=== design 1 ===
File: src/rtl/alu_sequencer.sv
// alu_sequencer: multi-cycle ALU initiator with 2**REG_AW-entry register file and status register.
// Optional B-operand shifter enabled by defining SHIFTER_EN.
module alu_sequencer #(
  parameter int DATA_W = 16,
  parameter int REG_AW = 3
) (
  input  logic              clk,
  input  logic              reset,
  input  logic              cmd_valid,
  output logic              cmd_ready,
  input  logic [1:0]        cmd_op,
  input  logic [REG_AW-1:0] cmd_rd,
  input  logic [REG_AW-1:0] cmd_rn,
  input  logic [REG_AW-1:0] cmd_rm,
  input  logic [1:0]        cmd_shift,
  input  logic              cmd_setflags,
  input  logic              cmd_nowrite,
  input  logic              ld_valid,
  input  logic [REG_AW-1:0] ld_reg,
  input  logic [DATA_W-1:0] ld_data,
  output logic [DATA_W-1:0] alu_ain,
  output logic [DATA_W-1:0] alu_bin,
  output logic [1:0]        alu_op,
  input  logic [DATA_W-1:0] alu_out,
  input  logic [2:0]        alu_status,
  output logic [2:0]        status_q,
  output logic              busy,
  output logic              done,
  input  logic [REG_AW-1:0] dbg_sel,
  output logic [DATA_W-1:0] dbg_data
);
  localparam logic [1:0] IDLE = 2'd0, READ = 2'd1, EXEC = 2'd2, WB = 2'd3;
  logic [1:0] state;
  logic [DATA_W-1:0] r [2**REG_AW];
  logic [REG_AW-1:0] rd_q, rn_q, rm_q;
  logic sf_q, nw_q;
  logic [DATA_W-1:0] c_q, rm_val, b_src;
  logic [2:0] s_q;
  assign busy      = state != IDLE;
  assign cmd_ready = state == IDLE && !ld_valid;
  assign done      = state == WB;
  assign dbg_data  = r[dbg_sel];
  assign rm_val    = r[rm_q];
`ifdef SHIFTER_EN
  logic [1:0] sh_q;
  always_comb b_src = sh_q == 2'b01 ? {rm_val[DATA_W-2:0], 1'b0} :
                      sh_q == 2'b10 ? {1'b0, rm_val[DATA_W-1:1]} :
                      sh_q == 2'b11 ? {rm_val[DATA_W-1], rm_val[DATA_W-1:1]} : rm_val;
  always_ff @(posedge clk)
    if (reset) sh_q <= '0;
    else if (cmd_valid && cmd_ready) sh_q <= cmd_shift;
`else
  logic unused_shift;
  assign unused_shift = ^cmd_shift;
  assign b_src = rm_val;
`endif
  // status_q only moves in WB so an aborted command never exposes its flags
  always_ff @(posedge clk) begin
    if (reset) begin
      state    <= IDLE;
      for (int i = 0; i < 2**REG_AW; i++) r[i] <= '0;
      rd_q     <= '0;
      rn_q     <= '0;
      rm_q     <= '0;
      sf_q     <= 1'b0;
      nw_q     <= 1'b0;
      alu_op   <= '0;
      alu_ain  <= '0;
      alu_bin  <= '0;
      c_q      <= '0;
      s_q      <= '0;
      status_q <= '0;
    end else begin
      state <= state == IDLE ? (cmd_valid && !ld_valid ? READ : IDLE) :
               state == WB ? IDLE : state + 2'd1;
      if (state == IDLE && ld_valid) r[ld_reg] <= ld_data;
      if (cmd_valid && cmd_ready) begin
        alu_op <= cmd_op;
        rd_q   <= cmd_rd;
        rn_q   <= cmd_rn;
        rm_q   <= cmd_rm;
        sf_q   <= cmd_setflags;
        nw_q   <= cmd_nowrite;
      end
      if (state == READ) begin
        alu_ain <= r[rn_q];
        alu_bin <= b_src;
      end
      if (state == EXEC) begin
        c_q <= alu_out;
        if (sf_q) s_q <= alu_status;
      end
      if (state == WB) begin
        if (!nw_q) r[rd_q] <= c_q;
        status_q <= s_q;
      end
    end
  end
endmodule

File: config.mk
export PLATFORM = sky130hd
export DESIGN_NAME = alu_sequencer
export DESIGN_NICKNAME = d
export VERILOG_FILES = /design/src/rtl/alu_sequencer.sv
export SDC_FILE = /design/constraint.sdc
export NUM_CORES = 1
export LEC_CHECK = 0
export CAP_MARGIN = 20
export CORE_MARGIN = 8
export CORE_UTILIZATION = 57
export DETAILED_ROUTE_END_ITERATION = 10
export GPL_TIMING_DRIVEN = 1
export HOLD_SLACK_MARGIN = 0.15
export PLACE_DENSITY = 0.81
export SLEW_MARGIN = 20
export SYNTH_ARGS = -nofsm -noshare
export SYNTH_HDL_FRONTEND = slang
export SYNTH_SLANG_ARGS = --single-unit
File: constraint.sdc
create_clock -name clk -period 3.25 [get_ports clk]
set_input_delay 0.8125 -clock clk [delete_from_list [all_inputs] [get_ports clk]]
set_output_delay 0.8125 -clock clk [all_outputs]
set_load 0.005 [all_outputs]
==> out/metrics.yaml <==
outcome: "complete, no violations"
cpPeakStageDelay_ns: 0.55
cp.required_ns: 2.44
use_met3_pct: 7.17
ff_count: 197
grt_overflow_total: 0
crit_buf_inv: 3
synthAdderAreaFrac_pct: 0.482
p_total_uw: 5850
ys_ff: 197
clock_path_buffers: 2
timing.hold.ws_ns: 0.453
p_sw_share_pct: 25.6
grtUsageMet2_pct: 37.5
setup_viol: 0
dieWidth_um: 151
logic_area_um2: 4760
cp_num_cells: 5
final_cells: 1207
combPwrFrac_pct: 15.7
seq_power_uw: 2890
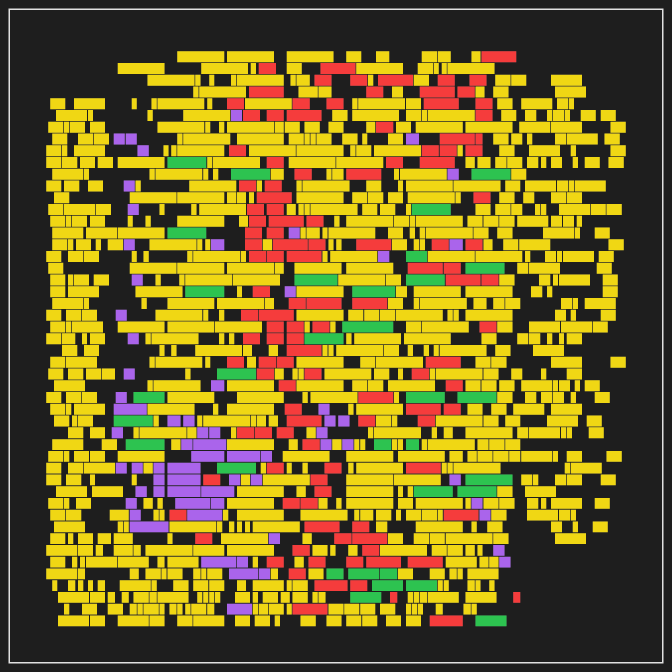
Figure 1: design 1, drive-strength map.
legend:
  _3 and _4 cells:
    color: purple
    cells: 66
  _6 and larger:
    color: green
    cells: 32
  _2 cells:
    color: red
    cells: 120
  _0 and _1 cells:
    color: yellow
    cells: 760
design area: 12500 um^2
area added between synthesis and finish: 20.7%
final setup margin: 0.0191 ns


=== design 2 ===
**config.mk**
```make
export PLATFORM = sky130hd
export DESIGN_NAME = hazard_scoreboard
export DESIGN_NICKNAME = d
export VERILOG_FILES = /design/src/rtl/hazard_scoreboard.sv
export SDC_FILE = /design/constraint.sdc
export NUM_CORES = 1
export LEC_CHECK = 0
export CORE_MARGIN = 5
export CORE_UTILIZATION = 35
export CTS_CLUSTER_SIZE = 40
export DETAILED_ROUTE_END_ITERATION = 16
export GPL_TIMING_DRIVEN = 0
export HOLD_SLACK_MARGIN = 0.06
export PLACE_DENSITY_LB_ADDON = 0.25
export SLEW_MARGIN = 20
export SYNTH_ARGS = -nofsm -noshare
export SYNTH_HDL_FRONTEND = slang
export SYNTH_SLANG_ARGS = --single-unit
```
**constraint.sdc**
```tcl
create_clock -name clk -period 6.7 [get_ports clk]
set_input_delay 1.34 -clock clk [delete_from_list [all_inputs] [get_ports clk]]
set_output_delay 1.34 -clock clk [all_outputs]
set_load 0.02 [all_outputs]
```
**src/rtl/hazard_scoreboard.sv**
```systemverilog
`default_nettype none
// ============================================================================
// Module      : hazard_scoreboard
// Description : In-order pipeline RAW scoreboard producing stall and forwarding
//               selects for the decode stage, plus a saturating stall counter.
// Revision    : 1.0 - initial release
// ============================================================================
module hazard_scoreboard #(
    parameter int DEPTH      = 3,
    parameter int READY_ALU  = 1,
    parameter int READY_LOAD = 2,
    parameter int FWD_EN     = 1,
    parameter int CNT_W      = 16,
    localparam int FW        = $clog2(DEPTH + 1)
) (
    input  logic             clk,
    input  logic             rst_n,
    input  logic             dec_valid,
    input  logic [4:0]       dec_rs1,
    input  logic [4:0]       dec_rs2,
    input  logic             dec_uses_rs1,
    input  logic             dec_uses_rs2,
    input  logic [4:0]       dec_rd,
    input  logic             dec_wr,
    input  logic             dec_is_load,
    input  logic             flush,
    input  logic             cnt_clr,
    output logic             stall,
    output logic [FW-1:0]    fwd_a,
    output logic [FW-1:0]    fwd_b,
    output logic [FW-1:0]    inflight,
    output logic [CNT_W-1:0] stall_cnt
);

    // Entry k describes the instruction currently in pipeline stage k.
    logic [DEPTH:1]      r_valid;
    logic [DEPTH:1][4:0] r_rd;
    logic [DEPTH:1]      r_load;
    logic [CNT_W-1:0]    r_stall_cnt;

    logic                w_haz_a;
    logic                w_haz_b;
    logic [FW-1:0]       w_fwd_a;
    logic [FW-1:0]       w_fwd_b;
    logic                w_stall;
    logic                w_issue;
    logic [FW-1:0]       w_inflight;

    // Returns {hazard, forward_stage}; the downward scan lets the youngest match win.
    function automatic logic [FW:0] resolve(
        input logic                uses,
        input logic [4:0]          addr,
        input logic [DEPTH:1]      v,
        input logic [DEPTH:1][4:0] rd,
        input logic [DEPTH:1]      ld
    );
        logic          found;
        logic          is_ld;
        logic          ready;
        logic [FW-1:0] stage;
        logic [FW:0]   res;
        found = 1'b0;
        is_ld = 1'b0;
        stage = '0;
        for (int k = DEPTH; k >= 1; k--) begin
            if (uses && (addr != 5'd0) && v[k] && (rd[k] == addr)) begin
                found = 1'b1;
                stage = FW'(k);
                is_ld = ld[k];
            end
        end
        ready = is_ld ? (int'(stage) >= READY_LOAD) : (int'(stage) >= READY_ALU);
        if (!found) begin
            res = '0;
        end else if ((FWD_EN != 0) && ready) begin
            res = {1'b0, stage};
        end else begin
            res = {1'b1, {FW{1'b0}}};
        end
        return res;
    endfunction

    always_comb begin
        {w_haz_a, w_fwd_a} = resolve(dec_uses_rs1, dec_rs1, r_valid, r_rd, r_load);
        {w_haz_b, w_fwd_b} = resolve(dec_uses_rs2, dec_rs2, r_valid, r_rd, r_load);
    end

    assign w_stall = dec_valid & ~flush & (w_haz_a | w_haz_b);
    assign w_issue = dec_valid & dec_wr & ~w_stall & ~flush & (dec_rd != 5'd0);

    always_ff @(posedge clk or negedge rst_n) begin
        if (!rst_n) begin
            r_valid <= '0;
            r_rd    <= '0;
            r_load  <= '0;
        end else begin
            r_valid <= {r_valid[DEPTH-1:1], w_issue};
            r_rd    <= {r_rd[DEPTH-1:1], dec_rd};
            r_load  <= {r_load[DEPTH-1:1], dec_is_load};
        end
    end

    always_comb begin
        w_inflight = '0;
        for (int k = 1; k <= DEPTH; k++) begin
            w_inflight = w_inflight + {{(FW-1){1'b0}}, r_valid[k]};
        end
    end

    // Clear wins over increment; increment stops at all-ones.
    always_ff @(posedge clk or negedge rst_n) begin
        if (!rst_n) begin
            r_stall_cnt <= '0;
        end else if (cnt_clr) begin
            r_stall_cnt <= '0;
        end else if (w_stall && !(&r_stall_cnt)) begin
            r_stall_cnt <= r_stall_cnt + CNT_W'(1);
        end
    end

    assign stall     = w_stall;
    assign fwd_a     = w_fwd_a;
    assign fwd_b     = w_fwd_b;
    assign inflight  = w_inflight;
    assign stall_cnt = r_stall_cnt;

endmodule
`default_nettype wire

```
==> out/metrics.yaml <==
seqPwrFrac_pct: 51.7
hold_start: "r_rd[3]"
nonClockInverterCount: 3
r2r_start: "r_rd[4]"
area_delta_synth_final_pct: 34.2
grtUsageMet2_pct: 21.5
numCtsBuffers: 5
slew_viol_final: 0
async_flop_share_pct: 100
outcome: "complete, no violations"
track_usage_pct: 14.2
area_leaders: "dfrtp_1 47%, xor2_1 11%, xnor2_1 4.7%"
tap-cell-count: 70
firstDrtPassIters: 4
place_hpwl_um: 3580
synth-simple-area-share_pct: 19.8
crit_slowest_cell: "clkdlybuf4s50_1"
htree_levels: 2
grt_max_degree: 22
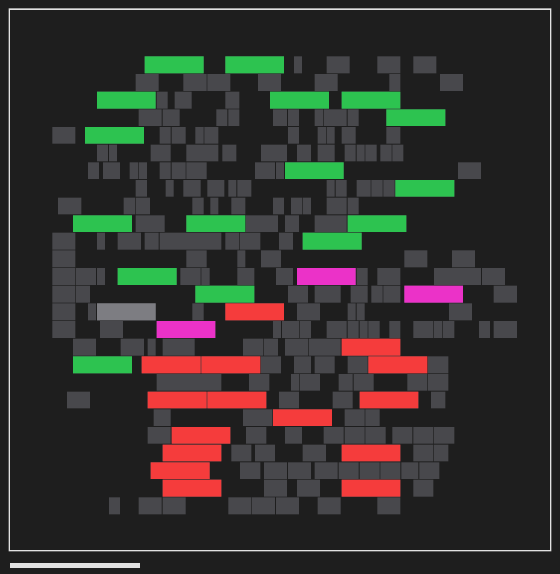
Figure 2: design 2, sequential cells grouped by signal name.
Bar = 20 um. Other sequential cells in the stronger gray, the rest of the logic in the fainter gray.
legend:
  r_rd:
    color: red
    sequential_cells: 15
  r_valid:
    color: magenta
    sequential_cells: 3
  stall_cnt:
    color: green
    sequential_cells: 16

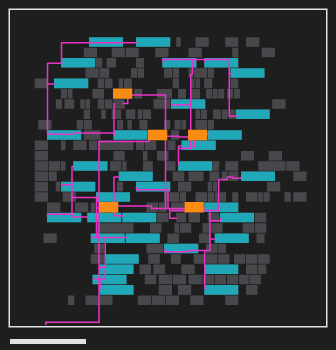
Figure 3: design 2, routed clock nets over the placement.
Bar = 20 um.
legend:
  clock wires:
    color: magenta
    length: 496 um
  clock drivers:
    color: orange
    count: 5
  flip-flops:
    color: cyan
    count: 35
routed clock nets: 6
clock share of power: 37.0%
Worst Clk Skew: 0.00400 ns


=== design 3 ===
`src/rtl/uart_cmd_pkg.sv`:
```
// rtl/uart_cmd_pkg.sv - shared ASCII constants and parser state encoding
// Purpose: command characters, line terminators, digit bounds and the parser
//          state type used by uart_cmd_parser.
// Ports:   none (package).
package uart_cmd_pkg;

    localparam logic [7:0] ASCII_R_UP = 8'h52;
    localparam logic [7:0] ASCII_R_LO = 8'h72;
    localparam logic [7:0] ASCII_C_UP = 8'h43;
    localparam logic [7:0] ASCII_C_LO = 8'h63;
    localparam logic [7:0] ASCII_S_UP = 8'h53;
    localparam logic [7:0] ASCII_S_LO = 8'h73;
    localparam logic [7:0] ASCII_CR   = 8'h0D;
    localparam logic [7:0] ASCII_LF   = 8'h0A;
    localparam logic [7:0] ASCII_ZERO = 8'h30;
    localparam logic [7:0] ASCII_NINE = 8'h39;

    typedef enum logic [1:0] {
        ST_IDLE = 2'd0,
        ST_NUM  = 2'd1,
        ST_ERR  = 2'd2
    } parser_state_t;

    function automatic logic is_digit(input logic [7:0] b);
        return (b >= ASCII_ZERO) && (b <= ASCII_NINE);
    endfunction

endpackage

```
`src/rtl/sync_fifo.sv`:
```
// rtl/sync_fifo.sv - single-clock FIFO with full/empty flags
// Purpose: DEPTH-entry buffer (DEPTH a power of 2). A push while full is
//          accepted only if a pop happens in the same cycle.
// Ports:   clk, reset (sync, active-high); i_push/i_data write side;
//          i_pop read side with o_data showing the head; o_full, o_empty.
module sync_fifo #(
    parameter int WIDTH = 8,
    parameter int DEPTH = 4
) (
    input  logic             clk,
    input  logic             reset,
    input  logic             i_push,
    input  logic [WIDTH-1:0] i_data,
    input  logic             i_pop,
    output logic [WIDTH-1:0] o_data,
    output logic             o_full,
    output logic             o_empty
);

    localparam int AW = $clog2(DEPTH);

    logic [WIDTH-1:0] r_mem [DEPTH];
    logic [AW-1:0]    r_wr_ptr;
    logic [AW-1:0]    r_rd_ptr;
    logic [AW:0]      r_count;
    logic             w_do_pop;
    logic             w_do_push;

    assign o_empty   = (r_count == '0);
    assign o_full    = (r_count == (AW+1)'(DEPTH));
    assign o_data    = r_mem[r_rd_ptr];
    assign w_do_pop  = i_pop && !o_empty;
    // A pop frees the head slot this cycle, so a full FIFO can still take a push.
    assign w_do_push = i_push && (!o_full || w_do_pop);

    always_ff @(posedge clk) begin
        if (w_do_push) begin
            r_mem[r_wr_ptr] <= i_data;
        end
    end

    always_ff @(posedge clk) begin
        if (reset) begin
            r_wr_ptr <= '0;
            r_rd_ptr <= '0;
            r_count  <= '0;
        end else begin
            if (w_do_push) begin
                r_wr_ptr <= r_wr_ptr + 1'b1;
            end
            if (w_do_pop) begin
                r_rd_ptr <= r_rd_ptr + 1'b1;
            end
            case ({w_do_push, w_do_pop})
                2'b10:   r_count <= r_count + 1'b1;
                2'b01:   r_count <= r_count - 1'b1;
                default: r_count <= r_count;
            endcase
        end
    end

endmodule

```
`src/rtl/uart_cmd_parser.sv`:
```
// rtl/uart_cmd_parser.sv - UART command parser with byte echo
// Purpose: decodes r/R (run toggle), c/C (clear) and s/S<digits>CR (set value)
//          from received bytes, and echoes every received byte back through
//          a FIFO to the transmitter.
// Ports:   clk, reset (sync, active-high);
//          i_rx_data/i_rx_done from the receiver;
//          o_tx_start/o_tx_data/i_tx_done to/from the transmitter;
//          o_run_toggle, o_clear, o_set_valid, o_set_value to the counter;
//          o_cmd_err (malformed command), o_echo_ovf (echo byte dropped).
module uart_cmd_parser #(
    parameter int ECHO_DEPTH = 4,
    parameter int MAX_DIGITS = 4
) (
    input  logic        clk,
    input  logic        reset,
    input  logic [7:0]  i_rx_data,
    input  logic        i_rx_done,
    input  logic        i_tx_done,
    output logic        o_tx_start,
    output logic [7:0]  o_tx_data,
    output logic        o_run_toggle,
    output logic        o_clear,
    output logic        o_set_valid,
    output logic [13:0] o_set_value,
    output logic        o_cmd_err,
    output logic        o_echo_ovf
);

    import uart_cmd_pkg::*;

    localparam int CW = $clog2(MAX_DIGITS + 1);

    parser_state_t r_state;
    logic [13:0]   r_acc;
    logic [CW-1:0] r_count;
    logic          w_is_digit;
    logic          w_digit_room;
    logic [3:0]    w_digit;

    // ASCII '0'..'9' carry their value in the low nibble.
    assign w_digit      = i_rx_data[3:0];
    assign w_is_digit   = is_digit(i_rx_data);
    assign w_digit_room = (r_count < CW'(MAX_DIGITS));

    always_ff @(posedge clk) begin
        if (reset) begin
            r_state      <= ST_IDLE;
            r_acc        <= '0;
            r_count      <= '0;
            o_run_toggle <= 1'b0;
            o_clear      <= 1'b0;
            o_set_valid  <= 1'b0;
            o_set_value  <= '0;
            o_cmd_err    <= 1'b0;
        end else begin
            o_run_toggle <= 1'b0;
            o_clear      <= 1'b0;
            o_set_valid  <= 1'b0;
            o_cmd_err    <= 1'b0;
            if (i_rx_done) begin
                case (r_state)
                    ST_IDLE: begin
                        if (i_rx_data == ASCII_R_UP || i_rx_data == ASCII_R_LO) begin
                            o_run_toggle <= 1'b1;
                        end else if (i_rx_data == ASCII_C_UP || i_rx_data == ASCII_C_LO) begin
                            o_clear <= 1'b1;
                        end else if (i_rx_data == ASCII_S_UP || i_rx_data == ASCII_S_LO) begin
                            r_acc   <= '0;
                            r_count <= '0;
                            r_state <= ST_NUM;
                        end else if (!(i_rx_data == ASCII_CR || i_rx_data == ASCII_LF)) begin
                            o_cmd_err <= 1'b1;
                        end
                    end
                    ST_NUM: begin
                        if (w_is_digit && w_digit_room) begin
                            r_acc   <= r_acc * 14'd10 + {10'd0, w_digit};
                            r_count <= r_count + 1'b1;
                        end else if (i_rx_data == ASCII_CR && r_count != '0) begin
                            o_set_valid <= 1'b1;
                            o_set_value <= r_acc;
                            r_state     <= ST_IDLE;
                        end else begin
                            o_cmd_err <= 1'b1;
                            r_state   <= ST_ERR;
                        end
                    end
                    ST_ERR: begin
                        if (i_rx_data == ASCII_CR) begin
                            r_state <= ST_IDLE;
                        end
                    end
                    default: r_state <= ST_IDLE;
                endcase
            end
        end
    end

    logic       r_busy;
    logic       w_fifo_full;
    logic       w_fifo_empty;
    logic       w_pop;
    logic [7:0] w_fifo_head;

    assign w_pop = !w_fifo_empty && !r_busy;

    sync_fifo #(
        .WIDTH (8),
        .DEPTH (ECHO_DEPTH)
    ) u_echo_fifo (
        .clk     (clk),
        .reset   (reset),
        .i_push  (i_rx_done),
        .i_data  (i_rx_data),
        .i_pop   (w_pop),
        .o_data  (w_fifo_head),
        .o_full  (w_fifo_full),
        .o_empty (w_fifo_empty)
    );

    // Busy is set in the pop cycle, so it is already high when o_tx_start
    // becomes visible; i_tx_done only matters while busy.
    always_ff @(posedge clk) begin
        if (reset) begin
            r_busy     <= 1'b0;
            o_tx_start <= 1'b0;
            o_tx_data  <= 8'h00;
            o_echo_ovf <= 1'b0;
        end else begin
            o_tx_start <= w_pop;
            o_echo_ovf <= i_rx_done && w_fifo_full && !w_pop;
            if (w_pop) begin
                o_tx_data <= w_fifo_head;
                r_busy    <= 1'b1;
            end else if (i_tx_done) begin
                r_busy <= 1'b0;
            end
        end
    end

endmodule

```
`config.mk`:
```
export PLATFORM = sky130hd
export DESIGN_NAME = uart_cmd_parser
export DESIGN_NICKNAME = d
export VERILOG_FILES = /design/src/rtl/uart_cmd_pkg.sv /design/src/rtl/sync_fifo.sv /design/src/rtl/uart_cmd_parser.sv
export SDC_FILE = /design/constraint.sdc
export NUM_CORES = 1
export LEC_CHECK = 0
export CAP_MARGIN = 10
export CORE_ASPECT_RATIO = 0.5
export CORE_MARGIN = 10
export CORE_UTILIZATION = 55
export DETAILED_ROUTE_END_ITERATION = 6
export PLACE_DENSITY = 0.75
export SYNTH_ARGS = -nofsm -noshare
export SYNTH_HDL_FRONTEND = slang
export SYNTH_SLANG_ARGS = --single-unit
```
`constraint.sdc`:
```
create_clock -name clk -period 7.1 [get_ports clk]
set_input_delay 1.065 -clock clk [delete_from_list [all_inputs] [get_ports clk]]
set_output_delay 1.065 -clock clk [all_outputs]
set_load 0.01 [all_outputs]
```
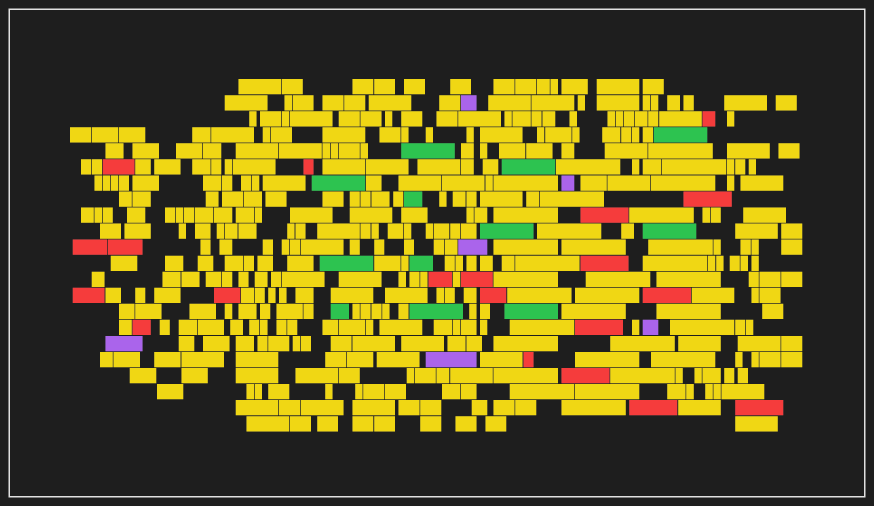
Figure 4: design 3, drive-strength map.
legend:
  _6 and larger:
    color: green
    cells: 12
  _0 and _1 cells:
    color: yellow
    cells: 393
  _3 and _4 cells:
    color: purple
    cells: 6
  _2 cells:
    color: red
    cells: 20

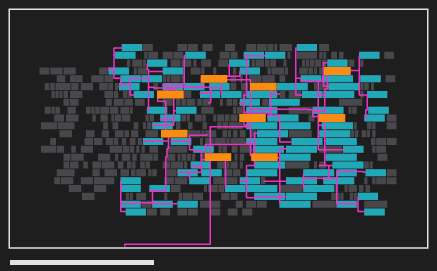
Figure 5: design 3, routed clock nets over the placement.
Bar = 50 um.
legend:
  flip-flops:
    color: cyan
    count: 87
  clock drivers:
    color: orange
    count: 9
  clock wires:
    color: magenta
    length: 895 um
routed clock nets: 10

==> out/metrics.yaml <==
hold_start: "o_tx_data[5]"
outcome: "complete, no violations"
ios: 40
seq_area_um2: 2060
grt_max_degree: 52
p_comb_uw: 260
grt_use_met1_pct: 18.7
clock_path_buffers: 2
cp.required_ns: 7.30
drt_iter0_markers: 224
finish.utilization_pct: 67.1
io_buffers: 39
root_buffer: "clkbuf_16"
drc: 0
synth_cell_types: 58
top_register: "u_echo_fifo.r_mem"
lay_top_cells: "55 x dfxtp_1, 42 x nand2_1, 39 x clkdlybuf4s50_1"
path_clk_slew_ns: 0.07
max_freq_mhz: 308
worst_r2r_endpoint: "r_acc[12]"
r2r_start: "r_acc[1]"
grtUsageMet2_pct: 27.6
area_delta_synth_final_pct: 16.6
gp_congestion: 0.913
fp_util_pct: 57.6
synth-simple-area-share_pct: 16.9
nonClockBufferCount: 40
p_sw_uw: 364
cp.arrival_ns: 3.44
top_area_cell: "dfxtp_1"
top_regs: "u_echo_fifo.r_mem (32), o_set_value (14), r_acc (14)"
use_met3_pct: 3.13
ys_ff: 87
core.rowCount: 22
signal_buffer_area_fraction_pct: 7.98
synthAdderAreaFrac_pct: 9.89
critPathMaxFanout: 15
critPathLaunchType: "input port"

=== design 4 ===
### src/rtl/pipe_ctrl_pkg.sv
// Shared types for the pipeline hazard controller: FSM encoding, operand
// forward select codes, scoreboard entry layout and lookup helpers.
package pipe_ctrl_pkg;

  localparam int unsigned REG_W = 5;
  localparam int unsigned FWD_W = 2;

  typedef enum logic [1:0] {
    ST_RUN      = 2'd0,
    ST_MEM_WAIT = 2'd1,
    ST_ERR      = 2'd2
  } state_e;

  localparam logic [FWD_W-1:0] FWD_REG   = 2'b00;
  localparam logic [FWD_W-1:0] FWD_EXMEM = 2'b10;
  localparam logic [FWD_W-1:0] FWD_MEMWB = 2'b01;

  // One in-flight instruction as seen by the hazard logic.
  typedef struct packed {
    logic             v;        // writes a non-zero register
    logic [REG_W-1:0] rd;
    logic             memread;  // load
    logic [REG_W-1:0] rs;
    logic [REG_W-1:0] rt;       // zero when rt is not read
  } sb_entry_t;

  // True when entry e produces register src; rd==0 never sets v, so $0 never matches.
  function automatic logic reg_match(input logic [REG_W-1:0] src, input sb_entry_t e);
    return e.v && (e.rd == src);
  endfunction

  // Forward select for one EX operand: the younger producer (EX_MEM) wins.
  function automatic logic [FWD_W-1:0] fwd_sel(input logic [REG_W-1:0] src,
                                                input sb_entry_t mem_e,
                                                input sb_entry_t wb_e);
    if (reg_match(src, mem_e))     return FWD_EXMEM;
    else if (reg_match(src, wb_e)) return FWD_MEMWB;
    else                           return FWD_REG;
  endfunction

endpackage

### src/rtl/pipe_hazard_ctrl_if.sv
// Bundle between the pipeline datapath and the hazard controller.
// master: datapath (drives ID/EX/MEM status, receives controls)
// slave : pipe_hazard_ctrl
interface pipe_hazard_ctrl_if #(parameter int unsigned CNT_W = 16);
  import pipe_ctrl_pkg::*;

  logic             id_valid;
  logic [REG_W-1:0] id_rs;
  logic [REG_W-1:0] id_rt;
  logic             id_uses_rt;
  logic [REG_W-1:0] id_rd;
  logic             id_regwrite;
  logic             id_memread;
  logic             ex_br_taken;
  logic             mem_access;
  logic             dmem_ack;

  logic             pc_we;
  logic             ifid_we;
  logic             ifid_flush;
  logic             idex_bubble;
  logic             pipe_we;
  logic             dmem_req;
  logic [FWD_W-1:0] fwd_a;
  logic [FWD_W-1:0] fwd_b;
  logic [CNT_W-1:0] stall_cnt;
  logic             err_timeout;

  modport master (
    output id_valid, id_rs, id_rt, id_uses_rt, id_rd, id_regwrite, id_memread,
           ex_br_taken, mem_access, dmem_ack,
    input  pc_we, ifid_we, ifid_flush, idex_bubble, pipe_we, dmem_req,
           fwd_a, fwd_b, stall_cnt, err_timeout
  );

  modport slave (
    input  id_valid, id_rs, id_rt, id_uses_rt, id_rd, id_regwrite, id_memread,
           ex_br_taken, mem_access, dmem_ack,
    output pc_we, ifid_we, ifid_flush, idex_bubble, pipe_we, dmem_req,
           fwd_a, fwd_b, stall_cnt, err_timeout
  );

endinterface

### src/rtl/pipe_scoreboard.sv
// Shadow copy of the EX/MEM/WB destination registers plus RAW comparators.
// Ports: CLK, RSTn; i_shift (pipe advances), i_bubble (EX loads NOP);
//        i_id_* (decoded ID instruction); o_hazard (ID must stall);
//        o_fwd_a/o_fwd_b (operand selects for the EX instruction).
// Optional feature: PIPE_FWD_EN (forwarding, load-use-only stalls).
module pipe_scoreboard
  import pipe_ctrl_pkg::*;
(
  input  logic             CLK,
  input  logic             RSTn,
  input  logic             i_shift,
  input  logic             i_bubble,
  input  logic             i_id_valid,
  input  logic [REG_W-1:0] i_id_rs,
  input  logic [REG_W-1:0] i_id_rt,
  input  logic             i_id_uses_rt,
  input  logic [REG_W-1:0] i_id_rd,
  input  logic             i_id_regwrite,
  input  logic             i_id_memread,
  output logic             o_hazard,
  output logic [FWD_W-1:0] o_fwd_a,
  output logic [FWD_W-1:0] o_fwd_b
);

  sb_entry_t        r_ex, r_mem, r_wb;
  sb_entry_t        w_new;
  logic [REG_W-1:0] w_rt_used;
  logic             w_hit;
  logic             w_unused;

  // Entry the ID instruction becomes in EX; a bubble or empty slot is all-zero.
  always_comb begin
    w_new = '0;
    if (!i_bubble && i_id_valid) begin
      w_new.v       = i_id_regwrite && (i_id_rd != '0);
      w_new.rd      = i_id_rd;
      w_new.memread = i_id_memread;
      w_new.rs      = i_id_rs;
      w_new.rt      = i_id_uses_rt ? i_id_rt : '0;
    end
  end

  always_ff @(posedge CLK or negedge RSTn) begin
    if (!RSTn) begin
      r_ex  <= '0;
      r_mem <= '0;
      r_wb  <= '0;
    end else if (i_shift) begin
      r_wb  <= r_mem;
      r_mem <= r_ex;
      r_ex  <= w_new;
    end
  end

  // RAW detection; the register file is write-first, so WB is never checked.
  always_comb begin
    w_rt_used = i_id_uses_rt ? i_id_rt : '0;
`ifdef PIPE_FWD_EN
    w_hit = r_ex.memread && (reg_match(i_id_rs, r_ex) || reg_match(w_rt_used, r_ex));
`else
    w_hit = reg_match(i_id_rs, r_ex)   || reg_match(w_rt_used, r_ex) ||
            reg_match(i_id_rs, r_mem)  || reg_match(w_rt_used, r_mem);
`endif
    o_hazard = i_id_valid && w_hit;
  end

`ifdef PIPE_FWD_EN
  assign o_fwd_a = fwd_sel(r_ex.rs, r_mem, r_wb);
  assign o_fwd_b = fwd_sel(r_ex.rt, r_mem, r_wb);
`else
  assign o_fwd_a = FWD_REG;
  assign o_fwd_b = FWD_REG;
`endif

  // Fields not read in every build are folded here.
  assign w_unused = ^{r_ex, r_mem, r_wb};

endmodule

### src/rtl/pipe_hazard_ctrl.sv
// Hazard and stall sequencer for the 5-stage MIPS pipeline.
// Ports: CLK (rising edge), RSTn (async, active-low),
//        bus (pipe_hazard_ctrl_if.slave): ID/EX/MEM status in; PC/stage
//        enables, flush/bubble, DMem request, forward selects, stall_cnt
//        and sticky err_timeout out.
// Parameters: MEM_TIMEOUT (max DMem wait cycles), CNT_W (stall_cnt width).
// Optional feature: PIPE_FWD_EN (forwarding; only load-use stalls).
module pipe_hazard_ctrl
  import pipe_ctrl_pkg::*;
#(
  parameter int unsigned MEM_TIMEOUT = 15,
  parameter int unsigned CNT_W       = 16
) (
  input logic              CLK,
  input logic              RSTn,
  pipe_hazard_ctrl_if.slave bus
);

  localparam int unsigned WAIT_W = $clog2(MEM_TIMEOUT + 1);

  state_e            r_state, w_state_nxt;
  logic [WAIT_W-1:0] r_wait, w_wait_nxt;
  logic [CNT_W-1:0]  r_stall_cnt;
  logic              w_hazard, w_freeze;
  logic              w_pc_we, w_ifid_we, w_ifid_flush, w_idex_bubble, w_pipe_we, w_dmem_req;
  logic [FWD_W-1:0]  w_fwd_a, w_fwd_b;

  pipe_scoreboard u_sb (
    .CLK           (CLK),
    .RSTn          (RSTn),
    .i_shift       (w_pipe_we),
    .i_bubble      (w_idex_bubble),
    .i_id_valid    (bus.id_valid),
    .i_id_rs       (bus.id_rs),
    .i_id_rt       (bus.id_rt),
    .i_id_uses_rt  (bus.id_uses_rt),
    .i_id_rd       (bus.id_rd),
    .i_id_regwrite (bus.id_regwrite),
    .i_id_memread  (bus.id_memread),
    .o_hazard      (w_hazard),
    .o_fwd_a       (w_fwd_a),
    .o_fwd_b       (w_fwd_b)
  );

  // State register, wait counter and saturating stall counter.
  always_ff @(posedge CLK or negedge RSTn) begin
    if (!RSTn) begin
      r_state     <= ST_RUN;
      r_wait      <= '0;
      r_stall_cnt <= '0;
    end else begin
      r_state <= w_state_nxt;
      r_wait  <= w_wait_nxt;
      if (!w_pc_we && (r_stall_cnt != '1))
        r_stall_cnt <= r_stall_cnt + CNT_W'(1);
    end
  end

  // Next state and controls; priority is freeze > branch > hazard.
  // Controls are held at their run defaults while RSTn is low.
  always_comb begin
    w_state_nxt   = r_state;
    w_wait_nxt    = r_wait;
    w_freeze      = 1'b0;
    w_pc_we       = 1'b1;
    w_ifid_we     = 1'b1;
    w_ifid_flush  = 1'b0;
    w_idex_bubble = 1'b0;
    w_pipe_we     = 1'b1;
    w_dmem_req    = 1'b0;
    if (RSTn) begin
      unique case (r_state)
        ST_RUN: begin
          w_dmem_req = bus.mem_access;
          w_wait_nxt = '0;
          if (bus.mem_access && !bus.dmem_ack) begin
            w_freeze    = 1'b1;
            w_state_nxt = ST_MEM_WAIT;
          end
        end
        ST_MEM_WAIT: begin
          w_dmem_req = 1'b1;
          if (bus.dmem_ack) begin
            w_state_nxt = ST_RUN;
            w_wait_nxt  = '0;
          end else begin
            w_freeze   = 1'b1;
            w_wait_nxt = r_wait + WAIT_W'(1);
            if (w_wait_nxt == WAIT_W'(MEM_TIMEOUT))
              w_state_nxt = ST_ERR;
          end
        end
        ST_ERR: w_freeze = 1'b1;
        default: w_state_nxt = ST_RUN;
      endcase

      if (w_freeze) begin
        w_pc_we   = 1'b0;
        w_ifid_we = 1'b0;
        w_pipe_we = 1'b0;
      end else if (bus.ex_br_taken) begin
        // Redirect: the ID instruction is dropped, so any stall it wanted is moot.
        w_ifid_flush  = 1'b1;
        w_idex_bubble = 1'b1;
      end else if (w_hazard) begin
        w_pc_we       = 1'b0;
        w_ifid_we     = 1'b0;
        w_idex_bubble = 1'b1;
      end
    end
  end

  assign bus.pc_we       = w_pc_we;
  assign bus.ifid_we     = w_ifid_we;
  assign bus.ifid_flush  = w_ifid_flush;
  assign bus.idex_bubble = w_idex_bubble;
  assign bus.pipe_we     = w_pipe_we;
  assign bus.dmem_req    = w_dmem_req;
  assign bus.fwd_a       = w_fwd_a;
  assign bus.fwd_b       = w_fwd_b;
  assign bus.stall_cnt   = r_stall_cnt;
  assign bus.err_timeout = (r_state == ST_ERR);

endmodule

### src/flat_wrapper.sv
// flat-port wrapper written by rule: the top's interface ports become plain ports
module pipe_hazard_ctrl_flat import pipe_ctrl_pkg::*;
#(
  parameter int unsigned MEM_TIMEOUT = 15,
  parameter int unsigned CNT_W       = 16
)
  (CLK, RSTn, bus_id_valid, bus_id_rs, bus_id_rt, bus_id_uses_rt, bus_id_rd, bus_id_regwrite, bus_id_memread, bus_ex_br_taken, bus_mem_access, bus_dmem_ack, bus_pc_we, bus_ifid_we, bus_ifid_flush, bus_idex_bubble, bus_pipe_we, bus_dmem_req, bus_fwd_a, bus_fwd_b, bus_stall_cnt, bus_err_timeout);
  pipe_hazard_ctrl_if #(.CNT_W(CNT_W)) bus_i ();
  input logic CLK;
  input logic RSTn;
  input wire logic [$bits(bus_i.id_valid)-1:0] bus_id_valid;
  input wire logic [$bits(bus_i.id_rs)-1:0] bus_id_rs;
  input wire logic [$bits(bus_i.id_rt)-1:0] bus_id_rt;
  input wire logic [$bits(bus_i.id_uses_rt)-1:0] bus_id_uses_rt;
  input wire logic [$bits(bus_i.id_rd)-1:0] bus_id_rd;
  input wire logic [$bits(bus_i.id_regwrite)-1:0] bus_id_regwrite;
  input wire logic [$bits(bus_i.id_memread)-1:0] bus_id_memread;
  input wire logic [$bits(bus_i.ex_br_taken)-1:0] bus_ex_br_taken;
  input wire logic [$bits(bus_i.mem_access)-1:0] bus_mem_access;
  input wire logic [$bits(bus_i.dmem_ack)-1:0] bus_dmem_ack;
  output wire logic [$bits(bus_i.pc_we)-1:0] bus_pc_we;
  output wire logic [$bits(bus_i.ifid_we)-1:0] bus_ifid_we;
  output wire logic [$bits(bus_i.ifid_flush)-1:0] bus_ifid_flush;
  output wire logic [$bits(bus_i.idex_bubble)-1:0] bus_idex_bubble;
  output wire logic [$bits(bus_i.pipe_we)-1:0] bus_pipe_we;
  output wire logic [$bits(bus_i.dmem_req)-1:0] bus_dmem_req;
  output wire logic [$bits(bus_i.fwd_a)-1:0] bus_fwd_a;
  output wire logic [$bits(bus_i.fwd_b)-1:0] bus_fwd_b;
  output wire logic [$bits(bus_i.stall_cnt)-1:0] bus_stall_cnt;
  output wire logic [$bits(bus_i.err_timeout)-1:0] bus_err_timeout;
  assign bus_i.id_valid = bus_id_valid;
  assign bus_i.id_rs = bus_id_rs;
  assign bus_i.id_rt = bus_id_rt;
  assign bus_i.id_uses_rt = bus_id_uses_rt;
  assign bus_i.id_rd = bus_id_rd;
  assign bus_i.id_regwrite = bus_id_regwrite;
  assign bus_i.id_memread = bus_id_memread;
  assign bus_i.ex_br_taken = bus_ex_br_taken;
  assign bus_i.mem_access = bus_mem_access;
  assign bus_i.dmem_ack = bus_dmem_ack;
  assign bus_pc_we = bus_i.pc_we;
  assign bus_ifid_we = bus_i.ifid_we;
  assign bus_ifid_flush = bus_i.ifid_flush;
  assign bus_idex_bubble = bus_i.idex_bubble;
  assign bus_pipe_we = bus_i.pipe_we;
  assign bus_dmem_req = bus_i.dmem_req;
  assign bus_fwd_a = bus_i.fwd_a;
  assign bus_fwd_b = bus_i.fwd_b;
  assign bus_stall_cnt = bus_i.stall_cnt;
  assign bus_err_timeout = bus_i.err_timeout;
  pipe_hazard_ctrl #(.MEM_TIMEOUT(MEM_TIMEOUT), .CNT_W(CNT_W)) u_core (.CLK(CLK), .RSTn(RSTn), .bus(bus_i));
endmodule
### config.mk
export PLATFORM = sky130hd
export DESIGN_NAME = pipe_hazard_ctrl_flat
export DESIGN_NICKNAME = d
export VERILOG_FILES = /design/src/rtl/pipe_ctrl_pkg.sv /design/src/rtl/pipe_hazard_ctrl_if.sv /design/src/rtl/pipe_scoreboard.sv /design/src/rtl/pipe_hazard_ctrl.sv /design/src/flat_wrapper.sv
export SDC_FILE = /design/constraint.sdc
export NUM_CORES = 1
export LEC_CHECK = 0
export ABC_AREA = 1
export CELL_PAD_IN_SITES_DETAIL_PLACEMENT = 1
export CELL_PAD_IN_SITES_GLOBAL_PLACEMENT = 1
export CORE_ASPECT_RATIO = 0.8
export CORE_MARGIN = 2
export CORE_UTILIZATION = 36
export DETAILED_ROUTE_END_ITERATION = 10
export PLACE_DENSITY_LB_ADDON = 0.1
export SETUP_SLACK_MARGIN = 0.5
export SYNTH_ARGS = -nofsm -noshare
export SYNTH_HDL_FRONTEND = slang
export SYNTH_HIERARCHICAL = 1
export SYNTH_SLANG_ARGS = --single-unit
### constraint.sdc
create_clock -name CLK -period 2 [get_ports CLK]
set_input_delay 0.3 -clock CLK [delete_from_list [all_inputs] [get_ports CLK]]
set_output_delay 0.3 -clock CLK [all_outputs]
set_load 0.01 [all_outputs]
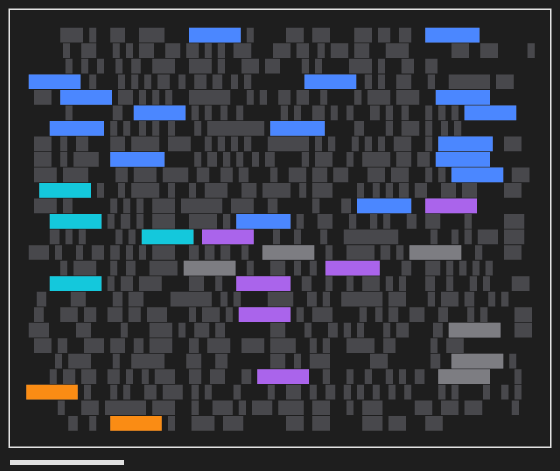
Figure 6: design 4, sequential cells grouped by signal name.
Bar = 20 um. Other sequential cells in the stronger gray, the rest of the logic in the fainter gray.
legend:
  u_core/r_state:
    color: orange
    sequential_cells: 2
  u_core/bus.stall_cnt:
    color: blue
    sequential_cells: 16
  u_core/u_sb/r_ex:
    color: purple
    sequential_cells: 6
  u_core/r_wait:
    color: cyan
    sequential_cells: 4
    where: left middle
not colored: 6
Seq area share: 24.2%
final core occ: 56.0%
seq pwr: 832 uW
register area: 865 um^2

==> out/metrics.yaml <==
root_buffer: "clkbuf_8"
max_freq_mhz: 475
chipArea_um2: 7240
timing.hold.ws_ns: -0.0213
via_per_inst: 4.86
met2_wirelength_um: 3730
setup_ws_ns: -0.107
dieWidth_um: 94.6
final-hold-violation-count: 11
fin_crit_ns: 2.11
postCtsSetupBuffers: 22
cp.required_ns: 1.70
rsz0062_at_grt: "true"
ys_sh_aoi_pct: 6.14
grt_pass1_wl_um: 13000
outcome: "finished with violations"
crit_path_cell_trace: "dlygate4sd2_1 > buf_12 > nand2_1 > nand2_1 > nand2_1 > a21oi_1 > nand2_1 > nand2_1 > nand2_1 > a21oi_2 > o21ai_1 > nor2_2 > buf_2"
r2r_start: "u_core/u_sb/r_mem[11]"
startpoint: "bus_id_uses_rt"
internal-power_uw: 1400
grtUsageMet2_pct: 36.6
use_met3_pct: 4.55
nonClockInverterCount: 43
top_cell_area_share_pct: 36.0
clock_path_buffers: 2
synthesis.area_um2: 2360
setup_viol: 20
lay_top_cells: "126 x nand2_1, 34 x inv_1, 32 x buf_4"
ys_area_um2: 2360
p_sw_uw: 675
r2r_slack_ns: -0.09
drc: 0
failed_checks: "hold timing, setup timing"
p_total_uw: 2070
area_delta_synth_final_pct: 51.0
highest_layer: "met4"
tap-cell-count: 84
fin_crit_sh_pct: 105
crit_buf_inv: 3
die_y_um: 76.5
cp.arrival_ns: 1.81
cp_num_cells: 13
grt_use_met1_pct: 31.6

=== design 5 ===
Figure 7. Routed clock nets over the placement (design 5).
Bar = 20 um.
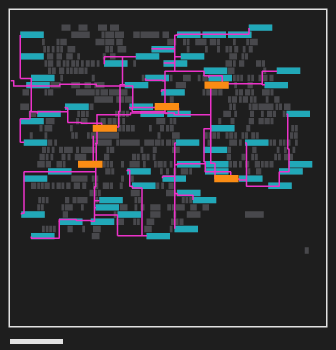
Figure 8. Drive-strength map (design 5).
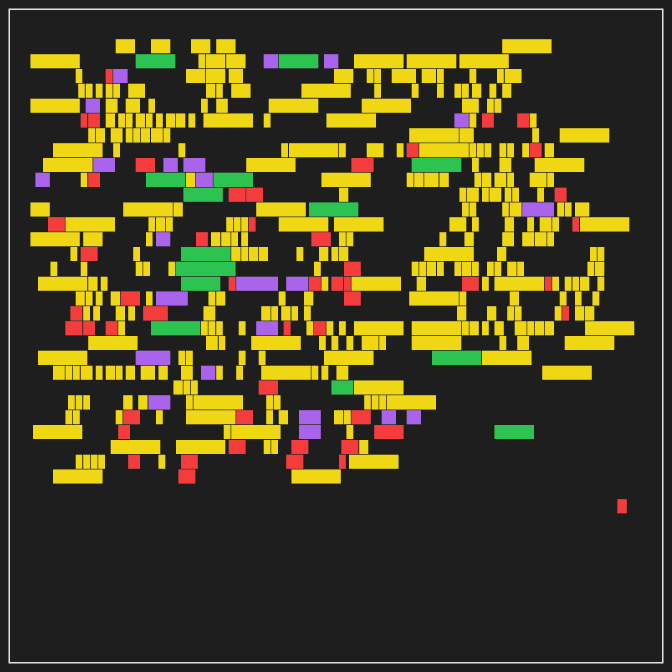
Figure 9. Placement view (design 5).
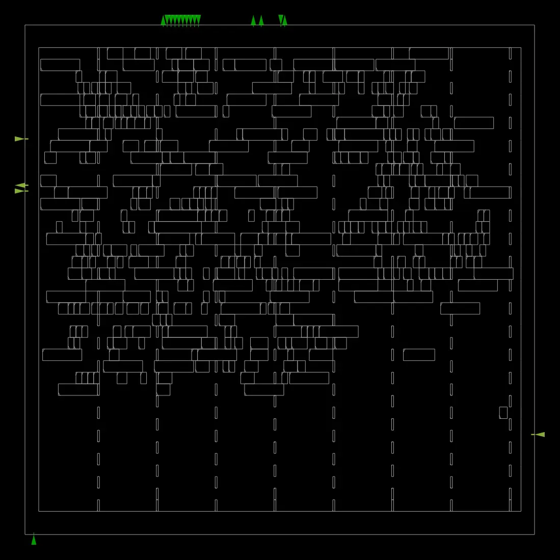
**src/rtl/step_sequencer.sv**
```systemverilog
// Sequencing controller for the add-by-STEP counter: debounces the button, paces auto ticks,
// and turns requests into single-cycle inc/clr commands plus the LIMIT celebration pulse.
module step_sequencer #(
    parameter int WIDTH           = 8,
    parameter int STEP            = 10,
    parameter int LIMIT           = 150,
    parameter int DEBOUNCE_CYCLES = 500000,
    parameter int AUTO_PERIOD     = 50000000
) (
    input  logic             clk,
    input  logic             reset,
    input  logic             button_raw,
    input  logic             selec,
    input  logic             auto_en,
    input  logic             anim_busy,
    input  logic [WIDTH-1:0] count_in,
    output logic             inc_cmd,
    output logic             clr_cmd,
    output logic             count_reached,
    output logic [1:0]       state
);

    // state      | meaning
    // HOLD       | counter forced clear; one clr_cmd on entry, leave when selec=1
    // IDLE       | accepting manual/auto requests
    // SETTLE     | inc_cmd cycle plus one cycle for count_in to update
    // CELEBRATE  | clr_cmd+count_reached cycle, then wait out anim_busy (2 cycles min)
    typedef enum logic [1:0] {
        ST_HOLD      = 2'd0,
        ST_IDLE      = 2'd1,
        ST_SETTLE    = 2'd2,
        ST_CELEBRATE = 2'd3
    } state_t;

    localparam int DEB_W  = $clog2(DEBOUNCE_CYCLES + 1);
    localparam int AUTO_W = $clog2(AUTO_PERIOD + 1);
    localparam logic [DEB_W-1:0]  DEB_LAST  = DEB_W'(DEBOUNCE_CYCLES - 1);
    localparam logic [AUTO_W-1:0] AUTO_LAST = AUTO_W'(AUTO_PERIOD - 1);
    localparam logic [WIDTH-1:0]  LIMIT_W   = WIDTH'(LIMIT);

    if ((LIMIT % STEP) != 0) begin : g_limit_misaligned
        $error("step_sequencer: LIMIT must be a multiple of STEP");
    end

    state_t              state_q;
    logic                sync_q1;
    logic                sync_q2;
    logic                deb_level;
    logic                deb_level_d;
    logic [DEB_W-1:0]    deb_cnt;
    logic [AUTO_W-1:0]   auto_cnt;
    logic                boot_clr_done;
    logic                man_req;
    logic                auto_run;
    logic                auto_req;
    logic                req;

    always_ff @(posedge clk or negedge reset) begin
        if (!reset) begin
            sync_q1     <= 1'b0;
            sync_q2     <= 1'b0;
            deb_level   <= 1'b0;
            deb_level_d <= 1'b0;
            deb_cnt     <= '0;
        end else begin
            sync_q1     <= button_raw;
            sync_q2     <= sync_q1;
            deb_level_d <= deb_level;
            if (sync_q2 == deb_level) begin
                deb_cnt <= '0;
            end else if (deb_cnt == DEB_LAST) begin
                deb_level <= sync_q2;
                deb_cnt   <= '0;
            end else begin
                deb_cnt <= deb_cnt + 1'b1;
            end
        end
    end

    assign man_req  = deb_level & ~deb_level_d;
    assign auto_run = (state_q == ST_IDLE) && auto_en && selec;
    assign auto_req = auto_run && (auto_cnt == AUTO_LAST);
    assign req      = (man_req | auto_req) & ~anim_busy;

    always_ff @(posedge clk or negedge reset) begin
        if (!reset) begin
            auto_cnt <= '0;
        end else if (!auto_run || auto_req || inc_cmd || clr_cmd) begin
            auto_cnt <= '0;
        end else begin
            auto_cnt <= auto_cnt + 1'b1;
        end
    end

    // The command pulses double as first-cycle markers for SETTLE and CELEBRATE.
    always_ff @(posedge clk or negedge reset) begin
        if (!reset) begin
            state_q       <= ST_HOLD;
            inc_cmd       <= 1'b0;
            clr_cmd       <= 1'b0;
            count_reached <= 1'b0;
            boot_clr_done <= 1'b0;
        end else begin
            inc_cmd       <= 1'b0;
            clr_cmd       <= 1'b0;
            count_reached <= 1'b0;
            if (state_q != ST_HOLD && !selec) begin
                // a clear already in flight covers the HOLD entry clear
                state_q       <= ST_HOLD;
                clr_cmd       <= ~clr_cmd;
                boot_clr_done <= 1'b1;
            end else begin
                case (state_q)
                    ST_HOLD: begin
                        if (!boot_clr_done) begin
                            clr_cmd       <= 1'b1;
                            boot_clr_done <= 1'b1;
                        end else if (selec) begin
                            state_q <= ST_IDLE;
                        end
                    end
                    ST_IDLE: begin
                        if (req) begin
                            if (count_in >= LIMIT_W) begin
                                clr_cmd       <= 1'b1;
                                count_reached <= 1'b1;
                                state_q       <= ST_CELEBRATE;
                            end else begin
                                inc_cmd <= 1'b1;
                                state_q <= ST_SETTLE;
                            end
                        end
                    end
                    ST_SETTLE: begin
                        if (!inc_cmd) state_q <= ST_IDLE;
                    end
                    ST_CELEBRATE: begin
                        if (!clr_cmd && !anim_busy) state_q <= ST_IDLE;
                    end
                    default: state_q <= ST_HOLD;
                endcase
            end
        end
    end

    assign state = state_q;

endmodule

```
**config.mk**
```make
export PLATFORM = sky130hd
export DESIGN_NAME = step_sequencer
export DESIGN_NICKNAME = d
export VERILOG_FILES = /design/src/rtl/step_sequencer.sv
export SDC_FILE = /design/constraint.sdc
export NUM_CORES = 1
export LEC_CHECK = 0
export ABC_AREA = 1
export CAP_MARGIN = 20
export CORE_MARGIN = 3
export CORE_UTILIZATION = 25
export CTS_CLUSTER_SIZE = 24
export DETAILED_ROUTE_END_ITERATION = 7
export PLACE_DENSITY_LB_ADDON = 0.2
export SYNTH_ARGS = -nofsm -noshare
export SYNTH_HDL_FRONTEND = slang
export SYNTH_SLANG_ARGS = --single-unit
```
**constraint.sdc**
```tcl
create_clock -name clk -period 1.82 [get_ports clk]
set_input_delay 0.455 -clock clk [delete_from_list [all_inputs] [get_ports clk]]
set_output_delay 0.455 -clock clk [all_outputs]
set_load 0.05 [all_outputs]
```
==> out/metrics.yaml <==
outcome: "complete, no violations"
skew_ns: 0.00480
power_leakage_uw: 0.00170
top_register: "auto_cnt"
sh_comb_area_pct: 41.0
via_per_inst: 4.32
holdCritPathClass: "input port to async pin"
core.rowCount: 40
cp.required_ns: 2.00
critical_path_class: "register to register"
top_cells_by_count: "73 x nand2_1, 58 x nor2_1, 55 x dfrtp_1"
final-hold-violation-count: 0
drc: 0
p_comb_uw: 342
hold_buffers: 0
signal_buffer_area_fraction_pct: 7.53
cpLargestDelayFamily: "simple AND/OR/NAND/NOR gates"
postRouteAntennaNets: 0
route.met3.wl_um: 143
highest_layer: "met4"
met1Wirelength_um: 3380
ys_sh_aoi_pct: 10.3
seq_share_pct: 35.7
seqPwrFrac_pct: 46.8
clock_area_share_pct: 4.22
syn_nets: 415
logic_area_um2: 1580
cp.arrival_ns: 1.81
placed_area_um2: 3680
async_flop_share_pct: 100
dieWidth_um: 120
slew_viol_final: 0
p_total_uw: 2690
drive_gt1_share_pct: 20.5
max_cap_violations: 0
r2r_start: "deb_cnt[0]"
synth.mux.area_fraction_pct: 0.349
cpPeakStageDelay_ns: 0.37
synthFlopType: "dfrtp_1"
finish.utilization_pct: 31.3
warnings: 27
antenna_found_initial: 0
Notes on Figure 7 above:
legend:
  clock drivers:
    color: orange
    count: 5
  flip-flops:
    color: cyan
    count: 55
  clock wires:
    color: magenta
    length: 795 um
routed clock nets: 6

Notes on Figure 8 above:
legend:
  _0 and _1 cells:
    color: yellow
    cells: 342
  _3 and _4 cells:
    color: purple
    cells: 23
  _2 cells:
    color: red
    cells: 51
  _6 and larger:
    color: green
    cells: 14

Notes on Figure 9 above:
total core area: 12300 um^2
post-route insts no fill: 598


=== design 6 ===
Figure 10. Drive-strength map (design 6).
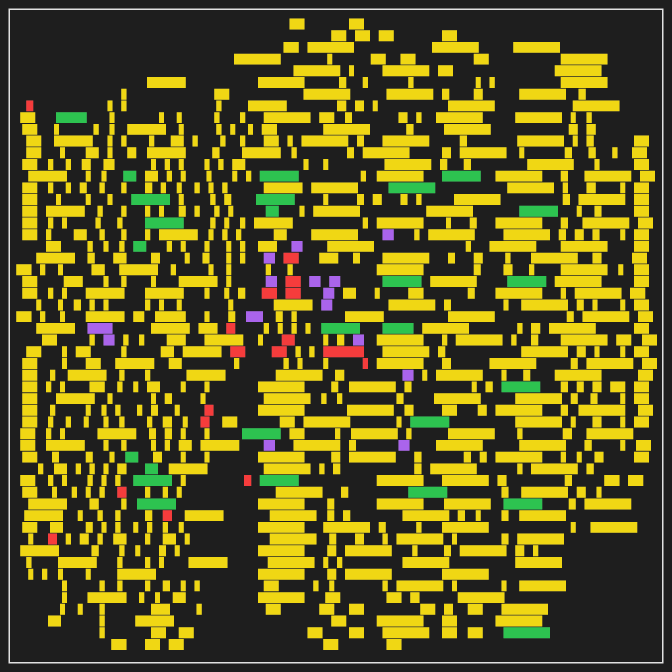
`config.mk`:
```
export PLATFORM = sky130hd
export DESIGN_NAME = mesh_term_rx
export DESIGN_NICKNAME = d
export VERILOG_FILES = /design/src/rtl/mesh_term_rx.sv
export SDC_FILE = /design/constraint.sdc
export NUM_CORES = 1
export LEC_CHECK = 0
export ABC_AREA = 1
export CAP_MARGIN = 25
export CELL_PAD_IN_SITES_DETAIL_PLACEMENT = 2
export CELL_PAD_IN_SITES_GLOBAL_PLACEMENT = 2
export CORE_UTILIZATION = 32
export DETAILED_ROUTE_END_ITERATION = 12
export PLACE_DENSITY = 0.88
export SYNTH_ARGS = -nofsm -noshare
export SYNTH_HDL_FRONTEND = slang
export SYNTH_SLANG_ARGS = --single-unit
```
`constraint.sdc`:
```
create_clock -name clk_i -period 3.6 [get_ports clk_i]
set_clock_uncertainty 0.05 [all_clocks]
set_input_delay 0.54 -clock clk_i [delete_from_list [all_inputs] [get_ports clk_i]]
set_output_delay 0.54 -clock clk_i [all_outputs]
set_load 0.02 [all_outputs]
```
`src/rtl/mesh_term_rx.sv`:
```
// mesh_term_rx: receive terminal for one mesh node.
// Pops packets from the mesh terminal output, filters them by destination ID,
// and buffers matching packets in a local FIFO for a valid/ready consumer.
//
// Ports:
//   clk_i, rst_ni        clock, asynchronous active-low reset
//   pndng_i, data_out_i  mesh terminal: packet pending / head packet
//   pop_o                one-cycle pop pulse back to the mesh terminal
//   rd_valid_o/rd_data_o local FIFO head, advanced by rd_ready_i
//   fifo_count_o         local FIFO occupancy
//   rx_count_o           accepted packets (saturating)
//   misroute_count_o     dropped misaddressed packets (saturating)
//   rd_ts_o              accept-cycle timestamp of head entry
//                        (only when MESH_TERM_RX_TIMESTAMP_EN is defined)
module mesh_term_rx #(
  parameter int unsigned PAKG_SIZE = 32,
  parameter int unsigned DEPTH     = 4,
  parameter int unsigned ROW_ID    = 0,
  parameter int unsigned COL_ID    = 0,
  parameter logic [7:0]  BDCST     = 8'hFF
) (
  input  logic                   clk_i,
  input  logic                   rst_ni,
  input  logic                   pndng_i,
  input  logic [PAKG_SIZE-1:0]   data_out_i,
  output logic                   pop_o,
  output logic                   rd_valid_o,
  output logic [PAKG_SIZE-1:0]   rd_data_o,
  input  logic                   rd_ready_i,
  output logic [$clog2(DEPTH):0] fifo_count_o,
  output logic [15:0]            rx_count_o,
  output logic [15:0]            misroute_count_o
`ifdef MESH_TERM_RX_TIMESTAMP_EN
  ,
  output logic [31:0]            rd_ts_o
`endif
);

  localparam int unsigned AW    = $clog2(DEPTH);
  localparam int unsigned CW    = AW + 1;
  localparam logic [7:0]  MY_ID = {4'(ROW_ID), 4'(COL_ID)};

  typedef enum logic {IDLE, SETTLE} state_t;

  state_t            state_q, state_d;
  logic              pop_q, pop_d;
  logic              armed_q, armed_d;
  logic [AW-1:0]     wr_ptr_q, wr_ptr_d;
  logic [AW-1:0]     rd_ptr_q, rd_ptr_d;
  logic [CW-1:0]     count_q, count_d;
  logic [15:0]       rx_q, rx_d;
  logic [15:0]       mis_q, mis_d;
  logic [PAKG_SIZE-1:0] mem_q [DEPTH];

  logic [7:0] pkt_id;
  logic       hit, accept, wr_en, rd_en;

`ifdef MESH_TERM_RX_TIMESTAMP_EN
  logic [31:0] ts_q, ts_d;
  logic [31:0] ts_mem_q [DEPTH];
`endif

  always_comb begin
    pkt_id = data_out_i[PAKG_SIZE-9 -: 8];
    hit    = (pkt_id == MY_ID) || (pkt_id == BDCST);
    // armed_q holds off acceptance for the first edge after reset release.
    // Fullness uses the registered count, so a read on the same edge does
    // not make room for that edge's accept.
    accept = (state_q == IDLE) && armed_q && pndng_i && (count_q < CW'(DEPTH));
    wr_en  = accept && hit;
    rd_en  = (count_q != '0) && rd_ready_i;

    state_d  = IDLE;
    pop_d    = 1'b0;
    armed_d  = 1'b1;
    case (state_q)
      IDLE:    if (accept) begin
                 state_d = SETTLE;
                 pop_d   = 1'b1;
               end
      SETTLE:  state_d = IDLE;
      default: state_d = IDLE;
    endcase

    wr_ptr_d = wr_ptr_q + AW'(wr_en);
    rd_ptr_d = rd_ptr_q + AW'(rd_en);
    count_d  = count_q + CW'(wr_en) - CW'(rd_en);

    rx_d  = rx_q;
    mis_d = mis_q;
    if (wr_en && (rx_q != '1))
      rx_d = rx_q + 16'd1;
    if (accept && !hit && (mis_q != '1))
      mis_d = mis_q + 16'd1;

`ifdef MESH_TERM_RX_TIMESTAMP_EN
    ts_d = ts_q + 32'd1;
`endif
  end

  always_ff @(posedge clk_i or negedge rst_ni) begin
    if (!rst_ni) begin
      state_q  <= IDLE;
      pop_q    <= 1'b0;
      armed_q  <= 1'b0;
      wr_ptr_q <= '0;
      rd_ptr_q <= '0;
      count_q  <= '0;
      rx_q     <= '0;
      mis_q    <= '0;
`ifdef MESH_TERM_RX_TIMESTAMP_EN
      ts_q     <= '0;
`endif
    end else begin
      state_q  <= state_d;
      pop_q    <= pop_d;
      armed_q  <= armed_d;
      wr_ptr_q <= wr_ptr_d;
      rd_ptr_q <= rd_ptr_d;
      count_q  <= count_d;
      rx_q     <= rx_d;
      mis_q    <= mis_d;
`ifdef MESH_TERM_RX_TIMESTAMP_EN
      ts_q     <= ts_d;
`endif
    end
  end

  // Storage needs no reset: pointers and count define what is valid.
  always_ff @(posedge clk_i) begin
    if (wr_en) begin
      mem_q[wr_ptr_q]    <= data_out_i;
`ifdef MESH_TERM_RX_TIMESTAMP_EN
      ts_mem_q[wr_ptr_q] <= ts_q;
`endif
    end
  end

  assign pop_o            = pop_q;
  assign rd_valid_o       = (count_q != '0);
  assign rd_data_o        = mem_q[rd_ptr_q];
  assign fifo_count_o     = count_q;
  assign rx_count_o       = rx_q;
  assign misroute_count_o = mis_q;
`ifdef MESH_TERM_RX_TIMESTAMP_EN
  assign rd_ts_o          = ts_mem_q[rd_ptr_q];
`endif

endmodule

```
==> out/metrics.yaml <==
fillers: 2358
final-hold-violation-count: 0
p_sw_uw: 2080
tap-cell-count: 280
nMultiInputCombCells: 431
drt_iter0_markers: 211
yosys_cells: 655
synth-warning-count: 0
synthAdderAreaFrac_pct: 1.33
ir_drop_uv: 442
holdCritPathClass: "input port to async pin"
outcome: "complete, no violations"
dp.cells: 1028
setup-tns-final_ns: 0
grt_use_met1_pct: 21.4
use_met3_pct: 3.71
place_hpwl_um: 13000
clock_sinks: 169
fin_crit_sh_pct: 85.2
end_kind: "output port"
seq_share_pct: 53.2
worstMarginPinSlew_ns: 0.744
power_clock_uw: 1790
max_freq_mhz: 326
grt_pass1_vias: 5927
cts_tree: "built"
ys_ff: 169
dieWidth_um: 151
logic_family: "simple AND/OR/NAND/NOR gates"
slew_headroom_pct: 50.4
About Figure 10:
legend:
  _6 and larger:
    color: green
    cells: 26
  _3 and _4 cells:
    color: purple
    cells: 15
  _2 cells:
    color: red
    cells: 17
  _0 and _1 cells:
    color: yellow
    cells: 724
area added between synthesis and finish: 28.0%
buffers outside the clock class: 117
design area: 9160 um^2
final setup margin: 0.534 ns


=== design 7 ===
Figure 11. Routed clock nets over the placement (design 7).
Bar = 20 um.
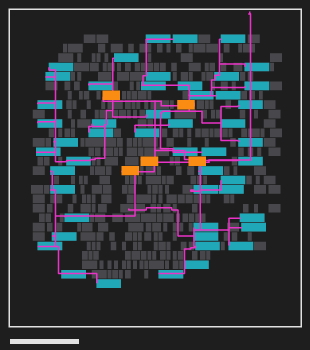
Figure 12. Signal metal coverage by tile (design 7).
17 x 18 tiles, from dark blue (low) to red (high), scaled to the fullest tile. Values are wire area over tile area, all layers added.
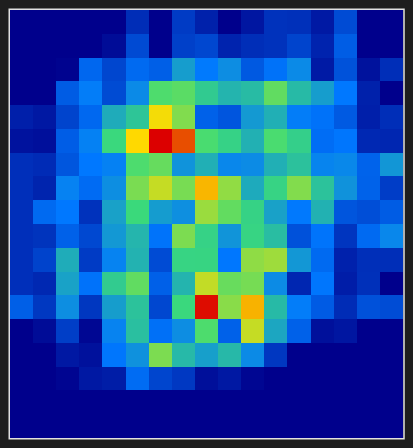
[config.mk]
export PLATFORM = sky130hd
export DESIGN_NAME = booth_mult_seq
export DESIGN_NICKNAME = d
export VERILOG_FILES = /design/src/rtl/booth_mult_seq_pkg.sv /design/src/rtl/booth_mult_seq_sum_resta_n.sv /design/src/rtl/booth_mult_seq.sv
export SDC_FILE = /design/constraint.sdc
export NUM_CORES = 1
export LEC_CHECK = 0
export ABC_AREA = 1
export CAP_MARGIN = 40
export CORE_ASPECT_RATIO = 1.1
export CORE_MARGIN = 5
export CORE_UTILIZATION = 45
export DETAILED_ROUTE_END_ITERATION = 8
export HOLD_SLACK_MARGIN = 0.15
export PLACE_DENSITY = 0.71
export REMOVE_ABC_BUFFERS = 1
export SYNTH_ARGS = -nofsm -noshare
export SYNTH_HDL_FRONTEND = slang
export SYNTH_HIERARCHICAL = 1
export SYNTH_SLANG_ARGS = --single-unit
[constraint.sdc]
create_clock -name clk -period 2.45 [get_ports clk]
set_input_delay 0.49 -clock clk [delete_from_list [all_inputs] [get_ports clk]]
set_output_delay 0.49 -clock clk [all_outputs]
set_load 0.03 [all_outputs]
[src/rtl/booth_mult_seq_pkg.sv]
// Shared definitions for the sequential Booth multiplier.
//   state_t      : control FSM states
//   OP_ADD/OP_SUB: {Q0,Q-1} decode values that select add or subtract of M
//   cnt_bits()   : width of the iteration counter for a given iteration count
package booth_mult_seq_pkg;

  typedef enum logic [1:0] {
    S_IDLE = 2'b00,
    S_CALC = 2'b01,
    S_DONE = 2'b10
  } state_t;

  localparam logic [1:0] OP_ADD = 2'b01;
  localparam logic [1:0] OP_SUB = 2'b10;

  function automatic int unsigned cnt_bits(input int unsigned n);
    return $clog2(n + 1);
  endfunction

endpackage

[src/rtl/booth_mult_seq_sum_resta_n.sv]
// sum_resta_n: W-bit adder/subtractor.
//   A, B   : operands
//   resta  : 0 = S = A + B, 1 = S = A - B
//   S      : W-bit result
//   c_out  : carry out of the top bit
module sum_resta_n #(
  parameter int W = 8
) (
  output logic [W-1:0] S,
  output logic         c_out,
  input  logic [W-1:0] A,
  input  logic [W-1:0] B,
  input  logic         resta
);

  logic [W-1:0] b_eff;
  logic [W:0]   full;

  // Subtraction as A + ~B + 1
  always_comb begin
    b_eff = B ^ {W{resta}};
    full  = {1'b0, A} + {1'b0, b_eff} + {{W{1'b0}}, resta};
    S     = full[W-1:0];
    c_out = full[W];
  end

endmodule

[src/rtl/booth_mult_seq.sv]
// booth_mult_seq: sequential radix-2 Booth multiplier, signed or unsigned.
//   clk, reset (sync, active low)
//   start        : request, sampled only in IDLE
//   signed_mode  : 1 = two's complement operands, 0 = unsigned; sampled with start
//   multiplicand : loaded into M on accept
//   multiplier   : loaded into Q on accept
//   busy         : high in CALC and DONE
//   done         : one-cycle pulse when product becomes valid
//   product      : 2*WIDTH result, held until the next accepted start
module booth_mult_seq
  import booth_mult_seq_pkg::*;
#(
  parameter int WIDTH = 8
) (
  input  logic               clk,
  input  logic               reset,
  input  logic               start,
  input  logic               signed_mode,
  input  logic [WIDTH-1:0]   multiplicand,
  input  logic [WIDTH-1:0]   multiplier,
  output logic               busy,
  output logic               done,
  output logic [2*WIDTH-1:0] product
);

  // Operands carry one extra bit so unsigned values look positive to Booth;
  // A has one more bit again so that A -/+ M never overflows.
  localparam int N  = WIDTH + 1;
  localparam int CW = int'(cnt_bits(N));

  state_t state, state_nxt;

  logic [N:0]    a_reg;
  logic [N-1:0]  q_reg;
  logic [N-1:0]  m_reg;
  logic          q_m1;
  logic [CW-1:0] cnt;

  logic [N:0]    m_ext;
  logic [N:0]    add_b;
  logic          add_sub;
  logic [N:0]    sum;
  logic          add_carry;
  logic [N:0]    a_nxt;
  logic [N-1:0]  q_nxt;
  logic          last_iter;

  sum_resta_n #(.W(WIDTH + 2)) u_sum_resta (
    .S     (sum),
    .c_out (add_carry),
    .A     (a_reg),
    .B     (add_b),
    .resta (add_sub)
  );

  // Booth decode, then arithmetic shift of {A,Q,Q-1} in the same cycle
  always_comb begin
    m_ext   = {m_reg[N-1], m_reg};
    add_b   = '0;
    add_sub = 1'b0;
    case ({q_reg[0], q_m1})
      OP_ADD: add_b = m_ext;
      OP_SUB: begin
        add_b   = m_ext;
        add_sub = 1'b1;
      end
      default: ;
    endcase
    a_nxt     = {sum[N], sum[N:1]};
    q_nxt     = {sum[0], q_reg[N-1:1]};
    last_iter = (cnt == CW'(1));
  end

  always_ff @(posedge clk) begin
    if (!reset) begin
      state <= S_IDLE;
    end else begin
      state <= state_nxt;
    end
  end

  always_comb begin
    state_nxt = state;
    busy      = 1'b0;
    done      = 1'b0;
    case (state)
      S_IDLE: begin
        if (start) state_nxt = S_CALC;
      end
      S_CALC: begin
        busy = 1'b1;
        if (last_iter) state_nxt = S_DONE;
      end
      S_DONE: begin
        busy      = 1'b1;
        done      = 1'b1;
        state_nxt = S_IDLE;
      end
      default: state_nxt = S_IDLE;
    endcase
  end

  always_ff @(posedge clk) begin
    if (!reset) begin
      a_reg   <= '0;
      q_reg   <= '0;
      m_reg   <= '0;
      q_m1    <= 1'b0;
      cnt     <= '0;
      product <= '0;
    end else begin
      case (state)
        S_IDLE: begin
          if (start) begin
            a_reg <= '0;
            q_reg <= {signed_mode & multiplier[WIDTH-1], multiplier};
            m_reg <= {signed_mode & multiplicand[WIDTH-1], multiplicand};
            q_m1  <= 1'b0;
            cnt   <= CW'(N);
          end
        end
        S_CALC: begin
          a_reg <= a_nxt;
          q_reg <= q_nxt;
          q_m1  <= q_reg[0];
          cnt   <= cnt - CW'(1);
          // Capture the final iteration's result directly so it is valid with done
          if (last_iter) product <= {a_nxt[WIDTH-2:0], q_nxt};
        end
        default: ;
      endcase
    end
  end

endmodule

==> out/metrics.yaml <==
hold_buffers: 0
power_clock_uw: 528
outcome: "complete, no violations"
critPathCapture: "product[13]"
chipArea_um2: 7650
timing.hold.ws_ns: 0.448
top_register: "product"
stdcell_area_um2: 3220
cpPeakStageDelay_ns: 0.37
wl_per_cell_um: 11.9
tap-cell-count: 77
seq_share_pct: 31.1
clock_path_buffers: 2
core.rowCount: 29
finish.utilization_pct: 55.4
p_comb_uw: 607
critPathMaxFanout: 9
fillers: 577
slew_viol_final: 0
cts-resized-gates: 1
grtUsageMet2_pct: 24.9
ir_drop_uv: 355
holdPathEnd: "product[12]"
crit_slowest_cell: "ha_1"
io_buffers: 37
p_sw_share_pct: 35.6
rsz0062_at_grt: "false"
worstMarginPinSlew_ns: 0.690
Notes on Figure 11 above:
legend:
  flip-flops:
    color: cyan
    count: 50
  clock drivers:
    color: orange
    count: 5
  clock wires:
    color: magenta
    length: 651 um
routed clock nets: 6
clock share of power: 25.6%
Worst Clk Skew: 0.0149 ns
Clock Latency Late Sink: 0.32 ns

Notes on Figure 12 above:
emptiest ninth of the die: bottom right
fullest tile: 0.56
mean over tiles: 0.12
nearly empty tiles: 26%



## Gallery

Routed clock nets over the placement.
shot_01.png
Bar = 20 um.
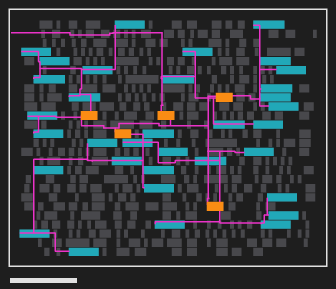
shot_02.png
Bar = 50 um.
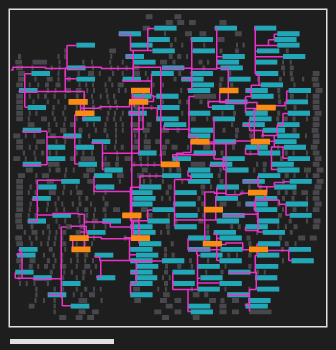
shot_03.png
Bar = 50 um.
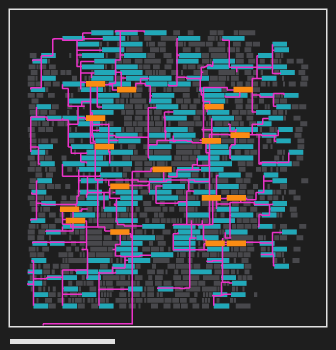
The one with the fewest sequential cells is shot_01.png.
The one with the most sequential cells is shot_03.png.
For design 4, see shot_01.png.
For design 1, see shot_03.png.
For design 6, see shot_02.png.

Key to shot_03.png:
legend:
  flip-flops:
    color: cyan
    count: 197
  clock wires:
    color: magenta
    length: 2230 um
  clock drivers:
    color: orange
    count: 17
flops lie: widely spread
routed clock nets: 18


==> gallery <==
Signal metal coverage by tile.
(a)
30 x 30 tiles, from dark blue (low) to red (high), scaled to the fullest tile. Values are wire area over tile area, all layers added.
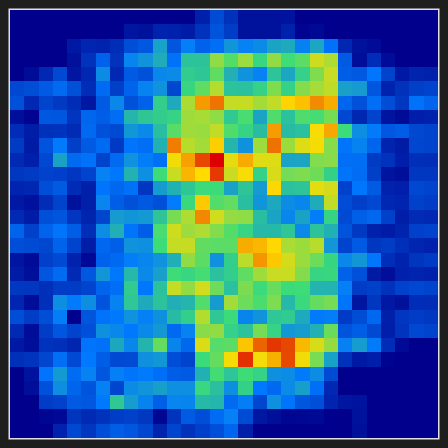
(b)
19 x 15 tiles, from dark blue (low) to red (high), scaled to the fullest tile. Values are wire area over tile area, all layers added.
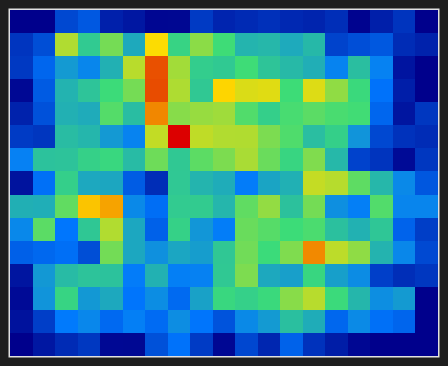
(c)
29 x 16 tiles, from dark blue (low) to red (high), scaled to the fullest tile. Values are wire area over tile area, all layers added.
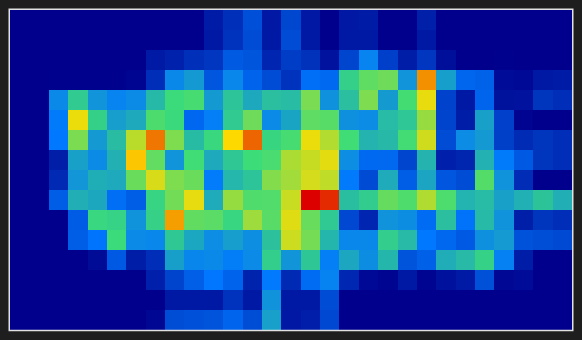
(d)
17 x 17 tiles, from dark blue (low) to red (high), scaled to the fullest tile. Values are wire area over tile area, all layers added.
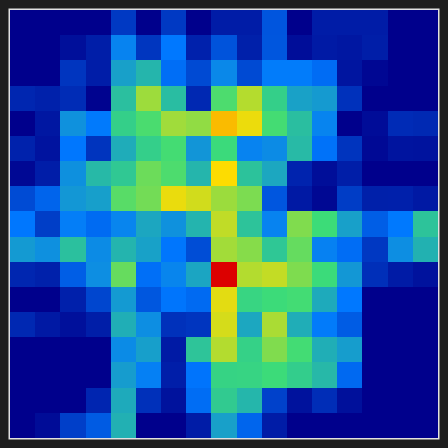
(e)
30 x 30 tiles, from dark blue (low) to red (high), scaled to the fullest tile. Values are wire area over tile area, all layers added.
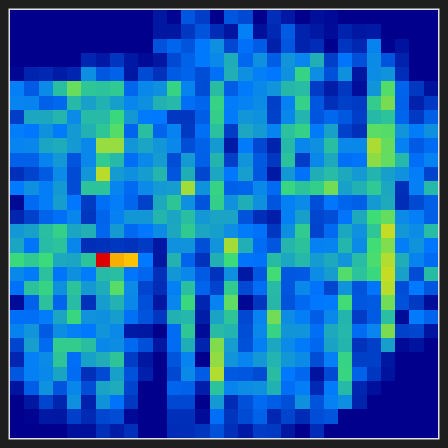
(f)
24 x 24 tiles, from dark blue (low) to red (high), scaled to the fullest tile. Values are wire area over tile area, all layers added.
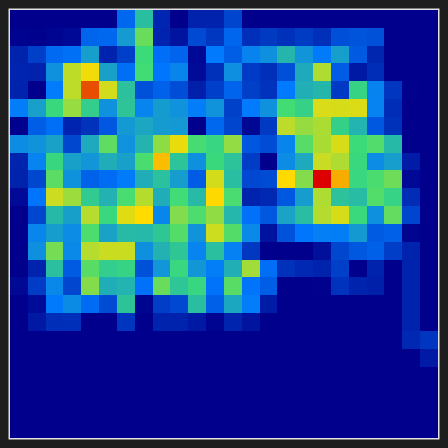
Design 1 is (a).
Design 2 is (d).
Design 5 is (f).
Design 6 is (e).
Design 4 is (b).
Design 3 is (c).

Power is estimated from default activity; no workload was simulated.
